# ---- design 1 ----
==> design_1/clk_routes.png <==
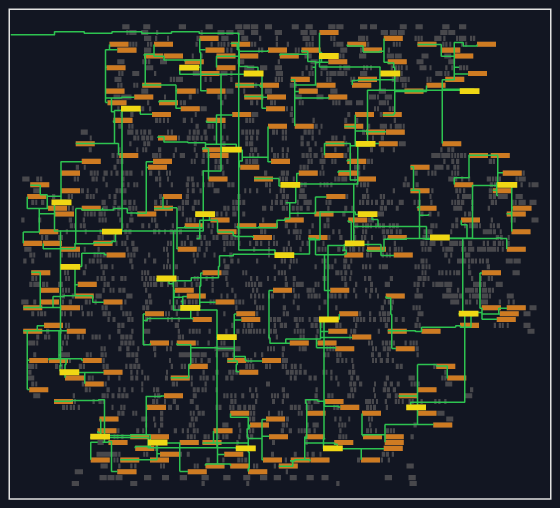

===== src/rtl/itlb_miss_ctrl.sv =====
`timescale 1ns / 1ps
`default_nettype none
// ============================================================================
//  Module   : itlb_miss_ctrl
//  Purpose  : ITLB miss sequencer. Holds one entry per L2 TLB tag and merges
//             repeated misses to the same {ASID,VPN}. Issues one tagged L2
//             TLB request per unique miss, and turns each L2 TLB response into
//             a single one-cycle fill toward the ITLB 4KB/4MB arrays.
//  Ports    : CLK/RST                      clock, async active-high reset
//             miss_valid/vpn/asid/ready    ITLB lookup miss handshake
//             l2_req_*                     registered tagged request to L2 TLB
//             l2_resp_*                    tagged walk result from L2 TLB
//             fill_*                       registered fill pulse to the ITLB
//             flush_valid                  sfence.vma, kills pending misses
//             busy                         any entry not FREE
//  Revision : 1.0 - initial release
// ============================================================================
module itlb_miss_ctrl #(
  parameter int TAG_COUNT  = 4,
  parameter int TAG_WIDTH  = 2,
  parameter int VPN_WIDTH  = 20,
  parameter int ASID_WIDTH = 9
) (
  input  logic                  CLK,
  input  logic                  RST,
  // miss from ITLB lookup
  input  logic                  miss_valid,
  input  logic [VPN_WIDTH-1:0]  miss_vpn,
  input  logic [ASID_WIDTH-1:0] miss_asid,
  output logic                  miss_ready,
  // request to L2 TLB
  output logic                  l2_req_valid,
  output logic [TAG_WIDTH-1:0]  l2_req_tag,
  output logic [VPN_WIDTH-1:0]  l2_req_vpn,
  output logic [ASID_WIDTH-1:0] l2_req_asid,
  input  logic                  l2_req_ready,
  // response from L2 TLB
  input  logic                  l2_resp_valid,
  input  logic [TAG_WIDTH-1:0]  l2_resp_tag,
  input  logic [31:0]           l2_resp_pte,
  input  logic                  l2_resp_is_4mb,
  input  logic                  l2_resp_fault,
  // fill to ITLB
  output logic                  fill_valid,
  output logic [VPN_WIDTH-1:0]  fill_vpn,
  output logic [ASID_WIDTH-1:0] fill_asid,
  output logic [31:0]           fill_pte,
  output logic                  fill_is_4mb,
  output logic                  fill_fault,
  // control / status
  input  logic                  flush_valid,
  output logic                  busy
);

  typedef enum logic [1:0] {
    ST_FREE      = 2'd0,
    ST_WAIT_REQ  = 2'd1,
    ST_WAIT_RESP = 2'd2,
    ST_FLUSHED   = 2'd3
  } entry_state_t;

  // per-entry storage
  entry_state_t          r_state     [TAG_COUNT];
  entry_state_t          w_state_nxt [TAG_COUNT];
  logic [VPN_WIDTH-1:0]  r_vpn       [TAG_COUNT];
  logic [ASID_WIDTH-1:0] r_asid      [TAG_COUNT];
  // entry currently sitting in the request register (not reselectable)
  logic [TAG_COUNT-1:0]  r_issuing;
  logic [TAG_COUNT-1:0]  w_issuing_nxt;

  // request register
  logic                  r_req_valid;
  logic [TAG_WIDTH-1:0]  r_req_tag;
  logic [VPN_WIDTH-1:0]  r_req_vpn;
  logic [ASID_WIDTH-1:0] r_req_asid;

  // fill register
  logic                  r_fill_valid;
  logic [VPN_WIDTH-1:0]  r_fill_vpn;
  logic [ASID_WIDTH-1:0] r_fill_asid;
  logic [31:0]           r_fill_pte;
  logic                  r_fill_is_4mb;
  logic                  r_fill_fault;

  logic [TAG_COUNT-1:0]  w_match;
  logic [TAG_COUNT-1:0]  w_free;
  logic [TAG_COUNT-1:0]  w_busy_vec;
  logic                  w_any_match;
  logic                  w_any_free;
  logic [TAG_WIDTH-1:0]  w_alloc_idx;
  logic                  w_accept;
  logic                  w_alloc;
  logic                  w_hs;
  logic                  w_can_load;
  logic [TAG_COUNT-1:0]  w_load_cand;
  logic                  w_load_found;
  logic [TAG_WIDTH-1:0]  w_load_idx;
  logic                  w_load;
  logic                  w_load_bypass;
  logic [VPN_WIDTH-1:0]  w_load_vpn;
  logic [ASID_WIDTH-1:0] w_load_asid;
  logic                  w_fill;

  // --------------------------------------------------------------------------
  // Per-entry match / free decode
  // --------------------------------------------------------------------------
  for (genvar gi = 0; gi < TAG_COUNT; gi++) begin : g_entry
    assign w_match[gi] = ((r_state[gi] == ST_WAIT_REQ) || (r_state[gi] == ST_WAIT_RESP)) &&
                         (r_vpn[gi] == miss_vpn) && (r_asid[gi] == miss_asid);
    assign w_free[gi]     = (r_state[gi] == ST_FREE);
    assign w_busy_vec[gi] = (r_state[gi] != ST_FREE);
  end

  assign w_any_match = |w_match;
  assign miss_ready  = !flush_valid && (w_any_match || w_any_free);
  assign w_accept    = miss_valid && miss_ready;
  assign w_alloc     = w_accept && !w_any_match;
  assign w_hs        = r_req_valid && l2_req_ready;
  assign w_can_load  = !r_req_valid || w_hs;

  // lowest-index FREE entry; scanning downward lets the lowest index win
  always_comb begin
    w_any_free  = 1'b0;
    w_alloc_idx = '0;
    for (int i = TAG_COUNT - 1; i >= 0; i--) begin
      if (w_free[i]) begin
        w_any_free  = 1'b1;
        w_alloc_idx = TAG_WIDTH'(i);
      end
    end
  end

  // Request candidates: waiting entries not already in the request register,
  // plus the entry being allocated this cycle so the first request appears
  // the cycle after the miss is accepted.
  always_comb begin
    w_load_found = 1'b0;
    w_load_idx   = '0;
    for (int i = TAG_COUNT - 1; i >= 0; i--) begin
      w_load_cand[i] = ((r_state[i] == ST_WAIT_REQ) && !r_issuing[i]) ||
                       (w_alloc && (w_alloc_idx == TAG_WIDTH'(i)));
      if (w_load_cand[i]) begin
        w_load_found = 1'b1;
        w_load_idx   = TAG_WIDTH'(i);
      end
    end
  end

  assign w_load        = w_can_load && w_load_found && !flush_valid;
  assign w_load_bypass = w_alloc && (w_load_idx == w_alloc_idx);
  assign w_load_vpn    = w_load_bypass ? miss_vpn  : r_vpn[w_load_idx];
  assign w_load_asid   = w_load_bypass ? miss_asid : r_asid[w_load_idx];

  // Fill only for a live WAIT_RESP entry; a flush in the same cycle kills it.
  assign w_fill = l2_resp_valid && (r_state[l2_resp_tag] == ST_WAIT_RESP) && !flush_valid;

  // --------------------------------------------------------------------------
  // Entry FSM next-state
  // --------------------------------------------------------------------------
  always_comb begin
    for (int i = 0; i < TAG_COUNT; i++) begin
      w_state_nxt[i] = r_state[i];
      unique case (r_state[i])
        ST_FREE: begin
          if (w_alloc && (w_alloc_idx == TAG_WIDTH'(i))) w_state_nxt[i] = ST_WAIT_REQ;
        end
        ST_WAIT_REQ: begin
          // a handshake coinciding with flush means the tag is already in flight
          if (w_hs && (r_req_tag == TAG_WIDTH'(i)))
            w_state_nxt[i] = flush_valid ? ST_FLUSHED : ST_WAIT_RESP;
          else if (flush_valid)
            w_state_nxt[i] = ST_FREE;
        end
        ST_WAIT_RESP: begin
          if (l2_resp_valid && (l2_resp_tag == TAG_WIDTH'(i))) w_state_nxt[i] = ST_FREE;
          else if (flush_valid)                                 w_state_nxt[i] = ST_FLUSHED;
        end
        ST_FLUSHED: begin
          if (l2_resp_valid && (l2_resp_tag == TAG_WIDTH'(i))) w_state_nxt[i] = ST_FREE;
        end
        default: w_state_nxt[i] = ST_FREE;
      endcase
    end
  end

  always_comb begin
    w_issuing_nxt = r_issuing;
    if (w_hs) w_issuing_nxt[r_req_tag] = 1'b0;
    if (w_load) w_issuing_nxt[w_load_idx] = 1'b1;
    if (flush_valid) w_issuing_nxt = '0;
  end

  // --------------------------------------------------------------------------
  // Sequential state
  // --------------------------------------------------------------------------
  always_ff @(posedge CLK or posedge RST) begin
    if (RST) begin
      for (int i = 0; i < TAG_COUNT; i++) begin
        r_state[i] <= ST_FREE;
        r_vpn[i]   <= '0;
        r_asid[i]  <= '0;
      end
      r_issuing <= '0;
    end else begin
      for (int i = 0; i < TAG_COUNT; i++) r_state[i] <= w_state_nxt[i];
      r_issuing <= w_issuing_nxt;
      if (w_alloc) begin
        r_vpn[w_alloc_idx]  <= miss_vpn;
        r_asid[w_alloc_idx] <= miss_asid;
      end
    end
  end

  always_ff @(posedge CLK or posedge RST) begin
    if (RST) begin
      r_req_valid <= 1'b0;
      r_req_tag   <= '0;
      r_req_vpn   <= '0;
      r_req_asid  <= '0;
    end else if (flush_valid) begin
      r_req_valid <= 1'b0;
    end else if (w_can_load) begin
      r_req_valid <= w_load_found;
      if (w_load_found) begin
        r_req_tag  <= w_load_idx;
        r_req_vpn  <= w_load_vpn;
        r_req_asid <= w_load_asid;
      end
    end
  end

  always_ff @(posedge CLK or posedge RST) begin
    if (RST) begin
      r_fill_valid  <= 1'b0;
      r_fill_vpn    <= '0;
      r_fill_asid   <= '0;
      r_fill_pte    <= '0;
      r_fill_is_4mb <= 1'b0;
      r_fill_fault  <= 1'b0;
    end else begin
      r_fill_valid <= w_fill;
      if (w_fill) begin
        r_fill_vpn    <= r_vpn[l2_resp_tag];
        r_fill_asid   <= r_asid[l2_resp_tag];
        r_fill_pte    <= l2_resp_pte;
        r_fill_is_4mb <= l2_resp_is_4mb;
        r_fill_fault  <= l2_resp_fault;
      end
    end
  end

  assign l2_req_valid = r_req_valid;
  assign l2_req_tag   = r_req_tag;
  assign l2_req_vpn   = r_req_vpn;
  assign l2_req_asid  = r_req_asid;
  assign fill_valid   = r_fill_valid;
  assign fill_vpn     = r_fill_vpn;
  assign fill_asid    = r_fill_asid;
  assign fill_pte     = r_fill_pte;
  assign fill_is_4mb  = r_fill_is_4mb;
  assign fill_fault   = r_fill_fault;
  assign busy         = |w_busy_vec;

  // A response may only target an entry that actually has a request in flight.
  a_resp_tag_live: assert property (@(posedge CLK) disable iff (RST)
    l2_resp_valid |-> ((r_state[l2_resp_tag] == ST_WAIT_RESP) ||
                       (r_state[l2_resp_tag] == ST_FLUSHED)));

endmodule
`default_nettype wire


===== config.mk =====
export PLATFORM = sky130hd
export DESIGN_NAME = itlb_miss_ctrl
export DESIGN_NICKNAME = d
export VERILOG_FILES = /design/src/rtl/itlb_miss_ctrl.sv
export SDC_FILE = /design/constraint.sdc
export NUM_CORES = 1
export LEC_CHECK = 0
export ABC_AREA = 1
export ABC_CLOCK_PERIOD_IN_PS = 9800
export CORE_ASPECT_RATIO = 0.9
export CORE_MARGIN = 5
export CORE_UTILIZATION = 25
export CTS_CLUSTER_SIZE = 30
export DETAILED_ROUTE_END_ITERATION = 16
export GPL_TIMING_DRIVEN = 0
export MAX_ROUTING_LAYER = met4
export PLACE_DENSITY = 0.4
export SLEW_MARGIN = 20
export SYNTH_ARGS = -nofsm -noshare
export SYNTH_HDL_FRONTEND = slang
export SYNTH_SLANG_ARGS = --single-unit

===== constraint.sdc =====
create_clock -name CLK -period 9.8 [get_ports CLK]
set_input_delay 1.47 -clock CLK [delete_from_list [all_inputs] [get_ports CLK]]
set_output_delay 1.47 -clock CLK [all_outputs]
set_load 0.02 [all_outputs]

# ---- design 2 ----
==> config.mk <==
export PLATFORM = sky130hd
export DESIGN_NAME = led_frame_buffer
export DESIGN_NICKNAME = d
export VERILOG_FILES = /design/src/rtl/led_frame_buffer.sv
export SDC_FILE = /design/constraint.sdc
export NUM_CORES = 1
export LEC_CHECK = 0
export CAP_MARGIN = 20
export CORE_ASPECT_RATIO = 1.5
export CORE_UTILIZATION = 32
export CTS_CLUSTER_SIZE = 25
export DETAILED_ROUTE_END_ITERATION = 8
export PLACE_DENSITY = 0.53
export REMOVE_ABC_BUFFERS = 1
export SLEW_MARGIN = 20
export SYNTH_ARGS = -nofsm -noshare
export SYNTH_HDL_FRONTEND = slang
export SYNTH_SLANG_ARGS = --single-unit
==> constraint.sdc <==
create_clock -name LED_FRAME_BUFFER_CLOCK_50 -period 2.05 [get_ports LED_FRAME_BUFFER_CLOCK_50]
set_input_delay 0.205 -clock LED_FRAME_BUFFER_CLOCK_50 [delete_from_list [all_inputs] [get_ports LED_FRAME_BUFFER_CLOCK_50]]
set_output_delay 0.205 -clock LED_FRAME_BUFFER_CLOCK_50 [all_outputs]
set_load 0.02 [all_outputs]
==> src/rtl/led_frame_buffer.sv <==
// led_frame_buffer: double-buffered LED frame store between game logic and matrix_ctrl.
// Game logic fills the back buffer row by row and requests a commit; the front buffer
// is refreshed from the back buffer only when the scan wraps to column 0, so the
// display never tears. The scan side reads one column per address, with optional
// horizontal/vertical mirroring selected at commit time.
// Optional feature: define LED_FRAME_BUFFER_BLINK_EN to build the blink timebase.
module led_frame_buffer #(
    parameter int DATAWIDTH_BUS = 8,
    parameter int ROWS          = 8,
    parameter int ADDR_W        = 3,
    parameter int BLINK_DIV     = 12500000,
    parameter int BLINK_W       = 24
) (
    input  logic                     LED_FRAME_BUFFER_CLOCK_50,
    input  logic                     LED_FRAME_BUFFER_RESET_InHigh,
    input  logic                     LED_FRAME_BUFFER_wrEn_In,
    input  logic [ADDR_W-1:0]        LED_FRAME_BUFFER_wrRow_In,
    input  logic [DATAWIDTH_BUS-1:0] LED_FRAME_BUFFER_wrData_In,
    input  logic                     LED_FRAME_BUFFER_commit_In,
    input  logic [1:0]               LED_FRAME_BUFFER_mode_In,
    input  logic                     LED_FRAME_BUFFER_blink_In,
    input  logic [ADDR_W-1:0]        LED_FRAME_BUFFER_dispAddr_In,
    output logic [ROWS-1:0]          LED_FRAME_BUFFER_dispData_Out,
    output logic                     LED_FRAME_BUFFER_busy_Out,
    output logic                     LED_FRAME_BUFFER_done_Out
);

    typedef enum logic {
        IDLE,
        PEND
    } commitState_t;

    commitState_t      commitState;
    commitState_t      commitStateNext;
    logic              swap;
    logic              frameBoundary;
    logic [ADDR_W-1:0] addrQ;
    logic [1:0]        modeQ;
    logic              doneQ;
    logic [31:0]       colIdx;
    logic              colValid;
    logic [ROWS-1:0]   rowBit;
    logic [ROWS-1:0]   rowBitRev;
    logic [ROWS-1:0]   colBits;
    logic              blanked;

    // A frame starts when the scan address moves onto column 0.
    assign frameBoundary = (addrQ != LED_FRAME_BUFFER_dispAddr_In) &&
                           (LED_FRAME_BUFFER_dispAddr_In == '0);

    // Commit FSM state register; reset drops any pending commit.
    always_ff @(posedge LED_FRAME_BUFFER_CLOCK_50) begin
        if (LED_FRAME_BUFFER_RESET_InHigh) begin
            commitState <= IDLE;
        end else begin
            commitState <= commitStateNext;
        end
    end

    // Commit FSM next state and swap strobe; extra commits while pending coalesce.
    always_comb begin
        // NOTE: every output of this block gets a default first, so no path can infer a latch.
        commitStateNext = commitState;
        swap            = 1'b0;
        case (commitState)
            IDLE: begin
                if (LED_FRAME_BUFFER_commit_In) begin
                    if (frameBoundary) begin
                        swap = 1'b1;
                    end else begin
                        commitStateNext = PEND;
                    end
                end
            end
            PEND: begin
                if (frameBoundary) begin
                    swap            = 1'b1;
                    commitStateNext = IDLE;
                end
            end
            default: commitStateNext = IDLE;
        endcase
    end

    // Scan address history, latched orientation and the post-swap done pulse.
    always_ff @(posedge LED_FRAME_BUFFER_CLOCK_50) begin
        if (LED_FRAME_BUFFER_RESET_InHigh) begin
            addrQ <= '0;
            modeQ <= '0;
            doneQ <= 1'b0;
        end else begin
            addrQ <= LED_FRAME_BUFFER_dispAddr_In;
            doneQ <= swap;
            if (swap) begin
                modeQ <= LED_FRAME_BUFFER_mode_In;
            end
        end
    end

    // Column bit selected from each row: left-to-right normally, right-to-left when mirrored.
    assign colIdx = modeQ[0] ? 32'(LED_FRAME_BUFFER_dispAddr_In)
                             : 32'(DATAWIDTH_BUS - 1) - 32'(LED_FRAME_BUFFER_dispAddr_In);
    assign colValid = 32'(LED_FRAME_BUFFER_dispAddr_In) < DATAWIDTH_BUS;

    for (genvar r = 0; r < ROWS; r++) begin : gRow
        logic [DATAWIDTH_BUS-1:0] backRow;
        logic [DATAWIDTH_BUS-1:0] frontRow;
        logic [DATAWIDTH_BUS-1:0] shifted;

        // Row storage: back takes writes, front copies back on a swap.
        always_ff @(posedge LED_FRAME_BUFFER_CLOCK_50) begin
            // NOTE: the frame is held in flops, not RAM, so reset can and does clear every row.
            if (LED_FRAME_BUFFER_RESET_InHigh) begin
                backRow  <= '0;
                frontRow <= '0;
            end else begin
                // NOTE: non-blocking assignment makes front take the pre-write back row
                // when a write and a swap share the same edge.
                if (swap) begin
                    frontRow <= backRow;
                end
                if (LED_FRAME_BUFFER_wrEn_In && (32'(LED_FRAME_BUFFER_wrRow_In) == r)) begin
                    backRow <= LED_FRAME_BUFFER_wrData_In;
                end
            end
        end

        assign shifted              = frontRow >> colIdx;
        assign rowBit[r]            = shifted[0];
        assign rowBitRev[ROWS-1-r]  = shifted[0];
    end

    // Row 0 sits at the top output bit unless the vertical flip is latched.
    assign colBits = modeQ[1] ? rowBit : rowBitRev;

`ifdef LED_FRAME_BUFFER_BLINK_EN
    logic [BLINK_W-1:0] blinkCnt;
    logic               blinkPhase;

    // Blink timebase: runs only while blink is enabled, phase toggles on each wrap.
    always_ff @(posedge LED_FRAME_BUFFER_CLOCK_50) begin
        if (LED_FRAME_BUFFER_RESET_InHigh || !LED_FRAME_BUFFER_blink_In) begin
            blinkCnt   <= '0;
            blinkPhase <= 1'b0;
        end else if (blinkCnt == BLINK_W'(BLINK_DIV - 1)) begin
            blinkCnt   <= '0;
            blinkPhase <= ~blinkPhase;
        end else begin
            blinkCnt <= blinkCnt + BLINK_W'(1);
        end
    end

    assign blanked = LED_FRAME_BUFFER_blink_In && blinkPhase;
`else
    logic unusedBlink;

    // Without the blink timebase the enable and its sizing parameters have no effect.
    assign unusedBlink = LED_FRAME_BUFFER_blink_In | (BLINK_DIV < 2) | (BLINK_W < 1);
    assign blanked     = 1'b0;
`endif

    assign LED_FRAME_BUFFER_dispData_Out = (blanked || !colValid) ? '0 : colBits;
    assign LED_FRAME_BUFFER_busy_Out     = (commitState == PEND);
    assign LED_FRAME_BUFFER_done_Out     = doneQ;

endmodule

# ---- design 3 ----
--- config.mk ---
export PLATFORM = sky130hd
export DESIGN_NAME = c1908_share_sched
export DESIGN_NICKNAME = d
export VERILOG_FILES = /design/src/rtl/c1908_share_sched.sv
export SDC_FILE = /design/constraint.sdc
export NUM_CORES = 1
export LEC_CHECK = 0
export CORE_MARGIN = 2
export CORE_UTILIZATION = 45
export CTS_BUF_LIST = sky130_fd_sc_hd__clkbuf_8
export DETAILED_ROUTE_END_ITERATION = 8
export PLACE_DENSITY = 0.95
export SYNTH_ARGS = -nofsm -noshare
export SYNTH_HDL_FRONTEND = slang
export SYNTH_SLANG_ARGS = --single-unit
--- constraint.sdc ---
create_clock -name clk -period 2.95 [get_ports clk]
set_clock_uncertainty 0.15 [all_clocks]
set_input_delay 0.295 -clock clk [delete_from_list [all_inputs] [get_ports clk]]
set_output_delay 0.295 -clock clk [all_outputs]
set_load 0.01 [all_outputs]
--- src/rtl/c1908_share_sched.sv ---
// Round-robin two-client scheduler for a shared combinational c1908 core.
// Define C1908_SCHED_REUSE_EN to return the cached result for a repeated operand.
module c1908_share_sched #(
    parameter int WAIT_CYCLES = 2
) (
    input  logic        clk,
    input  logic        rst_n,
    input  logic [1:0]  req_valid,
    output logic [1:0]  req_ready,
    input  logic [32:0] req_data0,
    input  logic [32:0] req_data1,
    output logic [32:0] core_in,
    input  logic [24:0] core_out,
    output logic        resp_valid,
    input  logic        resp_ready,
    output logic        resp_id,
    output logic [24:0] resp_data,
    output logic        busy
);

    typedef enum logic [1:0] {
        IDLE,
        SETTLE,
        RESP
    } state_t;

    state_t      state;
    state_t      state_nxt;
    logic [3:0]  cnt;
    logic        last_grant;
    logic        grant;
    logic        accept;
    logic        hit;
    logic [32:0] sel_data;

    always_comb begin
        grant = req_valid[1];
        if (&req_valid) begin
            grant = ~last_grant;
        end
    end

    assign req_ready = (state == IDLE) ?
                       (req_valid & (grant ? 2'b10 : 2'b01)) : 2'b00;
    assign accept    = |req_ready;
    assign sel_data  = grant ? req_data1 : req_data0;
    assign busy      = (state != IDLE);

`ifdef C1908_SCHED_REUSE_EN
    logic cache_valid;

    assign hit = cache_valid && (sel_data == core_in);

    always_ff @(posedge clk or negedge rst_n) begin
        if (!rst_n) begin
            cache_valid <= 1'b0;
        end else if (state == SETTLE && cnt == 4'd0) begin
            cache_valid <= 1'b1;
        end
    end
`else
    assign hit = 1'b0;
`endif

    always_ff @(posedge clk or negedge rst_n) begin
        if (!rst_n) begin
            state <= IDLE;
        end else begin
            state <= state_nxt;
        end
    end

    always_comb begin
        state_nxt = state;
        unique case (state)
            IDLE: begin
                if (accept) begin
                    state_nxt = hit ? RESP : SETTLE;
                end
            end
            SETTLE: begin
                if (cnt == 4'd0) begin
                    state_nxt = RESP;
                end
            end
            RESP: begin
                if (resp_ready) begin
                    state_nxt = IDLE;
                end
            end
            default: state_nxt = IDLE;
        endcase
    end

    // core_in is written only on a launching accept, keeping the core quiet otherwise
    always_ff @(posedge clk or negedge rst_n) begin
        if (!rst_n) begin
            core_in    <= '0;
            resp_data  <= '0;
            resp_valid <= 1'b0;
            resp_id    <= 1'b0;
            cnt        <= '0;
            last_grant <= 1'b1;
        end else begin
            if (accept) begin
                last_grant <= grant;
                resp_id    <= grant;
                if (hit) begin
                    resp_valid <= 1'b1;
                end else begin
                    core_in <= sel_data;
                    cnt     <= 4'(WAIT_CYCLES - 1);
                end
            end
            if (state == SETTLE) begin
                if (cnt == 4'd0) begin
                    resp_data  <= core_out;
                    resp_valid <= 1'b1;
                end else begin
                    cnt <= cnt - 4'd1;
                end
            end
            if (state == RESP && resp_ready) begin
                resp_valid <= 1'b0;
            end
        end
    end

endmodule

==> design_3/placement_by_type.png <==
The bar under the picture is 20 µm long. Fill, decap, tap and diode cells in gray.
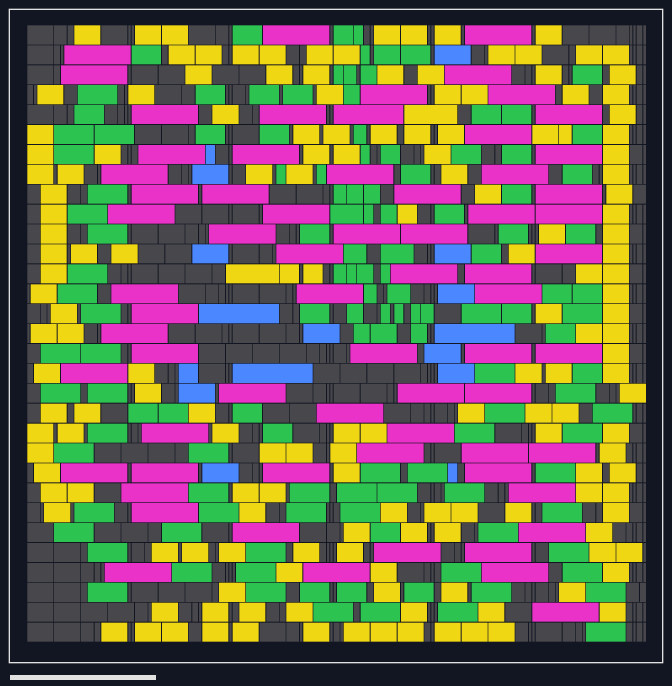
legend:
  clock drivers and dummy loads:
    color: blue
    cells: 16
    share_of_their_area: 4.8%
  combinational and other logic:
    color: green
    cells: 128
    share_of_their_area: 29%
  sequential cells:
    color: magenta
    cells: 67
    share_of_their_area: 33%
  remaining buffers and delay cells:
    color: yellow
    cells: 164
    share_of_their_area: 33%

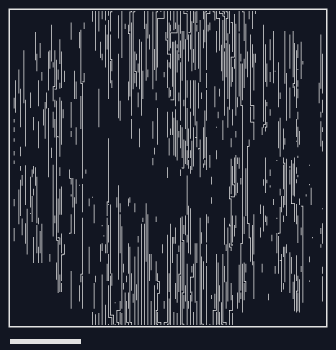
(design_3/layer_met2.png)
The bar under the picture is 20 µm long.
nets with wire on the layer: 437
share of all routed wire: 53%
wire length on this layer: 4100 µm
main direction: vertical
longest straight run: 39.3 µm

==> job_summary.md, design 3 <==
## Implementation flow summary

| Metric | Value |
|---|---|
| Status | `finished, final reports clean` |
| Power per cell area | `around 1000 nW/µm²` |
| Tap cells | `about 99` |
| GRT Total Usage | `about a fifth` |
| Post-cts resize count | `0` |
| Worst-path clk slew | `0.07 ns` |
| Boundary pin count | `about 160` |
| Gate power share | `between 50% and 60%` |
| Placed cells | `457` |
| Cell family with most CP delay | `buffers and inverters` |
| Grt met1 use | `a little under a quarter` |
| Rows | `31` |
| Asr flop ratio synth | `100%` |
| Yosys aoi share | `under 10%` |
| First-pass GRT wire length | `12000 µm` |
| Top cells by count, synth | `66 x dfrtp_1, 56 x mux2_4, 36 x mux2_2` |
| Maximum vdd drop | `around 0.46 mV` |
| Synth Instances | `205` |
| Final worst slack | `0.661 ns` |
| Final Hold Vio Count | `0` |
| CP required | `approximately 2.5 ns` |
| Inverters excl. clock | `5` |
| Met1 WL | `between 2000 and 3000 µm` |
| # Cells Yosys | `approximately 210` |
| Nonclk buf count | `164` |
| Number of clock buffers in the layout | `10` |
| Register share after synthesis | `between 50 and 60%` |
| Largest regs | `core_in (33), resp_data (25), cnt (4)` |
| Synth Register Bits | `67` |
| P_comb | `about 2.7 mW` |
| Top Usage Layer GRT | `met2` |
| CTS tree | `yes` |
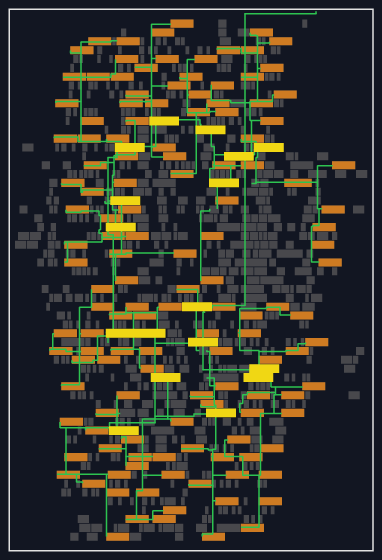
(design_2/clk_routes.png)
legend:
  clock wires:
    color: green
    length: 1730 µm
  clock drivers:
    color: yellow
    count: 17
  flip-flops:
    color: orange
    count: 135
routed clock nets: 18

==> job_summary.md, design 2 <==
## Implementation flow summary

| Metric | Value |
|---|---|
| Status | `finished with violations` |
| Die Wd | `~110 µm` |
| Final setup fails | `8` |
| CP required | `around 1.9 ns` |
| Largest net degree at the start of global routing | `about 58` |
| Mean number of vias per cell | `between 5 and 6` |
| Max frequency | `0.440 GHz` |
| CP max-delay cell | `a222oi_1` |
| RSZ-0062 raised after global routing | `yes` |
| Cell area leaders | `dfxtp_1 47%, nand2_1 18%, a21oi_1 12%` |
| Final worst slack | `-0.225 ns` |
| Sink Count | `about 140` |
| Hold Startpoint | `LED_FRAME_BUFFER_RESET_InHigh` |
| Core Util, Final | `approximately two fifths` |
| Area growth, synth to finish | `26.3%` |
| Registers | `135` |
| Cell family with most CP delay | `AND-OR/OR-AND gates` |
| Sequential cell area | `between 2000 and 3000 µm²` |
| Violated checks | `DRC, setup timing` |
| Number of remaining DRC errors | `2` |
| IO Port Bufs | `29` |
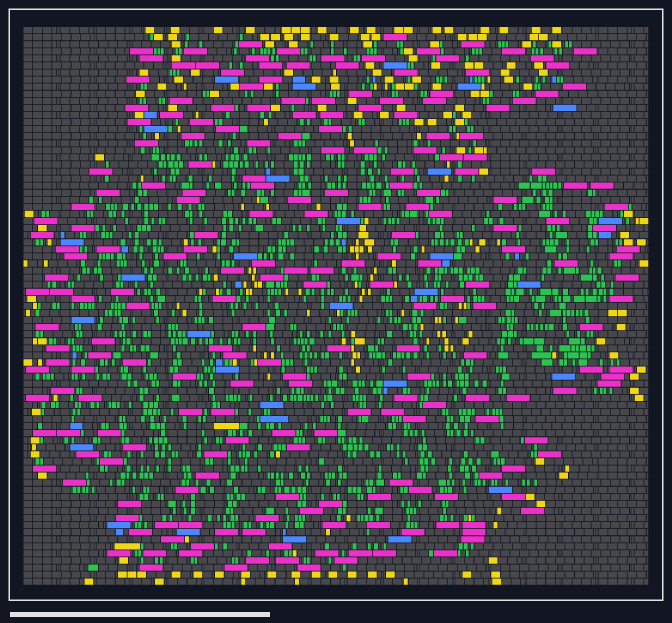
(design_1/placement_by_type.png)
The bar under the picture is 100 µm long. Fill, decap, tap and diode cells in gray.
legend:
  clock drivers and dummy loads:
    color: blue
    cells: 50
    share_of_their_area: 5.9%
  combinational and other logic:
    color: green
    cells: 1557
    share_of_their_area: 45%
  remaining buffers and delay cells:
    color: yellow
    cells: 258
    share_of_their_area: 13%
  sequential cells:
    color: magenta
    cells: 224
    share_of_their_area: 36%

## Picture notes: design_1/clk_routes.png
legend:
  flip-flops:
    color: orange
    count: 224
  clock drivers:
    color: yellow
    count: 29
  clock wires:
    color: green
    length: 4220 µm
flops lie: all over the die
routed clock nets: 30

==> job_summary.md, design 1 <==
## Implementation flow summary

| Metric | Value |
|---|---|
| Status | `finished, final reports clean` |
| CTS buffer count | `29` |
| Slew @ Worst Pin | `1.05 ns` |
| CTS tree | `yes` |
| Max frequency | `between 0.15 and 0.2 GHz` |
| Cell family with most CP delay | `buffers and inverters` |
| Worst path depth | `13` |
| Top cells by count, synth | `703 x nand2_1, 224 x dfrtp_1, 215 x nand3_1` |
| Routed wl met3 | `about 4000 µm` |
| GRT Total Usage | `a little over a fifth` |
| Yosys aoi share | `10.4%` |
| Max Cap Viol | `0` |
| # diodes | `3` |
| Logic area | `just over 6000 µm²` |
| Final setup fails | `0` |
| CTS H-tree lvls | `1` |
| Setup TNS | `0 ns` |
| Drt wl/cell | `22.4 µm` |
| CP startpoint kind | `input pin` |
| R2R setup slack | `roughly 5.5 ns` |
| FP Core Util | `between 20% and 30%` |
| Number of flops mapped to enable cells by yosys | `0` |
| DP Worst Slack | `about 4.2 ns` |
| Final Non-Filler Cells | `about 2.8k` |
| Area reported by Yosys stat | `13000 µm²` |
| Pint | `3.04 mW` |
| Pwr Total | `around 6 mW` |
| Clock buf/inv share | `approximately 5.6%` |
| Fin crit period | `5.53 ns` |
| Power per cell area | `~370 nW/µm²` |
| Max-area cell share | `between 40% and 50%` |
| Drt first pass iters | `6` |
| Clock Tree Root | `clkbuf_16` |
| Top Metal Used | `met4` |
| Synth Instances | `approximately 1.9k` |
| WHS Path Cells | `2` |
| NonClk Buf Share | `between 10% and 20%` |
| Top FF cell, synth | `dfrtp_1` |
| Core area | `between 50000 and 60000 µm²` |
| Die Wd | `251 µm` |
| Finished Cell Area | `approximately 16000 µm²` |
| Inverters excl. clock | `around 210` |
| Switching share of power | `between 50% and 60%` |
| Largest power group | `combinational cells` |
| Sequential cell area share | `about a third` |
| Asr flop ratio synth | `100%` |
| Global-route met2 utilization | `about a third` |
| Maximum vdd drop | `~0.15 mV` |

## Gallery

Cell outlines without signal wires.
Plate I
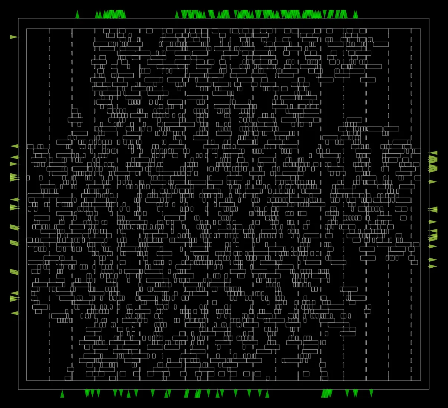
Plate II
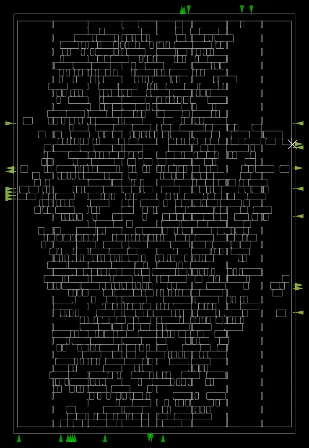
Plate III
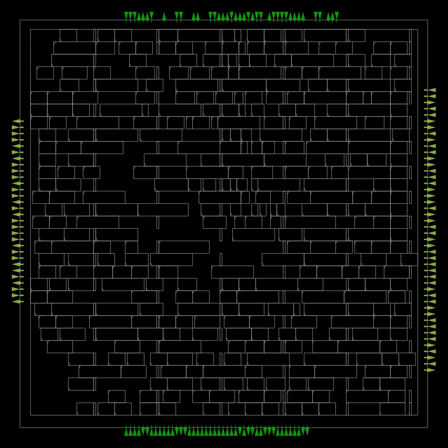
Of these, fewest sequential cells: Plate III
Of these, fewest cells: Plate III
design 3 -> Plate III
design 2 -> Plate II
design 1 -> Plate I


# ---- design 4 ----
==> design_4/placement.png <==
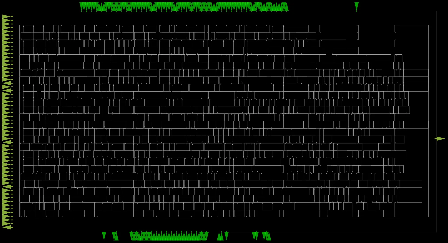

## config.mk

```make
export PLATFORM = sky130hd
export DESIGN_NAME = udp_tx_scheduler_flat
export DESIGN_NICKNAME = d
export VERILOG_FILES = /design/src/rtl/udp_tx_scheduler_pkg.sv /design/src/rtl/udp_tx_scheduler_if.sv /design/src/rtl/udp_tx_scheduler_rr_arbiter.sv /design/src/rtl/udp_tx_scheduler.sv /design/src/flat_wrapper.sv
export SDC_FILE = /design/constraint.sdc
export NUM_CORES = 1
export LEC_CHECK = 0
export ABC_AREA = 1
export CORE_ASPECT_RATIO = 0.5
export CORE_MARGIN = 3
export CORE_UTILIZATION = 46
export CTS_CLUSTER_DIAMETER = 120
export DETAILED_ROUTE_END_ITERATION = 8
export GPL_ROUTABILITY_DRIVEN = 0
export PLACE_DENSITY = 0.85
export RECOVER_POWER = 100
export SKIP_CTS_REPAIR_TIMING = 1
export SYNTH_ARGS = -nofsm -noshare
export SYNTH_HDL_FRONTEND = slang
export SYNTH_SLANG_ARGS = --single-unit
```

## constraint.sdc

```tcl
create_clock -name clk -period 3.4 [get_ports clk]
set_clock_uncertainty 0.05 [all_clocks]
set_input_delay 0.51 -clock clk [delete_from_list [all_inputs] [get_ports clk]]
set_output_delay 0.51 -clock clk [all_outputs]
set_load 0.01 [all_outputs]
```

## src/rtl/udp_tx_scheduler_pkg.sv

```systemverilog
// Shared definitions for the UDP transmit scheduler: FSM state encoding,
// default payload limit and the width of one ch_len/ch_port lane.
package udp_tx_scheduler_pkg;

  typedef enum logic [2:0] {
    ST_IDLE,
    ST_GRANT,
    ST_START,
    ST_SEND,
    ST_GAP
  } sched_state_t;

  localparam int unsigned DEF_MAX_LEN = 1472;
  localparam int unsigned LANE_W      = 16;

endpackage

```

## src/rtl/udp_tx_scheduler_if.sv

```systemverilog
// Channel request side and UDP sender side of the scheduler, bundled.
interface udp_tx_scheduler_if
  import udp_tx_scheduler_pkg::*;
#(
  parameter int unsigned N_CH = 4
);
  logic [N_CH-1:0]        ch_req;
  logic [LANE_W*N_CH-1:0] ch_len;
  logic [LANE_W*N_CH-1:0] ch_port;
  logic [N_CH-1:0]        ch_mask;
  logic                   end_tx;
  logic                   en;
  logic [LANE_W-1:0]      mem_length;
  logic [LANE_W-1:0]      port_dest;
  logic [2:0]             ch_sel;
  logic [N_CH-1:0]        ch_ack;
  logic [N_CH-1:0]        ch_drop;
  logic                   busy;
  logic                   timeout_err;

  modport master (
    output ch_req, ch_len, ch_port, ch_mask, end_tx,
    input  en, mem_length, port_dest, ch_sel, ch_ack, ch_drop, busy, timeout_err
  );

  modport slave (
    input  ch_req, ch_len, ch_port, ch_mask, end_tx,
    output en, mem_length, port_dest, ch_sel, ch_ack, ch_drop, busy, timeout_err
  );
endinterface

```

## src/rtl/udp_tx_scheduler_rr_arbiter.sv

```systemverilog
// Round-robin priority search: first eligible channel after ptr, wrapping.
module rr_arbiter #(
  parameter int unsigned N_CH = 4
) (
  input  logic [N_CH-1:0] req,
  input  logic [N_CH-1:0] mask,
  input  logic [2:0]      ptr,
  output logic [N_CH-1:0] grant,
  output logic [2:0]      idx,
  output logic            valid
);

  logic [N_CH-1:0] elig;
  assign elig = req & mask;

  // Walk distances 1..N_CH from the pointer; the first eligible hit wins.
  always_comb begin
    grant = '0;
    idx   = '0;
    valid = 1'b0;
    for (int unsigned k = 1; k <= N_CH; k++) begin
      for (int unsigned i = 0; i < N_CH; i++) begin
        if (!valid && elig[i] && (i == (32'(ptr) + k) % N_CH)) begin
          valid    = 1'b1;
          grant[i] = 1'b1;
          idx      = 3'(i);
        end
      end
    end
  end

endmodule

```

## src/rtl/udp_tx_scheduler.sv

```systemverilog
// Frame scheduler: grants one payload channel at a time to the UDP sender,
// rejects illegal lengths, aborts stalled frames and spaces frames by GAP.
module udp_tx_scheduler
  import udp_tx_scheduler_pkg::*;
#(
  parameter int unsigned N_CH    = 4,
  parameter int unsigned TIMEOUT = 4095,
  parameter int unsigned GAP     = 12,
  parameter int unsigned MAX_LEN = DEF_MAX_LEN
) (
  input  logic                clk,
  input  logic                rst,
  udp_tx_scheduler_if.slave   bus
);

  sched_state_t      state;
  logic [2:0]        rr_ptr;
  logic [11:0]       tmo_cnt;
  logic [15:0]       gap_cnt;
  logic [N_CH-1:0]   win_oh;

  logic              en_q;
  logic [LANE_W-1:0] len_q;
  logic [LANE_W-1:0] port_q;
  logic [2:0]        sel_q;
  logic [N_CH-1:0]   ack_q;
  logic [N_CH-1:0]   drop_q;
  logic              busy_q;
  logic              terr_q;

  logic [N_CH-1:0]   arb_grant;
  logic [2:0]        arb_idx;
  logic              arb_valid;
  logic [LANE_W-1:0] sel_len;
  logic [LANE_W-1:0] sel_port;
  logic              len_ok;
  logic              tmo_hit;

  rr_arbiter #(.N_CH(N_CH)) u_arb (
    .req   (bus.ch_req),
    .mask  (bus.ch_mask),
    .ptr   (rr_ptr),
    .grant (arb_grant),
    .idx   (arb_idx),
    .valid (arb_valid)
  );

  // Lane mux for the current arbitration winner.
  always_comb begin
    sel_len  = '0;
    sel_port = '0;
    for (int unsigned i = 0; i < N_CH; i++) begin
      if (arb_grant[i]) begin
        sel_len  = bus.ch_len[i*LANE_W +: LANE_W];
        sel_port = bus.ch_port[i*LANE_W +: LANE_W];
      end
    end
  end

  assign len_ok  = (sel_len != '0) && (32'(sel_len) <= MAX_LEN);
  // Fires on the edge where the counter reaches TIMEOUT, so the abort pulse
  // is visible TIMEOUT+1 cycles after the en cycle.
  assign tmo_hit = (({1'b0, tmo_cnt} + 13'd1) == 13'(TIMEOUT));

  // Scheduler FSM with registered pulse and hold outputs.
  always_ff @(posedge clk or posedge rst) begin
    if (rst) begin
      state   <= ST_IDLE;
      rr_ptr  <= 3'(N_CH - 1);
      tmo_cnt <= '0;
      gap_cnt <= '0;
      win_oh  <= '0;
      en_q    <= 1'b0;
      len_q   <= '0;
      port_q  <= '0;
      sel_q   <= '0;
      ack_q   <= '0;
      drop_q  <= '0;
      busy_q  <= 1'b0;
      terr_q  <= 1'b0;
    end else begin
      en_q   <= 1'b0;
      ack_q  <= '0;
      drop_q <= '0;
      terr_q <= 1'b0;
      case (state)
        ST_IDLE: begin
          if (|(bus.ch_req & bus.ch_mask)) begin
            state  <= ST_GRANT;
            busy_q <= 1'b1;
          end
        end
        ST_GRANT: begin
          if (arb_valid) begin
            len_q  <= sel_len;
            port_q <= sel_port;
            sel_q  <= arb_idx;
            win_oh <= arb_grant;
            rr_ptr <= arb_idx;
            if (len_ok) begin
              state <= ST_START;
              en_q  <= 1'b1;
            end else begin
              state   <= ST_GAP;
              drop_q  <= arb_grant;
              gap_cnt <= '0;
            end
          end else begin
            state  <= ST_IDLE;
            busy_q <= 1'b0;
          end
        end
        ST_START: begin
          state   <= ST_SEND;
          tmo_cnt <= '0;
        end
        ST_SEND: begin
          if (bus.end_tx) begin
            ack_q   <= win_oh;
            state   <= ST_GAP;
            gap_cnt <= '0;
          end else if (tmo_hit) begin
            drop_q  <= win_oh;
            terr_q  <= 1'b1;
            state   <= ST_GAP;
            gap_cnt <= '0;
          end else begin
            tmo_cnt <= tmo_cnt + 12'd1;
          end
        end
        ST_GAP: begin
          if (gap_cnt == 16'(GAP - 1)) begin
            state  <= ST_IDLE;
            busy_q <= 1'b0;
          end else begin
            gap_cnt <= gap_cnt + 16'd1;
          end
        end
        default: begin
          state  <= ST_IDLE;
          busy_q <= 1'b0;
        end
      endcase
    end
  end

  assign bus.en          = en_q;
  assign bus.mem_length  = len_q;
  assign bus.port_dest   = port_q;
  assign bus.ch_sel      = sel_q;
  assign bus.ch_ack      = ack_q;
  assign bus.ch_drop     = drop_q;
  assign bus.busy        = busy_q;
  assign bus.timeout_err = terr_q;

endmodule

```

## src/flat_wrapper.sv

```systemverilog
// flat-port wrapper written by rule: the top's interface ports become plain ports
module udp_tx_scheduler_flat import udp_tx_scheduler_pkg::*;
#(
  parameter int unsigned N_CH    = 4,
  parameter int unsigned TIMEOUT = 4095,
  parameter int unsigned GAP     = 12,
  parameter int unsigned MAX_LEN = DEF_MAX_LEN
)
  (clk, rst, bus_ch_req, bus_ch_len, bus_ch_port, bus_ch_mask, bus_end_tx, bus_en, bus_mem_length, bus_port_dest, bus_ch_sel, bus_ch_ack, bus_ch_drop, bus_busy, bus_timeout_err);
  udp_tx_scheduler_if #(.N_CH(N_CH)) bus_i ();
  input  logic clk;
  input  logic rst;
  input wire logic [$bits(bus_i.ch_req)-1:0] bus_ch_req;
  input wire logic [$bits(bus_i.ch_len)-1:0] bus_ch_len;
  input wire logic [$bits(bus_i.ch_port)-1:0] bus_ch_port;
  input wire logic [$bits(bus_i.ch_mask)-1:0] bus_ch_mask;
  input wire logic [$bits(bus_i.end_tx)-1:0] bus_end_tx;
  output wire logic [$bits(bus_i.en)-1:0] bus_en;
  output wire logic [$bits(bus_i.mem_length)-1:0] bus_mem_length;
  output wire logic [$bits(bus_i.port_dest)-1:0] bus_port_dest;
  output wire logic [$bits(bus_i.ch_sel)-1:0] bus_ch_sel;
  output wire logic [$bits(bus_i.ch_ack)-1:0] bus_ch_ack;
  output wire logic [$bits(bus_i.ch_drop)-1:0] bus_ch_drop;
  output wire logic [$bits(bus_i.busy)-1:0] bus_busy;
  output wire logic [$bits(bus_i.timeout_err)-1:0] bus_timeout_err;
  assign bus_i.ch_req = bus_ch_req;
  assign bus_i.ch_len = bus_ch_len;
  assign bus_i.ch_port = bus_ch_port;
  assign bus_i.ch_mask = bus_ch_mask;
  assign bus_i.end_tx = bus_end_tx;
  assign bus_en = bus_i.en;
  assign bus_mem_length = bus_i.mem_length;
  assign bus_port_dest = bus_i.port_dest;
  assign bus_ch_sel = bus_i.ch_sel;
  assign bus_ch_ack = bus_i.ch_ack;
  assign bus_ch_drop = bus_i.ch_drop;
  assign bus_busy = bus_i.busy;
  assign bus_timeout_err = bus_i.timeout_err;
  udp_tx_scheduler #(.N_CH(N_CH), .TIMEOUT(TIMEOUT), .GAP(GAP), .MAX_LEN(MAX_LEN)) u_core (.clk(clk), .rst(rst), .bus(bus_i));
endmodule
```

# ---- design 5 ----
### src/rtl/seq_pkg.sv
// ============================================================================
// Module   : seq_pkg
// Brief    : Shared types, code table and helpers for the custom-sequence counter.
// Revision : 1.0 - initial release
// ============================================================================
`default_nettype none

package seq_pkg;

  typedef enum logic [1:0] {
    ST_IDLE = 2'd0,
    ST_RUN  = 2'd1,
    ST_HALT = 2'd2
  } seq_state_t;

  localparam int SEQ_LEN = 8;
  localparam int CODE_W  = 4;
  localparam int IDX_W   = 3;

  // Codes listed in advance order; the array index is the position.
  localparam logic [CODE_W-1:0] SEQ_CODES [SEQ_LEN] = '{
    4'b0000, 4'b1101, 4'b1011, 4'b1001,
    4'b0110, 4'b1100, 4'b0011, 4'b1111
  };

  function automatic logic code_legal(input logic [CODE_W-1:0] code);
    logic hit;
    hit = 1'b0;
    for (int i = 0; i < SEQ_LEN; i++) begin
      if (SEQ_CODES[i] == code) hit = 1'b1;
    end
    return hit;
  endfunction

  function automatic logic [IDX_W-1:0] code_index(input logic [CODE_W-1:0] code);
    logic [IDX_W-1:0] idx;
    idx = '0;
    for (int i = 0; i < SEQ_LEN; i++) begin
      if (SEQ_CODES[i] == code) idx = IDX_W'(i);
    end
    return idx;
  endfunction

  // Unused codes map to 0000 so an illegal value can never stall the counter.
  function automatic logic [CODE_W-1:0] next_code(input logic [CODE_W-1:0] code);
    logic [IDX_W-1:0] nidx;
    nidx = code_index(code) + IDX_W'(1);
    return code_legal(code) ? SEQ_CODES[nidx] : '0;
  endfunction

endpackage

`default_nettype wire

### src/rtl/seq_next_lut.sv
// ============================================================================
// Module   : seq_next_lut
// Brief    : Combinational successor / index / legality lookup for one code.
// Revision : 1.0 - initial release
// ============================================================================
`default_nettype none

module seq_next_lut
  import seq_pkg::*;
(
  input  logic [3:0] q,
  output logic [3:0] next_q,
  output logic [2:0] idx,
  output logic       legal
);

  always_comb begin
    next_q = next_code(q);
    idx    = code_index(q);
    legal  = code_legal(q);
  end

endmodule

`default_nettype wire

### src/rtl/seq_run_controller.sv
// ============================================================================
// Module   : seq_run_controller
// Brief    : Run/step/stop/load/target-halt controller owning the sequence register.
// Revision : 1.0 - initial release
// ============================================================================
`default_nettype none

module seq_run_controller
  import seq_pkg::*;
#(
  parameter int PRESCALE_W = 4
) (
  input  logic                  clk,
  input  logic                  clear,
  input  logic                  start,
  input  logic                  stop,
  input  logic                  step,
  input  logic                  load,
  input  logic [3:0]            load_val,
  input  logic                  target_en,
  input  logic [3:0]            target,
  input  logic [PRESCALE_W-1:0] prescale,
  output logic [3:0]            q,
  output logic [2:0]            pos,
  output logic                  busy,
  output logic                  halted,
  output logic                  done,
  output logic                  wrap,
  output logic                  err
);

  seq_state_t            r_state, w_state_nxt;
  logic [PRESCALE_W-1:0] r_div, w_div_nxt;
  logic [3:0]            r_q, w_q_nxt;
  logic [2:0]            r_pos, w_pos_nxt;
  logic                  r_busy, r_halted, r_done, r_wrap, r_err;
  logic                  w_done_nxt, w_wrap_nxt, w_err_nxt;

  logic [3:0] w_adv_next;
  logic [2:0] w_adv_idx;
  logic       w_adv_legal;
  logic [3:0] w_ld_next_unused;
  logic [2:0] w_ld_idx;
  logic       w_ld_legal;
  logic [3:0] w_step_q;
  logic [2:0] w_step_pos;
  logic       w_step_wrap;

  seq_next_lut u_adv_lut (
    .q      (r_q),
    .next_q (w_adv_next),
    .idx    (w_adv_idx),
    .legal  (w_adv_legal)
  );

  seq_next_lut u_ld_lut (
    .q      (load_val),
    .next_q (w_ld_next_unused),
    .idx    (w_ld_idx),
    .legal  (w_ld_legal)
  );

  // Common advance result shared by RUN ticks and single steps.
  assign w_step_q    = w_adv_next;
  assign w_step_pos  = w_adv_idx + 3'd1;
  assign w_step_wrap = w_adv_legal && (w_adv_next == 4'b0000);

  always_comb begin
    w_state_nxt = r_state;
    w_div_nxt   = r_div;
    w_q_nxt     = r_q;
    w_pos_nxt   = r_pos;
    w_done_nxt  = 1'b0;
    w_wrap_nxt  = 1'b0;
    w_err_nxt   = 1'b0;

    if (load) begin
      w_state_nxt = ST_IDLE;
      w_div_nxt   = '0;
      if (w_ld_legal) begin
        w_q_nxt   = load_val;
        w_pos_nxt = w_ld_idx;
      end else begin
        w_q_nxt   = 4'b0000;
        w_pos_nxt = 3'd0;
        w_err_nxt = 1'b1;
      end
    end else if (stop) begin
      w_state_nxt = ST_IDLE;
      w_div_nxt   = '0;
    end else if (start && (r_state != ST_RUN)) begin
      w_state_nxt = ST_RUN;
      w_div_nxt   = '0;
    end else if (r_state == ST_RUN) begin
      // Compare with >= so a lowered prescale forces a prompt tick.
      if (r_div >= prescale) begin
        w_div_nxt  = '0;
        w_q_nxt    = w_step_q;
        w_pos_nxt  = w_step_pos;
        w_wrap_nxt = w_step_wrap;
        if (target_en && (w_step_q == target)) begin
          w_state_nxt = ST_HALT;
          w_done_nxt  = 1'b1;
        end
      end else begin
        w_div_nxt = r_div + PRESCALE_W'(1);
      end
    end else if (step) begin
      w_state_nxt = ST_IDLE;
      w_q_nxt     = w_step_q;
      w_pos_nxt   = w_step_pos;
      w_wrap_nxt  = w_step_wrap;
    end
  end

  always_ff @(posedge clk or negedge clear) begin
    if (!clear) begin
      r_state  <= ST_IDLE;
      r_div    <= '0;
      r_q      <= 4'b0000;
      r_pos    <= 3'd0;
      r_busy   <= 1'b0;
      r_halted <= 1'b0;
      r_done   <= 1'b0;
      r_wrap   <= 1'b0;
      r_err    <= 1'b0;
    end else begin
      r_state  <= w_state_nxt;
      r_div    <= w_div_nxt;
      r_q      <= w_q_nxt;
      r_pos    <= w_pos_nxt;
      r_busy   <= (w_state_nxt == ST_RUN);
      r_halted <= (w_state_nxt == ST_HALT);
      r_done   <= w_done_nxt;
      r_wrap   <= w_wrap_nxt;
      r_err    <= w_err_nxt;
    end
  end

  assign q      = r_q;
  assign pos    = r_pos;
  assign busy   = r_busy;
  assign halted = r_halted;
  assign done   = r_done;
  assign wrap   = r_wrap;
  assign err    = r_err;

endmodule

`default_nettype wire

### config.mk
export PLATFORM = sky130hd
export DESIGN_NAME = seq_run_controller
export DESIGN_NICKNAME = d
export VERILOG_FILES = /design/src/rtl/seq_pkg.sv /design/src/rtl/seq_next_lut.sv /design/src/rtl/seq_run_controller.sv
export SDC_FILE = /design/constraint.sdc
export NUM_CORES = 1
export LEC_CHECK = 0
export CORE_UTILIZATION = 45
export DETAILED_ROUTE_END_ITERATION = 16
export PLACE_DENSITY = 0.76
export SYNTH_ARGS = -nofsm -noshare
export SYNTH_HDL_FRONTEND = slang
export SYNTH_SLANG_ARGS = --single-unit
### constraint.sdc
create_clock -name clk -period 4 [get_ports clk]
set_input_delay 0.6 -clock clk [delete_from_list [all_inputs] [get_ports clk]]
set_output_delay 0.6 -clock clk [all_outputs]
set_load 0.03 [all_outputs]
# ---- design 6 ----
$ cat src/rtl/piso_tx_controller_pkg.sv
// rtl/piso_tx_controller_pkg.sv - shared state encoding and counter sizing for the PISO sequencer
package piso_pkg;

    typedef enum logic [1:0] {
        ST_IDLE  = 2'd0,
        ST_SHIFT = 2'd1,
        ST_GAP   = 2'd2
    } state_t;

    // Bits needed to count 0..n-1, never less than one bit
    function automatic int cnt_width(input int n);
        return (n <= 2) ? 1 : $clog2(n);
    endfunction

endpackage

$ cat src/rtl/piso_tx_controller_if.sv
// rtl/piso_tx_controller_if.sv - parallel word handshake and framed serial output bundle
interface piso_tx_controller_if #(
    parameter int WIDTH = 4
);
    logic [WIDTH-1:0] din;
    logic             din_valid;
    logic             din_ready;
    logic             sout;
    logic             sout_valid;
    logic             frame_start;
    logic             frame_end;

    modport master (
        output din, din_valid,
        input  din_ready, sout, sout_valid, frame_start, frame_end
    );

    modport slave (
        input  din, din_valid,
        output din_ready, sout, sout_valid, frame_start, frame_end
    );
endinterface

$ cat src/rtl/piso_shift_core.sv
// rtl/piso_shift_core.sv - loadable shift register presenting one serial bit
module piso_shift_core #(
    parameter int WIDTH     = 4,
    parameter int MSB_FIRST = 1
) (
    input  logic             Clk,
    input  logic             Rst,
    input  logic             load,
    input  logic             shift,
    input  logic [WIDTH-1:0] d,
    output logic             q
);
    logic [WIDTH-1:0] sr;

    // Load wins over shift so a back-to-back word replaces the drained register
    always_ff @(posedge Clk) begin
        if (Rst) begin
            sr <= '0;
        end else if (load) begin
            sr <= d;
        end else if (shift) begin
            if (MSB_FIRST != 0) begin
                sr <= {sr[WIDTH-2:0], 1'b0};
            end else begin
                sr <= {1'b0, sr[WIDTH-1:1]};
            end
        end
    end

    assign q = (MSB_FIRST != 0) ? sr[WIDTH-1] : sr[0];
endmodule

$ cat src/rtl/piso_tx_controller.sv
// rtl/piso_tx_controller.sv - handshake, framing and gap sequencing around the shift core
module piso_tx_controller
    import piso_pkg::*;
#(
    parameter int WIDTH      = 4,
    parameter int MSB_FIRST  = 1,
    parameter int GAP_CYCLES = 0
) (
    input  logic                 Clk,
    input  logic                 Rst,
    piso_tx_controller_if.slave  bus,
    output logic                 busy
);
    localparam int BW = cnt_width(WIDTH);
    localparam int GW = cnt_width(GAP_CYCLES + 1);
    localparam logic [BW-1:0] BIT_LAST = BW'(WIDTH - 1);
    localparam logic [GW-1:0] GAP_LAST = GW'((GAP_CYCLES > 0) ? GAP_CYCLES - 1 : 0);

    state_t        state;
    logic [BW-1:0] bit_cnt;
    logic [GW-1:0] gap_cnt;
    logic          last_bit;
    logic          accept;
    logic          core_q;

    assign last_bit      = (state == ST_SHIFT) && (bit_cnt == BIT_LAST);
    // Ready on the final bit only when no gap is owed, giving gapless streaming
    assign bus.din_ready = !Rst && ((state == ST_IDLE) || (last_bit && (GAP_CYCLES == 0)));
    assign accept        = bus.din_valid && bus.din_ready;

    piso_shift_core #(
        .WIDTH     (WIDTH),
        .MSB_FIRST (MSB_FIRST)
    ) u_core (
        .Clk   (Clk),
        .Rst   (Rst),
        .load  (accept),
        .shift (state == ST_SHIFT),
        .d     (bus.din),
        .q     (core_q)
    );

    // Frame sequencing: idle -> shift WIDTH bits -> optional gap -> idle
    always_ff @(posedge Clk) begin
        if (Rst) begin
            state   <= ST_IDLE;
            bit_cnt <= '0;
            gap_cnt <= '0;
        end else begin
            case (state)
                ST_IDLE: begin
                    if (accept) begin
                        state   <= ST_SHIFT;
                        bit_cnt <= '0;
                    end
                end
                ST_SHIFT: begin
                    if (bit_cnt == BIT_LAST) begin
                        bit_cnt <= '0;
                        if (accept) begin
                            state <= ST_SHIFT;
                        end else if (GAP_CYCLES > 0) begin
                            state   <= ST_GAP;
                            gap_cnt <= '0;
                        end else begin
                            state <= ST_IDLE;
                        end
                    end else begin
                        bit_cnt <= bit_cnt + 1'b1;
                    end
                end
                ST_GAP: begin
                    if (gap_cnt == GAP_LAST) begin
                        state   <= ST_IDLE;
                        gap_cnt <= '0;
                    end else begin
                        gap_cnt <= gap_cnt + 1'b1;
                    end
                end
                default: begin
                    state   <= ST_IDLE;
                    bit_cnt <= '0;
                    gap_cnt <= '0;
                end
            endcase
        end
    end

    assign bus.sout_valid  = (state == ST_SHIFT);
    assign bus.sout        = core_q && (state == ST_SHIFT);
    assign bus.frame_start = (state == ST_SHIFT) && (bit_cnt == '0);
    assign bus.frame_end   = last_bit;
    assign busy            = (state != ST_IDLE);
endmodule

$ cat src/flat_wrapper.sv
// flat-port wrapper written by rule: the top's interface ports become plain ports
module piso_tx_controller_flat import piso_pkg::*;
#(
    parameter int WIDTH      = 4,
    parameter int MSB_FIRST  = 1,
    parameter int GAP_CYCLES = 0
)
  (Clk, Rst, busy, bus_din, bus_din_valid, bus_din_ready, bus_sout, bus_sout_valid, bus_frame_start, bus_frame_end);
  piso_tx_controller_if #(.WIDTH(WIDTH)) bus_i ();
  input  logic Clk;
  input  logic Rst;
  output logic busy;
  input wire logic [$bits(bus_i.din)-1:0] bus_din;
  input wire logic [$bits(bus_i.din_valid)-1:0] bus_din_valid;
  output wire logic [$bits(bus_i.din_ready)-1:0] bus_din_ready;
  output wire logic [$bits(bus_i.sout)-1:0] bus_sout;
  output wire logic [$bits(bus_i.sout_valid)-1:0] bus_sout_valid;
  output wire logic [$bits(bus_i.frame_start)-1:0] bus_frame_start;
  output wire logic [$bits(bus_i.frame_end)-1:0] bus_frame_end;
  assign bus_i.din = bus_din;
  assign bus_i.din_valid = bus_din_valid;
  assign bus_din_ready = bus_i.din_ready;
  assign bus_sout = bus_i.sout;
  assign bus_sout_valid = bus_i.sout_valid;
  assign bus_frame_start = bus_i.frame_start;
  assign bus_frame_end = bus_i.frame_end;
  piso_tx_controller #(.WIDTH(WIDTH), .MSB_FIRST(MSB_FIRST), .GAP_CYCLES(GAP_CYCLES)) u_core (.Clk(Clk), .Rst(Rst), .bus(bus_i), .busy(busy));
endmodule
$ cat config.mk
export PLATFORM = sky130hd
export DESIGN_NAME = piso_tx_controller_flat
export DESIGN_NICKNAME = d
export VERILOG_FILES = /design/src/rtl/piso_tx_controller_pkg.sv /design/src/rtl/piso_tx_controller_if.sv /design/src/rtl/piso_shift_core.sv /design/src/rtl/piso_tx_controller.sv /design/src/flat_wrapper.sv
export SDC_FILE = /design/constraint.sdc
export NUM_CORES = 1
export LEC_CHECK = 0
export ABC_AREA = 1
export CAP_MARGIN = 20
export CORE_AREA = 2 2 39 41
export CTS_BUF_LIST = sky130_fd_sc_hd__clkbuf_16
export CTS_CLUSTER_DIAMETER = 120
export DETAILED_ROUTE_END_ITERATION = 10
export DIE_AREA = 0 0 41 43
export GPL_ROUTABILITY_DRIVEN = 0
export PLACE_DENSITY_LB_ADDON = 0.2
export SLEW_MARGIN = 20
export SYNTH_ARGS = -nofsm -noshare
export SYNTH_HDL_FRONTEND = slang
export SYNTH_SLANG_ARGS = --single-unit
$ cat constraint.sdc
create_clock -name Clk -period 2.1 [get_ports Clk]
set_clock_uncertainty 0.15 [all_clocks]
set_input_delay 0.525 -clock Clk [delete_from_list [all_inputs] [get_ports Clk]]
set_output_delay 0.525 -clock Clk [all_outputs]
set_load 0.05 [all_outputs]
# ---- design 7 ----
### config.mk
export PLATFORM = sky130hd
export DESIGN_NAME = nmea_uart_rx
export DESIGN_NICKNAME = d
export VERILOG_FILES = /design/src/rtl/nmea_uart_rx.sv
export SDC_FILE = /design/constraint.sdc
export NUM_CORES = 1
export LEC_CHECK = 0
export ABC_AREA = 1
export CELL_PAD_IN_SITES_DETAIL_PLACEMENT = 0
export CELL_PAD_IN_SITES_GLOBAL_PLACEMENT = 1
export CORE_ASPECT_RATIO = 0.9
export CORE_UTILIZATION = 37
export DETAILED_ROUTE_END_ITERATION = 7
export GPL_TIMING_DRIVEN = 0
export PLACE_DENSITY_LB_ADDON = 0.1
export SYNTH_ARGS = -nofsm -noshare
export SYNTH_HDL_FRONTEND = slang
export SYNTH_SLANG_ARGS = --single-unit
### constraint.sdc
create_clock -name i_clk -period 3.3 [get_ports i_clk]
set_input_delay 0.66 -clock i_clk [delete_from_list [all_inputs] [get_ports i_clk]]
set_output_delay 0.66 -clock i_clk [all_outputs]
set_load 0.02 [all_outputs]
### src/rtl/nmea_uart_rx.sv
// 8N1 UART receiver for an NMEA GPS byte stream, writing each good byte into a downstream FIFO.
// Mid-bit sampling with a glitch-rejecting start check, and break handling after a framing error.
module nmea_uart_rx #(
    parameter int unsigned CLKS_PER_BIT = 5208
) (
    input  logic       i_clk,
    input  logic       i_rst,
    input  logic       i_rx,
    input  logic       i_full,
    output logic       o_write,
    output logic [7:0] o_char,
    output logic       o_frame_err,
    output logic       o_overrun
);

    typedef enum logic [2:0] {
        StIdle,
        StStart,
        StData,
        StStop,
        StBreak
    } state_e;

    localparam logic [12:0] HalfCnt = 13'(CLKS_PER_BIT / 2 - 1);
    localparam logic [12:0] FullCnt = 13'(CLKS_PER_BIT - 1);

    logic        rx_meta_q;
    logic        rx_s_q;
    state_e      state_q;
    logic [12:0] cnt_q;
    logic [2:0]  idx_q;
    logic [7:0]  shift_q;
    logic        write_q;
    logic [7:0]  char_q;
    logic        frame_err_q;
    logic        overrun_q;

    // Both sync flops reset to the idle line level so a reset can't fake a start bit.
    always_ff @(posedge i_clk or negedge i_rst) begin
        if (!i_rst) begin
            rx_meta_q <= 1'b1;
            rx_s_q    <= 1'b1;
        end else begin
            rx_meta_q <= i_rx;
            rx_s_q    <= rx_meta_q;
        end
    end

    always_ff @(posedge i_clk or negedge i_rst) begin
        if (!i_rst) begin
            state_q     <= StIdle;
            cnt_q       <= 13'd0;
            idx_q       <= 3'd0;
            shift_q     <= 8'd0;
            write_q     <= 1'b0;
            char_q      <= 8'd0;
            frame_err_q <= 1'b0;
            overrun_q   <= 1'b0;
        end else begin
            write_q     <= 1'b0;
            frame_err_q <= 1'b0;
            overrun_q   <= 1'b0;
            unique case (state_q)
                StIdle: begin
                    if (!rx_s_q) begin
                        state_q <= StStart;
                        cnt_q   <= 13'd0;
                    end
                end
                StStart: begin
                    if (cnt_q == HalfCnt) begin
                        cnt_q <= 13'd0;
                        if (!rx_s_q) begin
                            state_q <= StData;
                            idx_q   <= 3'd0;
                        end else begin
                            state_q <= StIdle;
                        end
                    end else begin
                        cnt_q <= cnt_q + 13'd1;
                    end
                end
                StData: begin
                    if (cnt_q == FullCnt) begin
                        shift_q[idx_q] <= rx_s_q;
                        cnt_q          <= 13'd0;
                        idx_q          <= idx_q + 3'd1;
                        if (idx_q == 3'd7) begin
                            state_q <= StStop;
                        end
                    end else begin
                        cnt_q <= cnt_q + 13'd1;
                    end
                end
                StStop: begin
                    if (cnt_q == FullCnt) begin
                        cnt_q <= 13'd0;
                        if (rx_s_q) begin
                            // i_full only matters here; a full FIFO drops the byte.
                            if (!i_full) begin
                                write_q <= 1'b1;
                                char_q  <= shift_q;
                            end else begin
                                overrun_q <= 1'b1;
                            end
                            state_q <= StIdle;
                        end else begin
                            frame_err_q <= 1'b1;
                            state_q     <= StBreak;
                        end
                    end else begin
                        cnt_q <= cnt_q + 13'd1;
                    end
                end
                StBreak: begin
                    if (rx_s_q) begin
                        state_q <= StIdle;
                    end
                end
                default: begin
                    state_q <= StIdle;
                    cnt_q   <= 13'd0;
                end
            endcase
        end
    end

    assign o_write     = write_q;
    assign o_char      = char_q;
    assign o_frame_err = frame_err_q;
    assign o_overrun   = overrun_q;

endmodule


==> notes/layouts.md <==
Pictures saved along the way, in no particular order.

PDN straps and rails.
Pins as bars on the die edge. Tap cells in gray.
shot_01.png
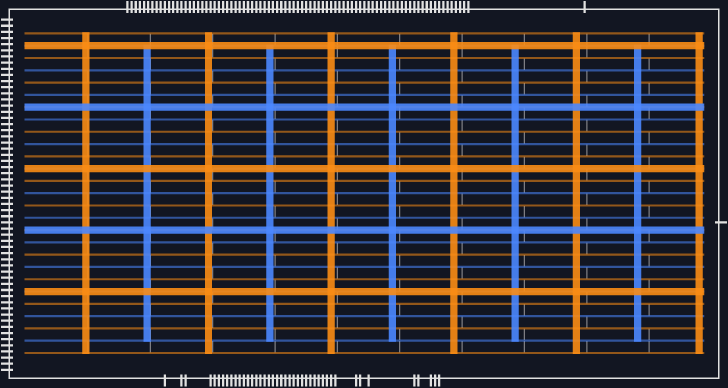
shot_02.png
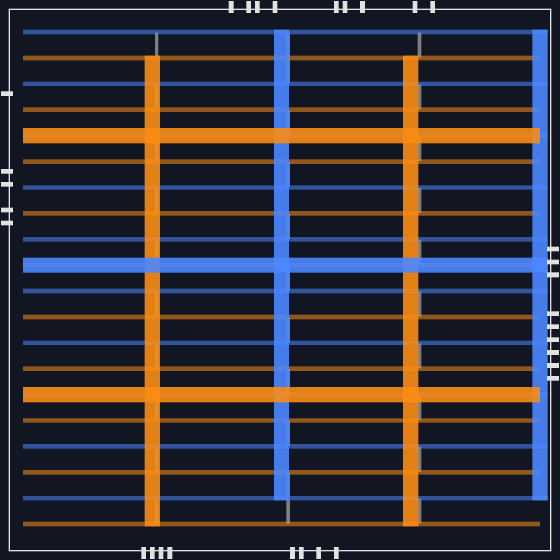
shot_03.png
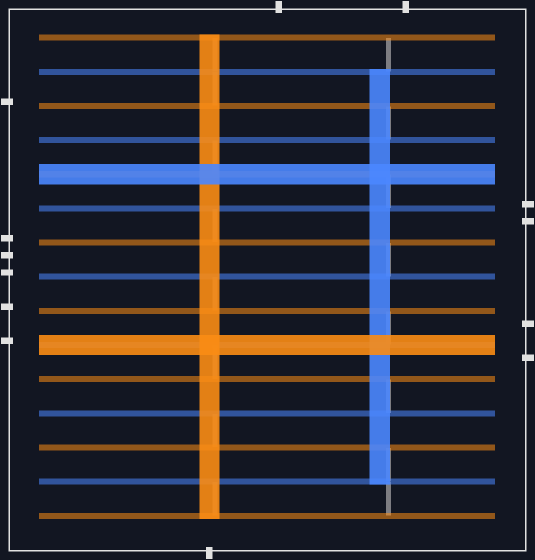
shot_04.png
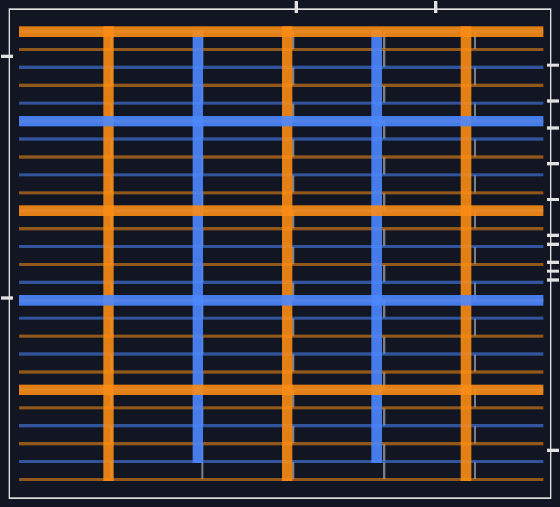
For design 6, see shot_03.png.
For design 5, see shot_02.png.
For design 7, see shot_04.png.
For design 4, see shot_01.png.
The one with the largest die is shot_01.png.

Key to shot_04.png:
legend:
  VDD:
    color: blue
  VSS:
    color: orange
rows: 25
met1 rails: 26

==> design_4/clk_routes.png <==
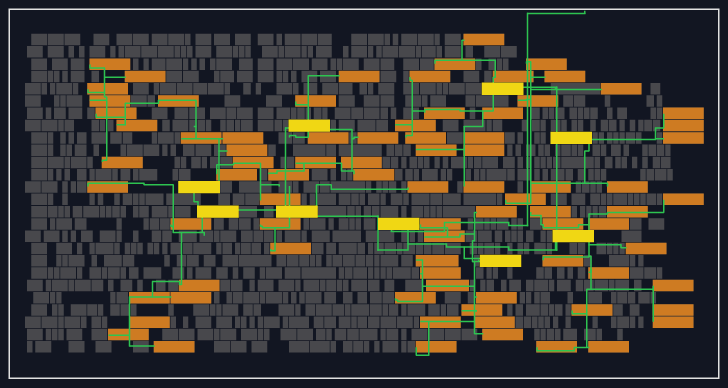
legend:
  clock wires:
    color: green
    length: 1100 µm
  flip-flops:
    color: orange
    count: 82
  clock drivers:
    color: yellow
    count: 9
flops lie: all over the die

About design_4/placement.png:
tap cells: 140
sequential cell area share: 25.2%

==> job_summary.md, design 4 <==
## Implementation flow summary

| Metric | Value |
|---|---|
| Worst path depth | `20` |
| # diodes | `0` |
| WHS Path Cells | `2` |
| Layout cells sized above 1 | `17.9%` |
| Post-Syn Area per Cell | `between 7 and 8 µm²` |
| Maximum vdd drop | `0.367 mV` |
| Violated checks | `capacitance limit, slew limit, setup timing` |
| Total gr overflow | `0` |
| Most frequent CP cell | `nand2_1` |
| Crit path arrival time | `approximately 3.7 ns` |
| Top Usage Layer GRT | `met2` |
| First-pass GRT wire length | `roughly 26000 µm` |
| Drt wl/cell | `around 16 µm` |
| Sequential power share | `26.0%` |
| Slowest cell delay on critical path | `approximately 0.63 ns` |
| Number of clock buffers in the layout | `11` |
| Area leader, netlist | `dfrtp_1` |
| P_sw | `~2.6 mW` |
| Top FF cell, synth | `dfrtp_1` |
| Gate power share | `between 50% and 60%` |
| Finished Cell Area | `around 8200 µm²` |
| Cell Area, Synth | `~5200 µm²` |
| Sequential power | `roughly 1.6 mW` |
| Power share of the clock group | `16.7%` |
| Final ANT Viol Nets | `0` |
| Boundary pin count | `185` |
| R2R cell count | `20` |
| CP required | `around 3.6 ns` |
| CP startpoint kind | `flip-flop` |
| CP Cell Sequence | `clkinvlp_4 -> buf_4 -> nor3_2 -> nand2_1 -> nand3_1 -> nand2_1 -> inv_2 -> nand2_4 -> nand2_1 -> nand2_1 -> nor2_1 -> nand2_1 -> nor2_2 -> nand3_1 -> nand3_2 -> nand4_4 -> buf_12 -> nand2_8 -> nand2_2 -> nand2_1` |
| Synth Instances | `between 700 and 800` |
| Core Util, Final | `~77%` |
| Leakage power | `approximately 3.8 nW` |
| Area growth, synth to finish | `56.2%` |
| Area-dominant class | `multi-input combinational cells` |
| Pwr Total | `roughly 6 mW` |
| Max-slew violations | `about 60` |
| CP Class | `flip-flop to flip-flop` |
| Final Non-Filler Cells | `1113` |
| Worst-path clk slew | `roughly 0.060 ns` |
| DR WL met2 | `~9000 µm` |
| Drt first pass iters | `7` |
| Warnings, synthesis | `0` |
| Final worst slack | `-0.0472 ns` |
| Worst hold path type | `flip-flop to flip-flop` |
| Final setup fails | `10` |
| Vert. Die Dim | `between 80 and 90 µm` |
| Max Root-Sink Buffers | `2` |
| WP buf/inv | `4` |
| Max Cap Viol | `1` |
| DP Worst Slack | `-0.276 ns` |
| Fillers | `between 700 and 800` |
| Most frequent cells in the layout | `234 x nand2_1, 134 x clkdlybuf4s50_1, 80 x dfrtp_1` |
| Tool Warnings | `28` |
| Mean number of vias per cell | `~5.3` |
| RR Startpoint | `u_core.rr_ptr[0]` |
| Status | `finished with violations` |
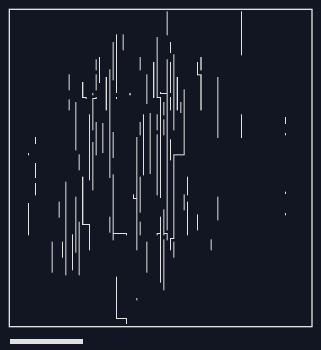
(design_6/layer_met2.png)
The bar under the picture is 10 µm long.
main direction: vertical
nets with wire on the layer: 61
longest straight run: 23.1 µm
share of all routed wire: 47%
wire length on this layer: 402 µm

==> job_summary.md, design 6 <==
## Implementation flow summary

| Metric | Value |
|---|---|
| Status | `finished, final reports clean` |
| Rows | `14` |
| Count leader, synth | `nand2_1` |
| DR WL met2 | `approximately 400 µm` |
| Drt wl/cell | `9.47 µm` |
| CP Class | `input pin to primary output` |
| R2R setup slack | `between 0.6 and 0.7 ns` |
| Final ANT Viol Nets | `0` |
| Vert. Die Dim | `43 µm` |
| Grt met1 use | `17.8%` |
| XOR Share, Synth | `0%` |
| # Cells Yosys | `about 58` |
| Crit path to | `bus_din_ready` |
| Largest family of logic cells by area | `simple AND/OR/NAND/NOR gates` |
| Synth Register Bits | `7` |
| Sequential power share | `between 20 and 30%` |
| Slew HR | `74.0%` |
| Slew @ Worst Pin | `0.389 ns` |
| WHS Path Cells | `2` |
| Sequential cell area share | `between 10% and 20%` |
| Core Util, Final | `between 50 and 60%` |
| Number of flops mapped to enable cells by yosys | `0` |
| CTS H-tree lvls | `1` |
| Sink Count | `7` |
| Area-dominant class | `multi-input combinational cells` |
| Placed cells | `approximately 86` |
| Tap cells | `16` |
| Post-layout period usage | `between 90% and 100%` |
| Top Usage Layer GRT | `met2` |
| Power per cell area | `slightly above 800 nW/µm²` |
| Largest net degree at the start of global routing | `11` |
| Routed WL | `about 850 µm` |
| RR Startpoint | `u_core.state[0]` |
| Top FF cell, synth | `dfxtp_1` |
| NonClk Buf Share | `roughly 28%` |
| Cell Area, Synth | `between 400 and 500 µm²` |
| Total Nets Final | `between 80 and 90` |
| FP Core Util | `32.5%` |
| Final worst slack | `0.145 ns` |
| Boundary pin count | `13` |
| Most frequent cells in the layout | `13 x nand2_1, 9 x inv_1, 7 x dfxtp_1` |
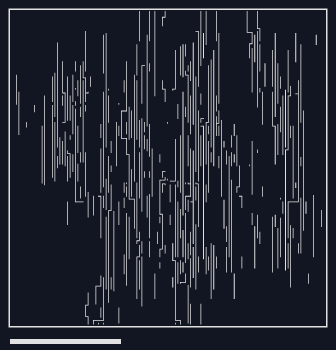
(design_5/layer_met2.png)
The bar under the picture is 20 µm long.
wire length on this layer: 1690 µm
longest straight run: 23.8 µm
share of all routed wire: 54%

==> job_summary.md, design 5 <==
## Implementation flow summary

| Metric | Value |
|---|---|
| XOR Share, Synth | `between 4 and 5%` |
| Finished Cell Area | `1670 µm²` |
| Worst-path fanout max | `7` |
| Area growth, synth to finish | `23.6%` |
| Rows | `19` |
| Reg-to-reg endpoint | `q[0]` |
| Violated checks | `DRC` |
| # diodes | `0` |
| Routed WL | `roughly 3100 µm` |
| Nonclk buf count | `30` |
| Max-slew violations | `0` |
| Clock Power | `0.0875 mW` |
| Clock Skew | `0.00328 ns` |
| Via count | `between 1k and 1.5k` |
| Most frequent cells in the layout | `30 x clkdlybuf4s50_1, 21 x nor2_1, 18 x dfrtp_1` |
| P_comb | `around 0.16 mW` |
| Grt met1 use | `a little under a quarter` |
| Number of remaining DRC errors | `2` |
| Met3 Use GR | `under 10%` |
| Fillers | `between 200 and 250` |
| Status | `finished with violations` |
| Post-Syn Area per Cell | `8.53 µm²` |
| Total gr overflow | `0` |
| Tool Warnings | `26` |
| Final Hold Vio Count | `0` |
| Sequential cell area share | `between 20% and 30%` |
| CP Class | `input pin to flip-flop` |
| Top Usage Layer GRT | `met2` |
| Worst-path clk slew | `0.10 ns` |
| Power share of the clock group | `19.1%` |
| Post-layout period usage | `61.2%` |
| Initial detailed-routing violation count | `29` |
| Sequential cell area | `around 450 µm²` |
| CTS tree | `yes` |
| Cell area leaders | `dfrtp_1 33%, nor2_1 5.8%, ha_1 4.6%` |
| Area leader, netlist | `dfrtp_1` |
| Drt first pass iters | `10` |
| CP required | `approximately 4.2 ns` |
| P_sw | `about 0.16 mW` |
| Number of clock buffers in the layout | `3` |
| CTS buffer count | `3` |
| DP Worst Slack | `1.26 ns` |
| Post-DP Area | `approximately 1600 µm²` |
| Largest power group | `registers` |
| Clock buf/inv share | `under 10%` |
| CP endpoint kind | `flip-flop` |
| Logic area | `slightly above 800 µm²` |
| Sequential power share | `between 40% and 50%` |
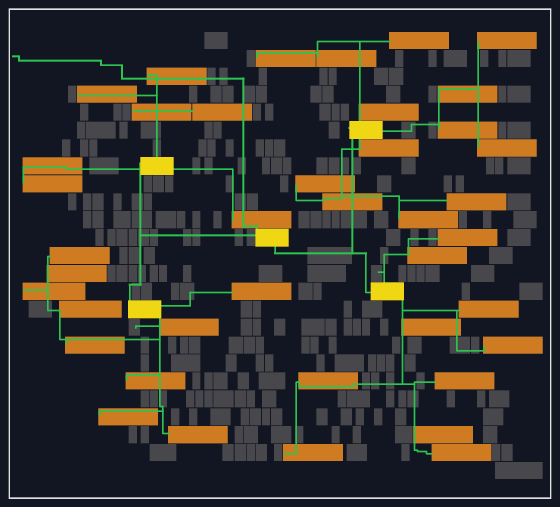
(design_7/clk_routes.png)
legend:
  clock wires:
    color: green
    length: 544 µm
  flip-flops:
    color: orange
    count: 40
  clock drivers:
    color: yellow
    count: 5
routed clock nets: 6

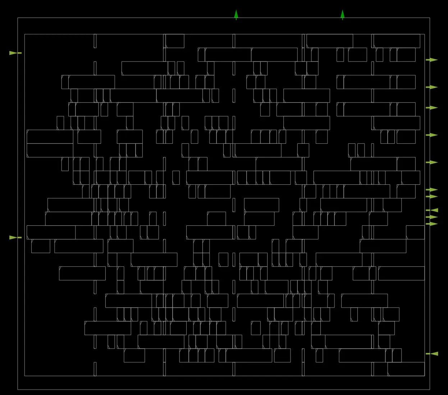
(design_7/placement.png)
Core Util, Final: 45.4%
registers: 40
Rows: 25
core area: 5410 µm²

==> job_summary.md, design 7 <==
## Implementation flow summary

| Metric | Value |
|---|---|
| Mux cell area share | `0%` |
| Max-slew violations | `0` |
| Max-area cell share | `about 45%` |
| Setup TNS | `0 ns` |
| Power share of the clock group | `between 30% and 40%` |
| Status | `finished, final reports clean` |
| Slowest cell delay on critical path | `0.60 ns` |
| Slew @ Worst Pin | `around 0.49 ns` |
| Met1 WL | `2590 µm` |
| # diodes | `0` |
| Synth Instances | `roughly 270` |
| Final ANT Viol Nets | `0` |
| DP Worst Slack | `~1.5 ns` |
| Area leader, netlist | `dfrtp_1` |
| Clock buf/inv share | `under 10%` |
| Vias in the first global route | `between 1.5k and 2k` |
| Final setup fails | `0` |
| Number of remaining DRC errors | `0` |
| CP startpoint kind | `flip-flop` |
| CTS H-tree lvls | `2` |
| Worst hold path type | `input pin to async pin` |
| Tool Warnings | `26` |
| Placed cells | `around 350` |
| CP Class | `flip-flop to primary output` |
| Mean number of vias per cell | `between 4 and 5` |
| Routability cong. | `0.800` |
| Fillers | `558` |
| Max reg flops | `13` |
| CP max-delay cell | `clkdlybuf4s50_1` |
| Drt wl/cell | `~13 µm` |
| Setup Fix Bufs, Post-CTS | `0` |
| First-pass GRT wire length | `7780 µm` |
| XOR Share, Synth | `approximately 3.3%` |
| Post-layout period usage | `approximately 58%` |
| CP endpoint kind | `primary output` |
| IO Port Bufs | `14` |
| Worst path depth | `1` |
| DR WL met2 | `roughly 1700 µm` |
| Slew HR | `about two thirds` |
| Fin crit period | `1.91 ns` |
| Routed wl met3 | `188 µm` |
| Worst-path fanout max | `2` |
| Top Metal Used | `met4` |
| GRT Total Usage | `between 10% and 20%` |
| Dpl hpwl | `approximately 3400 µm` |
| Maximum vdd drop | `between 0.2 and 0.25 mV` |
| CTS buffer count | `5` |
| CP Cell Sequence | `clkdlybuf4s50_1` |
| WP buf/inv | `1` |
| Cell Area, Synth | `approximately 2100 µm²` |
| Clock Skew | `between 0.008 and 0.009 ns` |
| Initial detailed-routing violation count | `about 96` |
| Most frequent cells in the layout | `85 x nand2_1, 38 x dfrtp_1, 35 x nand3_1` |
| Switching share of power | `23.3%` |
| Gate power share | `between 2 and 3%` |
| RSZ-0062 raised after global routing | `no` |
| Finished Cell Area | `between 2000 and 2500 µm²` |
| Post-synthesis adder-cell area fraction | `1.76%` |
| Total gr overflow | `0` |
| P_comb | `~0.021 mW` |
| CTS tree | `yes` |

# ---- design 8 ----
==> design_8/power_grid.png <==
Pins as bars on the die edge. Tap cells in gray.
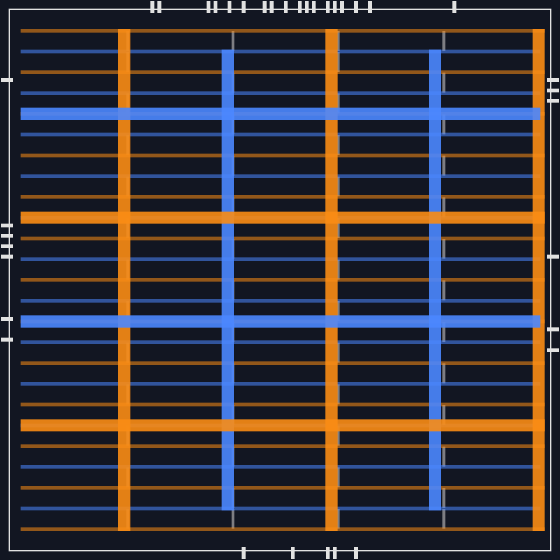

`src/rtl/i2c_slave_pkg.sv`:
```
// -----------------------------------------------------------------------------
// i2c_slave_pkg
// Shared types and widths for the I2C slave core.
//   i2c_slv_state_e : slave protocol state machine encoding
//   I2C_ADDR_W      : width of the 7-bit slave address
//   I2C_BYTE_W      : width of one bus byte
// -----------------------------------------------------------------------------
package i2c_slave_pkg;

    localparam int I2C_ADDR_W = 7;
    localparam int I2C_BYTE_W = 8;

    typedef enum logic [2:0] {
        IDLE     = 3'd0,
        ADDR     = 3'd1,
        ADDR_ACK = 3'd2,
        RX       = 3'd3,
        RX_ACK   = 3'd4,
        TX       = 3'd5,
        TX_ACK   = 3'd6,
        IGNORE   = 3'd7
    } i2c_slv_state_e;

endpackage

```
`src/rtl/i2c_sync_filter.sv`:
```
// -----------------------------------------------------------------------------
// i2c_sync_filter
// Conditions one raw bus line: SYNC_STAGES-deep synchronizer followed by a
// glitch filter. The filtered value flips only after FILTER_LEN consecutive
// samples that disagree with it. A one-cycle-delayed copy of the filtered
// value is also provided so the parent can decode edges.
// Ports:
//   clk_i   in  core clock
//   rst_i   in  asynchronous active-high reset (line state resets to 1)
//   line_i  in  raw, asynchronous bus line
//   filt_o  out filtered line value
//   prev_o  out filtered line value from the previous cycle
// -----------------------------------------------------------------------------
module i2c_sync_filter #(
    parameter int SYNC_STAGES = 2,
    parameter int FILTER_LEN  = 3
) (
    input  logic clk_i,
    input  logic rst_i,
    input  logic line_i,
    output logic filt_o,
    output logic prev_o
);

    localparam logic [2:0] CNT_MAX = 3'(FILTER_LEN - 1);

    logic [SYNC_STAGES-1:0] sync_q;
    logic                   filt_q, filt_d;
    logic                   prev_q;
    logic [2:0]             cnt_q, cnt_d;
    logic                   samp;

    assign samp = sync_q[SYNC_STAGES-1];

    // Count disagreeing samples; any agreeing sample restarts the count,
    // so a pulse shorter than FILTER_LEN never reaches the output.
    always_comb begin
        filt_d = filt_q;
        cnt_d  = 3'd0;
        if (samp != filt_q) begin
            if (cnt_q == CNT_MAX) begin
                filt_d = samp;
            end else begin
                cnt_d = cnt_q + 3'd1;
            end
        end
    end

    always_ff @(posedge clk_i or posedge rst_i) begin
        if (rst_i) begin
            sync_q <= '1;
            filt_q <= 1'b1;
            prev_q <= 1'b1;
            cnt_q  <= 3'd0;
        end else begin
            sync_q <= {sync_q[SYNC_STAGES-2:0], line_i};
            filt_q <= filt_d;
            prev_q <= filt_q;
            cnt_q  <= cnt_d;
        end
    end

    assign filt_o = filt_q;
    assign prev_o = prev_q;

endmodule

```
`src/rtl/i2c_slave_core.sv`:
```
// -----------------------------------------------------------------------------
// i2c_slave_core
// Synthesizable I2C slave on the I2C core clock. Oversamples SCL/SDA,
// detects START/STOP, matches a 7-bit address, ACKs and receives write
// bytes, and shifts out locally supplied bytes on reads.
// Ports:
//   i2c_core_clk_i  in  core clock (only clock)
//   i2c_core_rst_i  in  asynchronous active-high reset
//   scl_i, sda_i    in  raw bus lines
//   sda_oe_o        out 1 = pull SDA low
//   slave_addr_i    in  own 7-bit address
//   tx_data_i       in  byte to send on the next read byte
//   tx_data_req_o   out 1-cycle pulse when tx_data_i is captured
//   rx_data_o       out last received write byte
//   rx_valid_o      out 1-cycle pulse when rx_data_o updates
//   start_o/stop_o  out 1-cycle pulses on START (incl. repeated) / STOP
//   busy_o          out high from START to STOP
//   dbg_state_o     out current protocol state, for debug/checkers
// -----------------------------------------------------------------------------
module i2c_slave_core
    import i2c_slave_pkg::*;
#(
    parameter int SYNC_STAGES = 2,
    parameter int FILTER_LEN  = 3
) (
    input  logic                  i2c_core_clk_i,
    input  logic                  i2c_core_rst_i,
    input  logic                  scl_i,
    input  logic                  sda_i,
    output logic                  sda_oe_o,
    input  logic [I2C_ADDR_W-1:0] slave_addr_i,
    input  logic [I2C_BYTE_W-1:0] tx_data_i,
    output logic                  tx_data_req_o,
    output logic [I2C_BYTE_W-1:0] rx_data_o,
    output logic                  rx_valid_o,
    output logic                  start_o,
    output logic                  stop_o,
    output logic                  busy_o,
    output i2c_slv_state_e        dbg_state_o
);

    // ---------------------------------------------------------------- lines
    logic scl_f, scl_p, sda_f, sda_p;

    i2c_sync_filter #(
        .SYNC_STAGES (SYNC_STAGES),
        .FILTER_LEN  (FILTER_LEN)
    ) u_scl_filt (
        .clk_i  (i2c_core_clk_i),
        .rst_i  (i2c_core_rst_i),
        .line_i (scl_i),
        .filt_o (scl_f),
        .prev_o (scl_p)
    );

    i2c_sync_filter #(
        .SYNC_STAGES (SYNC_STAGES),
        .FILTER_LEN  (FILTER_LEN)
    ) u_sda_filt (
        .clk_i  (i2c_core_clk_i),
        .rst_i  (i2c_core_rst_i),
        .line_i (sda_i),
        .filt_o (sda_f),
        .prev_o (sda_p)
    );

    // --------------------------------------------------------------- events
    logic scl_rise, scl_fall, start_evt, stop_evt;

    assign scl_rise  =  scl_f & ~scl_p;
    assign scl_fall  = ~scl_f &  scl_p;
    // SCL must be high on both sides of the SDA edge to count as START/STOP.
    assign start_evt =  scl_f &  scl_p &  sda_p & ~sda_f;
    assign stop_evt  =  scl_f &  scl_p & ~sda_p &  sda_f;

    // ------------------------------------------------------------ registers
    i2c_slv_state_e        state_q, state_d;
    logic [2:0]            bit_cnt_q, bit_cnt_d;
    logic [I2C_BYTE_W-1:0] shift_q, shift_d;
    logic                  byte_done_q, byte_done_d; // 8th bit seen, waiting for the fall
    logic                  rw_q, rw_d;
    logic                  ack_q, ack_d;             // master ACK sampled in TX_ACK
    logic                  sda_oe_q, sda_oe_d;
    logic [I2C_BYTE_W-1:0] rx_data_q, rx_data_d;
    logic                  rx_valid_q, rx_valid_d;
    logic                  tx_req_q, tx_req_d;
    logic                  start_q, start_d;
    logic                  stop_q, stop_d;
    logic                  busy_q, busy_d;

    // ------------------------------------------------------ next-state logic
    always_comb begin
        state_d     = state_q;
        bit_cnt_d   = bit_cnt_q;
        shift_d     = shift_q;
        byte_done_d = byte_done_q;
        rw_d        = rw_q;
        ack_d       = ack_q;
        sda_oe_d    = sda_oe_q;
        rx_data_d   = rx_data_q;
        rx_valid_d  = 1'b0;
        tx_req_d    = 1'b0;
        start_d     = start_evt;
        stop_d      = stop_evt;
        busy_d      = busy_q;

        if (stop_evt) begin
            // STOP wins over anything else in the same cycle.
            state_d     = IDLE;
            sda_oe_d    = 1'b0;
            byte_done_d = 1'b0;
            busy_d      = 1'b0;
        end else if (start_evt) begin
            state_d     = ADDR;
            bit_cnt_d   = 3'd0;
            shift_d     = '0;
            sda_oe_d    = 1'b0;
            byte_done_d = 1'b0;
            busy_d      = 1'b1;
        end else begin
            case (state_q)
                ADDR: begin
                    if (scl_rise && !byte_done_q) begin
                        shift_d   = {shift_q[6:0], sda_f};
                        bit_cnt_d = bit_cnt_q + 3'd1;
                        if (bit_cnt_q == 3'd7) begin
                            // shift_q[6:0] becomes the address field once sda_f
                            // (the R/W bit) is shifted in.
                            if (shift_q[6:0] == slave_addr_i) begin
                                byte_done_d = 1'b1;
                                rw_d        = sda_f;
                            end else begin
                                state_d = IGNORE;
                            end
                        end
                    end else if (scl_fall && byte_done_q) begin
                        sda_oe_d    = 1'b1;
                        byte_done_d = 1'b0;
                        state_d     = ADDR_ACK;
                    end
                end

                ADDR_ACK: begin
                    if (scl_fall) begin
                        bit_cnt_d = 3'd0;
                        if (!rw_q) begin
                            sda_oe_d = 1'b0;
                            state_d  = RX;
                        end else begin
                            shift_d  = tx_data_i;
                            tx_req_d = 1'b1;
                            sda_oe_d = ~tx_data_i[7];
                            state_d  = TX;
                        end
                    end
                end

                RX: begin
                    if (scl_rise && !byte_done_q) begin
                        shift_d   = {shift_q[6:0], sda_f};
                        bit_cnt_d = bit_cnt_q + 3'd1;
                        if (bit_cnt_q == 3'd7) begin
                            rx_data_d   = {shift_q[6:0], sda_f};
                            rx_valid_d  = 1'b1;
                            byte_done_d = 1'b1;
                        end
                    end else if (scl_fall && byte_done_q) begin
                        sda_oe_d    = 1'b1;
                        byte_done_d = 1'b0;
                        state_d     = RX_ACK;
                    end
                end

                RX_ACK: begin
                    if (scl_fall) begin
                        sda_oe_d  = 1'b0;
                        bit_cnt_d = 3'd0;
                        state_d   = RX;
                    end
                end

                TX: begin
                    if (scl_fall) begin
                        if (bit_cnt_q == 3'd7) begin
                            sda_oe_d = 1'b0;
                            state_d  = TX_ACK;
                        end else begin
                            // Rotate so the next bit to present sits in bit 7.
                            shift_d   = {shift_q[6:0], shift_q[7]};
                            sda_oe_d  = ~shift_q[6];
                            bit_cnt_d = bit_cnt_q + 3'd1;
                        end
                    end
                end

                TX_ACK: begin
                    if (scl_rise) begin
                        ack_d = sda_f;
                    end else if (scl_fall) begin
                        if (!ack_q) begin
                            shift_d   = tx_data_i;
                            tx_req_d  = 1'b1;
                            sda_oe_d  = ~tx_data_i[7];
                            bit_cnt_d = 3'd0;
                            state_d   = TX;
                        end else begin
                            state_d = IGNORE;
                        end
                    end
                end

                default: begin
                    // IDLE and IGNORE only react to START/STOP above.
                end
            endcase
        end
    end

    // ------------------------------------------------------- state register
    always_ff @(posedge i2c_core_clk_i or posedge i2c_core_rst_i) begin
        if (i2c_core_rst_i) begin
            state_q     <= IDLE;
            bit_cnt_q   <= 3'd0;
            shift_q     <= '0;
            byte_done_q <= 1'b0;
            rw_q        <= 1'b0;
            ack_q       <= 1'b1;
            sda_oe_q    <= 1'b0;
            rx_data_q   <= '0;
            rx_valid_q  <= 1'b0;
            tx_req_q    <= 1'b0;
            start_q     <= 1'b0;
            stop_q      <= 1'b0;
            busy_q      <= 1'b0;
        end else begin
            state_q     <= state_d;
            bit_cnt_q   <= bit_cnt_d;
            shift_q     <= shift_d;
            byte_done_q <= byte_done_d;
            rw_q        <= rw_d;
            ack_q       <= ack_d;
            sda_oe_q    <= sda_oe_d;
            rx_data_q   <= rx_data_d;
            rx_valid_q  <= rx_valid_d;
            tx_req_q    <= tx_req_d;
            start_q     <= start_d;
            stop_q      <= stop_d;
            busy_q      <= busy_d;
        end
    end

    assign sda_oe_o      = sda_oe_q;
    assign tx_data_req_o = tx_req_q;
    assign rx_data_o     = rx_data_q;
    assign rx_valid_o    = rx_valid_q;
    assign start_o       = start_q;
    assign stop_o        = stop_q;
    assign busy_o        = busy_q;
    assign dbg_state_o   = state_q;

endmodule

```
`config.mk`:
```
export PLATFORM = sky130hd
export DESIGN_NAME = i2c_slave_core
export DESIGN_NICKNAME = d
export VERILOG_FILES = /design/src/rtl/i2c_slave_pkg.sv /design/src/rtl/i2c_sync_filter.sv /design/src/rtl/i2c_slave_core.sv
export SDC_FILE = /design/constraint.sdc
export NUM_CORES = 1
export LEC_CHECK = 0
export CORE_UTILIZATION = 50
export DETAILED_ROUTE_END_ITERATION = 6
export GPL_TIMING_DRIVEN = 1
export PLACE_DENSITY_LB_ADDON = 0.05
export SYNTH_ARGS = -nofsm -noshare
export SYNTH_HDL_FRONTEND = slang
export SYNTH_HIERARCHICAL = 1
export SYNTH_SLANG_ARGS = --single-unit
export TNS_END_PERCENT = 5
```
`constraint.sdc`:
```
create_clock -name i2c_core_clk_i -period 4.1 [get_ports i2c_core_clk_i]
set_input_delay 1.23 -clock i2c_core_clk_i [delete_from_list [all_inputs] [get_ports i2c_core_clk_i]]
set_output_delay 1.23 -clock i2c_core_clk_i [all_outputs]
set_load 0.01 [all_outputs]
```
# ---- design 9 ----
File: src/rtl/bank_write_buffer.sv
// Coalescing byte-masked write buffer in front of the 2R/1W memory bank.
// Define WRITE_BUFFER_COALESCE_EN to merge same-address requests into a pending entry.
module bank_write_buffer #(
  parameter int SIZE       = 1024,
  parameter int ADDR_WIDTH = $clog2(SIZE),
  parameter int COL_WIDTH  = 8,
  parameter int NB_COL     = 4,
  parameter int DEPTH      = 4
) (
  input  logic                          clock,
  input  logic                          reset,
  input  logic                          in_valid,
  output logic                          in_ready,
  input  logic [ADDR_WIDTH-1:0]         in_address,
  input  logic [NB_COL-1:0]             in_byte_enable,
  input  logic [NB_COL*COL_WIDTH-1:0]   in_data,
  input  logic                          drain_stall,
  output logic [NB_COL-1:0]             bank_write_enable,
  output logic [ADDR_WIDTH-1:0]         bank_write_address,
  output logic [NB_COL*COL_WIDTH-1:0]   bank_write_data,
  input  logic [ADDR_WIDTH-1:0]         read1_address,
  input  logic [ADDR_WIDTH-1:0]         read2_address,
  output logic [NB_COL-1:0]             fwd1_mask,
  output logic [NB_COL*COL_WIDTH-1:0]   fwd1_data,
  output logic [NB_COL-1:0]             fwd2_mask,
  output logic [NB_COL*COL_WIDTH-1:0]   fwd2_data,
  output logic                          empty
);

  localparam int PW = $clog2(DEPTH);
  localparam int CW = PW + 1;
  localparam int DW = NB_COL * COL_WIDTH;

  logic [DEPTH-1:0]      valid_q, valid_d;
  logic [ADDR_WIDTH-1:0] addr_q [DEPTH];
  logic [ADDR_WIDTH-1:0] addr_d [DEPTH];
  logic [NB_COL-1:0]     mask_q [DEPTH];
  logic [NB_COL-1:0]     mask_d [DEPTH];
  logic [DW-1:0]         data_q [DEPTH];
  logic [DW-1:0]         data_d [DEPTH];
  logic [PW-1:0]         head_q, head_d;
  logic [PW-1:0]         tail_q, tail_d;
  logic [CW-1:0]         count_q, count_d;

  logic          drain;
  logic          accept;
  logic          merge_hit;
  logic [PW-1:0] merge_idx;
  logic [PW-1:0] idx;

  assign empty    = (count_q == '0);
  assign in_ready = (count_q != CW'(DEPTH));
  assign drain    = !empty && !drain_stall;
  assign accept   = in_valid && in_ready && (|in_byte_enable);

  assign bank_write_enable  = drain ? mask_q[head_q] : '0;
  assign bank_write_address = addr_q[head_q];
  assign bank_write_data    = data_q[head_q];

`ifdef WRITE_BUFFER_COALESCE_EN
  // A head entry leaving this cycle cannot absorb the request.
  always_comb begin
    merge_hit = 1'b0;
    merge_idx = '0;
    for (int i = 0; i < DEPTH; i++) begin
      if (valid_q[i] && addr_q[i] == in_address &&
          !(drain && PW'(i) == head_q)) begin
        merge_hit = 1'b1;
        merge_idx = PW'(i);
      end
    end
  end
`else
  assign merge_hit = 1'b0;
  assign merge_idx = '0;
`endif

  always_comb begin
    valid_d = valid_q;
    addr_d  = addr_q;
    mask_d  = mask_q;
    data_d  = data_q;
    head_d  = head_q;
    tail_d  = tail_q;
    if (drain) begin
      valid_d[head_q] = 1'b0;
      head_d          = head_q + 1'b1;
    end
    if (accept) begin
      if (merge_hit) begin
        mask_d[merge_idx] = mask_q[merge_idx] | in_byte_enable;
        for (int l = 0; l < NB_COL; l++) begin
          if (in_byte_enable[l]) begin
            data_d[merge_idx][l*COL_WIDTH +: COL_WIDTH] =
              in_data[l*COL_WIDTH +: COL_WIDTH];
          end
        end
      end else begin
        valid_d[tail_q] = 1'b1;
        addr_d[tail_q]  = in_address;
        mask_d[tail_q]  = in_byte_enable;
        data_d[tail_q]  = in_data;
        tail_d          = tail_q + 1'b1;
      end
    end
    count_d = count_q + CW'(accept && !merge_hit) - CW'(drain);
  end

  // Walk oldest to youngest so the youngest matching byte wins.
  always_comb begin
    fwd1_mask = '0;
    fwd1_data = '0;
    fwd2_mask = '0;
    fwd2_data = '0;
    idx       = '0;
    for (int k = 0; k < DEPTH; k++) begin
      idx = head_q + PW'(k);
      for (int l = 0; l < NB_COL; l++) begin
        if (valid_q[idx] && mask_q[idx][l]) begin
          if (addr_q[idx] == read1_address) begin
            fwd1_mask[l] = 1'b1;
            fwd1_data[l*COL_WIDTH +: COL_WIDTH] =
              data_q[idx][l*COL_WIDTH +: COL_WIDTH];
          end
          if (addr_q[idx] == read2_address) begin
            fwd2_mask[l] = 1'b1;
            fwd2_data[l*COL_WIDTH +: COL_WIDTH] =
              data_q[idx][l*COL_WIDTH +: COL_WIDTH];
          end
        end
      end
    end
  end

  always_ff @(posedge clock or posedge reset) begin
    if (reset) begin
      valid_q <= '0;
      head_q  <= '0;
      tail_q  <= '0;
      count_q <= '0;
      for (int i = 0; i < DEPTH; i++) begin
        addr_q[i] <= '0;
        mask_q[i] <= '0;
        data_q[i] <= '0;
      end
    end else begin
      valid_q <= valid_d;
      addr_q  <= addr_d;
      mask_q  <= mask_d;
      data_q  <= data_d;
      head_q  <= head_d;
      tail_q  <= tail_d;
      count_q <= count_d;
    end
  end

endmodule

File: config.mk
export PLATFORM = sky130hd
export DESIGN_NAME = bank_write_buffer
export DESIGN_NICKNAME = d
export VERILOG_FILES = /design/src/rtl/bank_write_buffer.sv
export SDC_FILE = /design/constraint.sdc
export NUM_CORES = 1
export LEC_CHECK = 0
export CORE_AREA = 2 2 205 207
export CTS_CLUSTER_SIZE = 40
export DETAILED_ROUTE_END_ITERATION = 10
export DIE_AREA = 0 0 207 209
export PLACE_DENSITY = 0.58
export SLEW_MARGIN = 20
export SYNTH_ARGS = -nofsm -noshare
export SYNTH_HDL_FRONTEND = slang
export SYNTH_SLANG_ARGS = --single-unit
File: constraint.sdc
create_clock -name clock -period 7.11 [get_ports clock]
set_input_delay 2.133 -clock clock [delete_from_list [all_inputs] [get_ports clock]]
set_output_delay 2.133 -clock clock [all_outputs]
set_load 0.01 [all_outputs]
# ---- design 10 ----
`src/rtl/mem_stage_lsu.sv`:
```
// Purpose : MEM pipeline stage; issues data-memory requests and drives the MEM/WB register.
// Latency : non-access instructions 1 cycle; loads/stores 1 issue cycle plus the wait for dmem_ack.
// Backpres: combinational stall holds IF/ID/EX and EX/MEM while a request is issued or outstanding.
//
// Ports:
//   clk, rst (async, active-high)
//   mem_to_reg_i, mem_write_i, reg_write_i, pc_count_i, rd2_i, alu_result_i  - EX/MEM inputs
//   dmem_req, dmem_we, dmem_addr, dmem_wdata (registered), dmem_rdata, dmem_ack - memory port
//   stall                                      - hold request to upstream stages
//   wb_mem_to_reg, wb_reg_write, wb_pc_count, wb_read_data, wb_alu_result - MEM/WB register
//   misalign_err                               - one-cycle pulse on a rejected misaligned access
//   bus_err                                    - sticky timeout flag (live only with MEM_TIMEOUT_EN)
//
// Build option: define MEM_TIMEOUT_EN to abandon a request after 256 WAIT cycles without ack.

module mem_stage_lsu (
    input  logic        clk,
    input  logic        rst,
    input  logic        mem_to_reg_i,
    input  logic        mem_write_i,
    input  logic        reg_write_i,
    input  logic [31:0] pc_count_i,
    input  logic [31:0] rd2_i,
    input  logic [31:0] alu_result_i,
    output logic        dmem_req,
    output logic        dmem_we,
    output logic [31:0] dmem_addr,
    output logic [31:0] dmem_wdata,
    input  logic [31:0] dmem_rdata,
    input  logic        dmem_ack,
    output logic        stall,
    output logic        wb_mem_to_reg,
    output logic        wb_reg_write,
    output logic [31:0] wb_pc_count,
    output logic [31:0] wb_read_data,
    output logic [31:0] wb_alu_result,
    output logic        misalign_err,
    output logic        bus_err
);

    typedef enum logic {IDLE, WAIT} state_t;

    state_t      state;
    logic        access;
    logic        misaligned;
    logic        aligned_acc;
    logic        timeout_hit;

    // Transaction fields captured at issue; the address doubles as the ALU result
    // for writeback, so it is taken from dmem_addr rather than stored twice.
    logic        cap_load;
    logic        cap_reg_write;
    logic [31:0] cap_pc;

    assign access      = mem_to_reg_i | mem_write_i;
    assign misaligned  = access & (alu_result_i[1:0] != 2'b00);
    assign aligned_acc = access & ~misaligned;

`ifdef MEM_TIMEOUT_EN
    logic [7:0] wait_cnt;
    assign timeout_hit = (state == WAIT) & ~dmem_ack & (wait_cnt == 8'd255);
`else
    assign timeout_hit = 1'b0;
    assign bus_err     = 1'b0;
`endif

    // Upstream is released on the ack cycle (and on a timeout) so the next
    // instruction lands in EX/MEM at the same edge the current one retires.
    assign stall = ((state == IDLE) & aligned_acc)
                 | ((state == WAIT) & ~dmem_ack & ~timeout_hit);

    always_ff @(posedge clk or posedge rst) begin
        if (rst) begin
            state         <= IDLE;
            dmem_req      <= 1'b0;
            dmem_we       <= 1'b0;
            dmem_addr     <= 32'd0;
            dmem_wdata    <= 32'd0;
            cap_load      <= 1'b0;
            cap_reg_write <= 1'b0;
            cap_pc        <= 32'd0;
            wb_mem_to_reg <= 1'b0;
            wb_reg_write  <= 1'b0;
            wb_pc_count   <= 32'd0;
            wb_read_data  <= 32'd0;
            wb_alu_result <= 32'd0;
            misalign_err  <= 1'b0;
`ifdef MEM_TIMEOUT_EN
            wait_cnt      <= 8'd0;
            bus_err       <= 1'b0;
`endif
        end else begin
            misalign_err <= 1'b0;
            case (state)
                IDLE: begin
                    if (aligned_acc) begin
                        state         <= WAIT;
                        dmem_req      <= 1'b1;
                        dmem_we       <= mem_write_i;
                        dmem_addr     <= alu_result_i;
                        dmem_wdata    <= rd2_i;
                        // Both control bits set means store, never a load writeback.
                        cap_load      <= mem_to_reg_i & ~mem_write_i;
                        cap_reg_write <= reg_write_i;
                        cap_pc        <= pc_count_i;
                        wb_mem_to_reg <= 1'b0;
                        wb_reg_write  <= 1'b0;
`ifdef MEM_TIMEOUT_EN
                        wait_cnt      <= 8'd0;
`endif
                    end else if (misaligned) begin
                        misalign_err  <= 1'b1;
                        wb_mem_to_reg <= 1'b0;
                        wb_reg_write  <= 1'b0;
                    end else begin
                        wb_mem_to_reg <= 1'b0;
                        wb_reg_write  <= reg_write_i;
                        wb_pc_count   <= pc_count_i;
                        wb_alu_result <= alu_result_i;
                        wb_read_data  <= 32'd0;
                    end
                end
                WAIT: begin
                    if (dmem_ack) begin
                        state         <= IDLE;
                        dmem_req      <= 1'b0;
                        dmem_we       <= 1'b0;
                        wb_mem_to_reg <= cap_load;
                        wb_reg_write  <= cap_reg_write;
                        wb_pc_count   <= cap_pc;
                        wb_alu_result <= dmem_addr;
                        wb_read_data  <= cap_load ? dmem_rdata : 32'd0;
                    end else if (timeout_hit) begin
                        // Abandoned request: retire it without a register write.
                        state         <= IDLE;
                        dmem_req      <= 1'b0;
                        dmem_we       <= 1'b0;
                        wb_mem_to_reg <= cap_load;
                        wb_reg_write  <= 1'b0;
                        wb_pc_count   <= cap_pc;
                        wb_alu_result <= dmem_addr;
                        wb_read_data  <= 32'd0;
`ifdef MEM_TIMEOUT_EN
                        bus_err       <= 1'b1;
`endif
                    end else begin
                        wb_mem_to_reg <= 1'b0;
                        wb_reg_write  <= 1'b0;
`ifdef MEM_TIMEOUT_EN
                        wait_cnt      <= wait_cnt + 8'd1;
`endif
                    end
                end
                default: state <= IDLE;
            endcase
        end
    end

endmodule

```
`config.mk`:
```
export PLATFORM = sky130hd
export DESIGN_NAME = mem_stage_lsu
export DESIGN_NICKNAME = d
export VERILOG_FILES = /design/src/rtl/mem_stage_lsu.sv
export SDC_FILE = /design/constraint.sdc
export NUM_CORES = 1
export LEC_CHECK = 0
export ABC_AREA = 0
export CAP_MARGIN = 20
export CORE_AREA = 2 2 153 193
export DETAILED_ROUTE_END_ITERATION = 8
export DIE_AREA = 0 0 155 195
export PLACE_DENSITY = 0.66
export SYNTH_ARGS = -nofsm -noshare
export SYNTH_HDL_FRONTEND = slang
export SYNTH_SLANG_ARGS = --single-unit
```
`constraint.sdc`:
```
create_clock -name clk -period 6.6 [get_ports clk]
set_input_delay 1.65 -clock clk [delete_from_list [all_inputs] [get_ports clk]]
set_output_delay 1.65 -clock clk [all_outputs]
set_load 0.1 [all_outputs]
```

## Gallery

Cell classes on the final placement.
picture 1
The bar under the picture is 50 µm long. Fill, decap, tap and diode cells in gray.
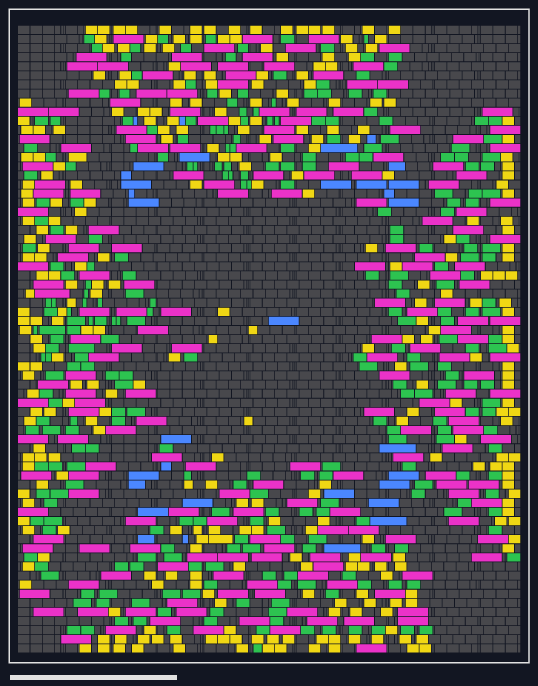
picture 2
The bar under the picture is 50 µm long. Fill, decap, tap and diode cells in gray.
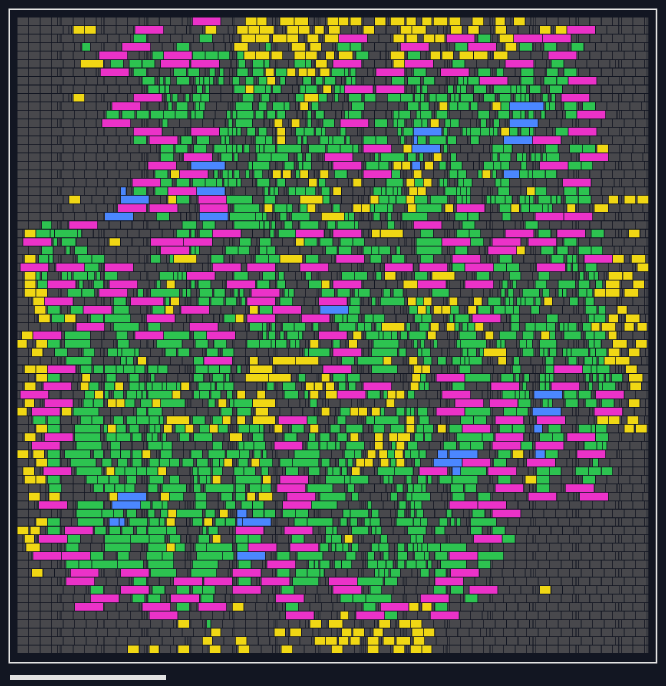
picture 3
The bar under the picture is 20 µm long. Fill, decap, tap and diode cells in gray.
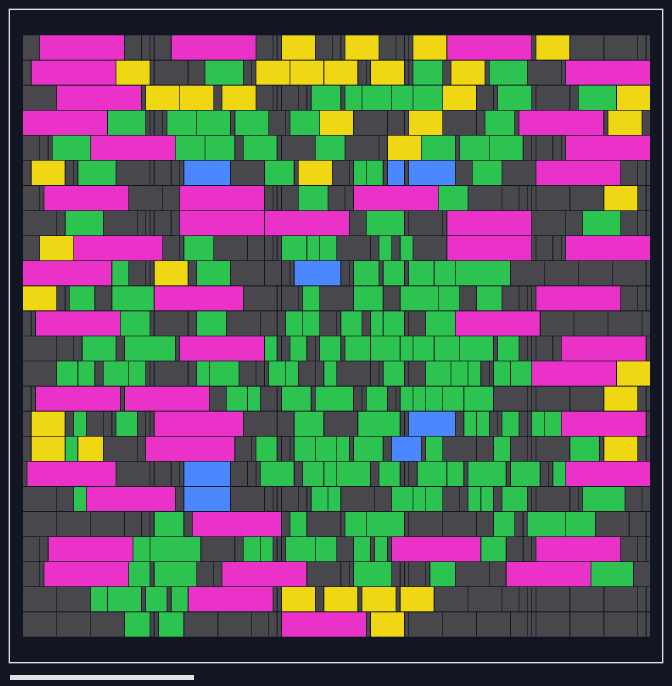
picture 3 -> design 8
picture 2 -> design 9
picture 1 -> design 10
Of these, highest utilization: picture 3

==> design_10/power_grid.png <==
Pins as bars on the die edge. Tap cells in gray.
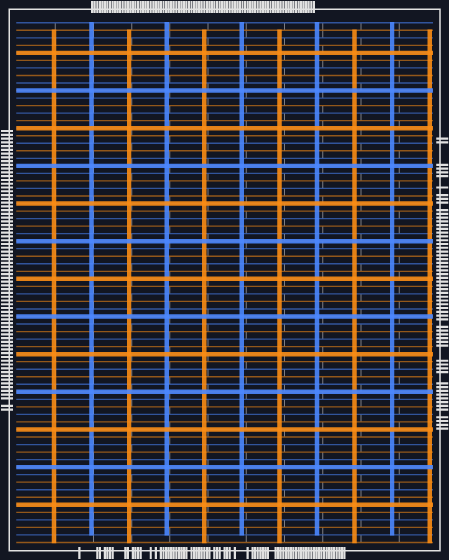
legend:
  VSS:
    color: orange
  VDD:
    color: blue
signal pins: 301
met5 straps: 13
tap cells: 355

==> job_summary.md, design 10 <==
## Implementation flow summary

| Metric | Value |
|---|---|
| NonClk Buf Share | `24.8%` |
| Worst hold slack | `about 0.5 ns` |
| Nonclk buf count | `slightly above 300` |
| GRT Total Usage | `between 10% and 20%` |
| Via count | `5468` |
| Post-DP Area | `between 10000 and 15000 µm²` |
| Met3 Use GR | `slightly above 4%` |
| Sequential cell area | `roughly 5000 µm²` |
| Clock Latency Late Sink | `between 0.4 and 0.5 ns` |
| Largest family of logic cells by area | `multiplexers` |
| Hold_buf cts | `0` |
| Final worst slack | `roughly 1.3 ns` |
| FP Core Util | `29.8%` |
| Number of clock buffers in the layout | `21` |
| Setup Fix Bufs, Post-CTS | `0` |
| Gate power share | `51.4%` |
| Met1 WL | `approximately 9500 µm` |
| Slew @ Worst Pin | `between 1 and 1.5 ns` |
| Crit path arrival time | `3.61 ns` |
| Cell family with most CP delay | `buffers and inverters` |
| Count leader, synth | `dfrtp_1` |
| CP startpoint kind | `input pin` |
| Area growth, synth to finish | `47.2%` |
| Area leader, netlist | `dfrtp_1` |
| Clock Power | `between 1 and 1.5 mW` |
| Warnings, synthesis | `0` |
| Total Nets Final | `956` |
| Pint | `around 3.0 mW` |
| Area reported by Yosys stat | `8410 µm²` |
| Status | `finished, final reports clean` |
| Worst hold path type | `flip-flop to flip-flop` |
| Register share after synthesis | `between 50% and 60%` |
| Dpl hpwl | `14900 µm` |
| CP endpoint kind | `primary output` |
| Initial detailed-routing violation count | `169` |
| Netlist cell types | `24` |
| Reg-to-reg endpoint | `wb_pc_count[10]` |
| Finished Cell Area | `between 10000 and 15000 µm²` |
| Mux cell area share | `approximately 33%` |
| Placed cells | `between 1k and 1.5k` |
| Max Cap Viol | `0` |
| Drt wl/cell | `between 15 and 20 µm` |
| Fillers | `~2.6k` |
| Most frequent cells in the layout | `298 x clkdlybuf4s50_1, 199 x dfrtp_1, 162 x mux2_2` |
| Max Root-Sink Buffers | `2` |
| Sink Count | `200` |
| Vias in the first global route | `5791` |
| Top Usage Layer GRT | `met2` |
| Tap cells | `between 300 and 400` |
| Maximum vdd drop | `between 0.2 and 0.25 mV` |
| CP max-delay cell | `or4_4` |
| Leakage power | `between 5 and 6 nW` |
| Max-slew violations | `0` |
| Final ANT Viol Nets | `0` |
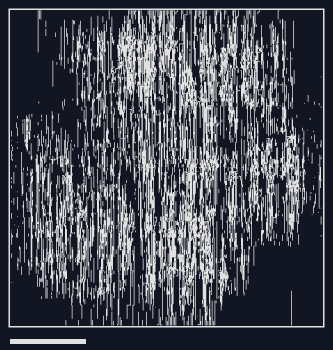
(design_9/layer_met2.png)
The bar under the picture is 50 µm long.
share of all routed wire: 47%
longest straight run: 72.4 µm
wire length on this layer: 25.7 mm

==> job_summary.md, design 9 <==
## Implementation flow summary

| Metric | Value |
|---|---|
| Status | `finished, final reports clean` |
| Netlist cell types | `slightly above 70` |
| Drt first pass iters | `6` |
| Setup Fix Bufs, Post-CTS | `10` |
| Max Cap Viol | `0` |
| Nonclk buf count | `between 300 and 400` |
| Number of flops mapped to enable cells by yosys | `0` |
| Final worst slack | `0.0613 ns` |
| WP buf/inv | `3` |
| Warnings, synthesis | `0` |
| CP Cell Sequence | `clkdlybuf4s50_1 -> xor2_1 -> nor4_2 -> o2111ai_2 -> buf_6 -> or3_4 -> a311oi_2 -> o22ai_1 -> clkdlybuf4s50_1` |
| Fillers | `a little under 4k` |
| FP Core Util | `between 30% and 40%` |
| # Cells Yosys | `1577` |
| Met3 Use GR | `under 10%` |
| Post-Syn Area per Cell | `just over 10 µm²` |
| Logic area | `between 10000 and 15000 µm²` |
| # diodes | `1` |
| Worst path depth | `9` |
| Area leader, netlist | `dfrtp_1` |
| Sink Count | `195` |
| Tool Warnings | `36` |
| CTS tree | `yes` |
| Sequential cell area | `4890 µm²` |
| Global-route met2 utilization | `between 30% and 40%` |
| Top Usage Layer GRT | `met2` |
| CP Class | `input pin to primary output` |
| Cell Area, Synth | `16300 µm²` |
| Max-area cell share | `30.0%` |
| Pint | `5.63 mW` |
| Final Non-Filler Cells | `~2.4k` |
| Largest net degree at the start of global routing | `between 150 and 200` |
| Boundary pin count | `between 150 and 200` |
| Vert. Die Dim | `209 µm` |
| Finished Cell Area | `~20000 µm²` |
| Switching share of power | `approximately 48%` |
| Largest Register | `data_q` |
| Register share after synthesis | `30.0%` |
| Max frequency | `about 0.14 GHz` |
| Drt wl/cell | `about 23 µm` |
| Post-DP Area | `approximately 20000 µm²` |
| Final setup fails | `0` |
| Max Root-Sink Buffers | `2` |
| Registers | `195` |
| Most frequent cells in the layout | `243 x mux2_2, 193 x dfrtp_1, 152 x buf_4` |
| Logic share of the area | `between 50% and 60%` |
| Most frequent CP cell | `clkdlybuf4s50_1` |
| Initial detailed-routing violation count | `roughly 1.2k` |
| Worst hold slack | `0.511 ns` |
| Antenna violations before repair | `1` |
| Largest power group | `combinational cells` |
| Slowest cell delay on critical path | `roughly 0.50 ns` |
| Commonest Layout Cell | `mux2_2` |
| Basic Gates by Area | `a little over an eighth` |
| Hold_buf cts | `0` |
| Largest family of logic cells by area | `multiplexers` |
| Placed cells | `approximately 2.3k` |
| Worst-path fanout max | `9` |
| CTS H-tree lvls | `4` |
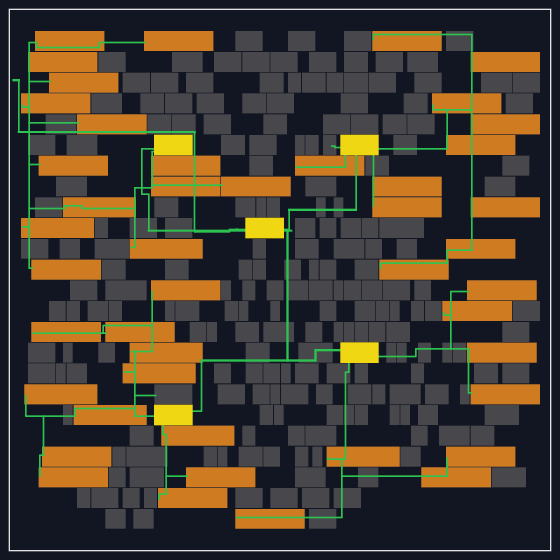
(design_8/clk_routes.png)
legend:
  flip-flops:
    color: orange
    count: 45
  clock wires:
    color: green
    length: 534 µm
  clock drivers:
    color: yellow
    count: 5
routed clock nets: 6
flops lie: all over the die

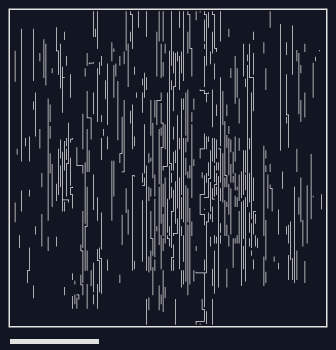
(design_8/layer_met2.png)
The bar under the picture is 20 µm long.
longest straight run: 31.6 µm
share of all routed wire: 48%

About design_8/power_grid.png:
legend:
  VDD:
    color: blue
  VSS:
    color: orange
rows: 24
met5 straps: 4
tap cells: 52
signal pins: 36

==> job_summary.md, design 8 <==
## Implementation flow summary

| Metric | Value |
|---|---|
| Post-layout period usage | `roughly 74%` |
| # diodes | `0` |
| Synth Instances | `approximately 220` |
| Top FF cell, synth | `dfrtp_1` |
| Global-route met2 utilization | `35.1%` |
| Dpl hpwl | `between 3000 and 4000 µm` |
| MI comb cells | `approximately 150` |
| Total gr overflow | `0` |
| Worst path depth | `1` |
| Fin crit period | `between 3 and 4 ns` |
| IO Port Bufs | `35` |
| Leakage power | `~1.2 nW` |
| Clock Latency Late Sink | `0.30 ns` |
| Top Usage Layer GRT | `met2` |
| R2R cell count | `5` |
| Hold Startpoint | `u_scl_filt/sync_q[0]` |
| Antenna violations before repair | `0` |
| Crit path arrival time | `between 1.5 and 2 ns` |
| CP required | `roughly 2.9 ns` |
| WHS Path Cells | `0` |
| Max-area cell share | `between 30% and 40%` |
| Reg-to-reg endpoint | `bit_cnt_q[0]` |
| CTS H-tree lvls | `2` |
| DR WL met2 | `roughly 2400 µm` |
| Grt met1 use | `approximately a third` |
| Post-Syn Area per Cell | `11.0 µm²` |
| Boundary pin count | `36` |
| Slowest cell delay on critical path | `slightly above 0.8 ns` |
| CP startpoint kind | `flip-flop` |
| Status | `finished, final reports clean` |
| Max Cap Viol | `0` |
| Number of clock buffers in the layout | `6` |
| Core area | `4440 µm²` |
| Clock Power | `between 0.2 and 0.3 mW` |
| Setup crit start | `dbg_state_o[1]` |
| Area-dominant class | `multi-input combinational cells` |
| RR Startpoint | `dbg_state_o[1]` |
| Clock Skew | `between 0.003 and 0.004 ns` |
| Worst hold slack | `0.358 ns` |
| Fillers | `374` |
| CP Class | `flip-flop to primary output` |
| Sink Count | `45` |
| Post-cts resize count | `0` |


## Gallery

Metal 2.
(a)
The bar under the picture is 20 µm long.
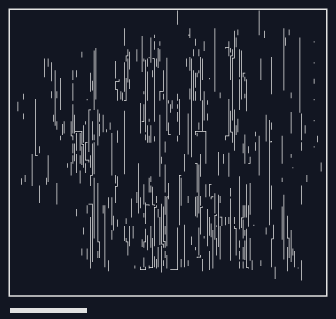
(b)
The bar under the picture is 50 µm long.
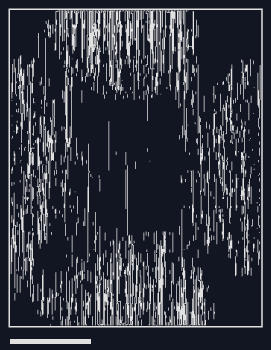
(c)
The bar under the picture is 100 µm long.
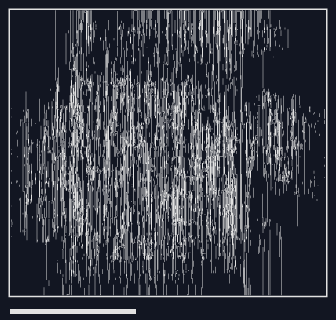
(d)
The bar under the picture is 50 µm long.
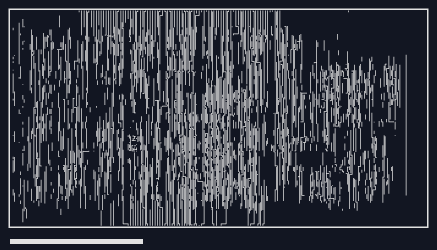
(e)
The bar under the picture is 20 µm long.
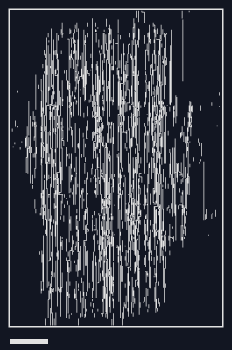
Of these, largest die: (c)
| picture | from |
|---|---|
| (c) | design 1 |
| (d) | design 4 |
| (a) | design 7 |
| (b) | design 10 |
| (e) | design 2 |

Key to (c):
nets with wire on the layer: 1680
share of all routed wire: 45%
wire length on this layer: 27.9 mm
main direction: vertical


==> gallery <==
Routed clock nets over the placement.
panel A
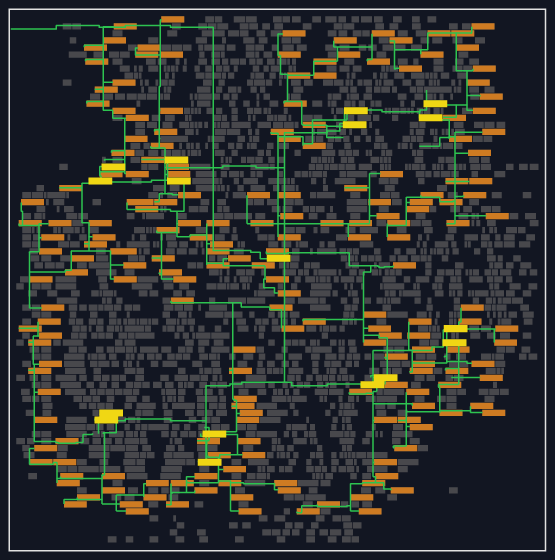
panel B
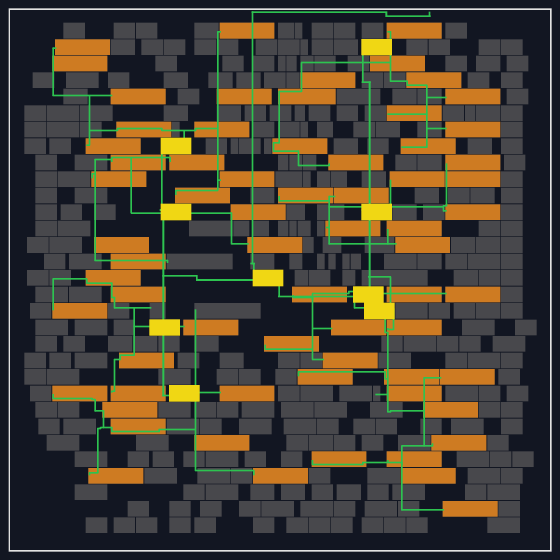
panel C
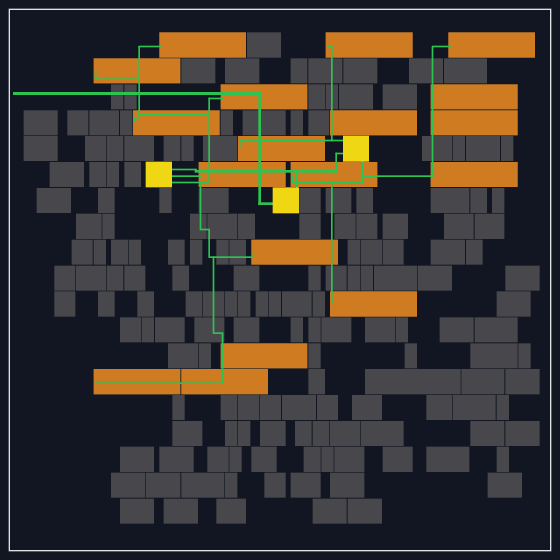
panel D
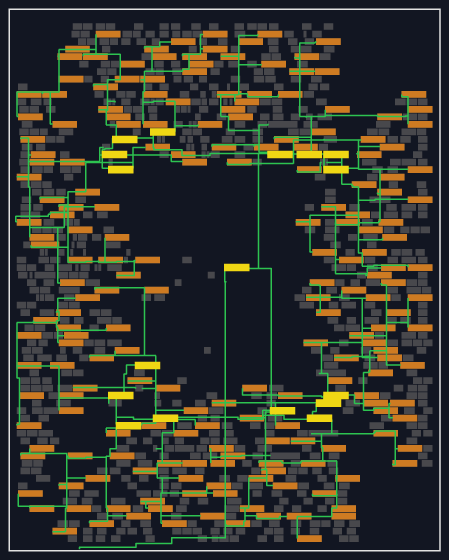
panel E
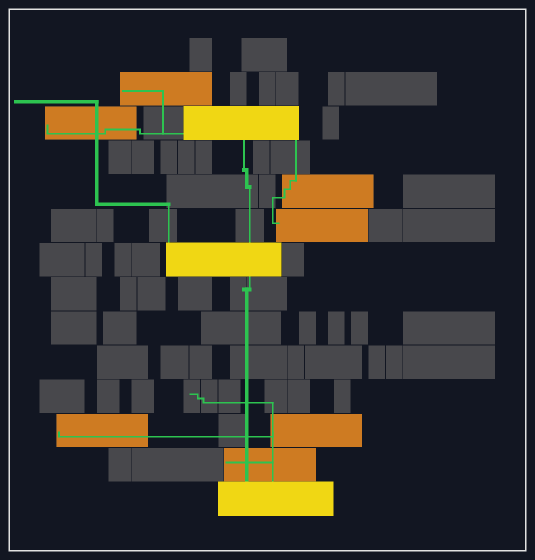
| picture | from |
|---|---|
| panel D | design 10 |
| panel C | design 5 |
| panel B | design 3 |
| panel E | design 6 |
| panel A | design 9 |
- fewest sequential cells: panel E

Key to panel B:
legend:
  clock drivers:
    color: yellow
    count: 9
  clock wires:
    color: green
    length: 814 µm
  flip-flops:
    color: orange
    count: 67
flops lie: all over the die

Power is estimated from default activity; no workload was simulated.
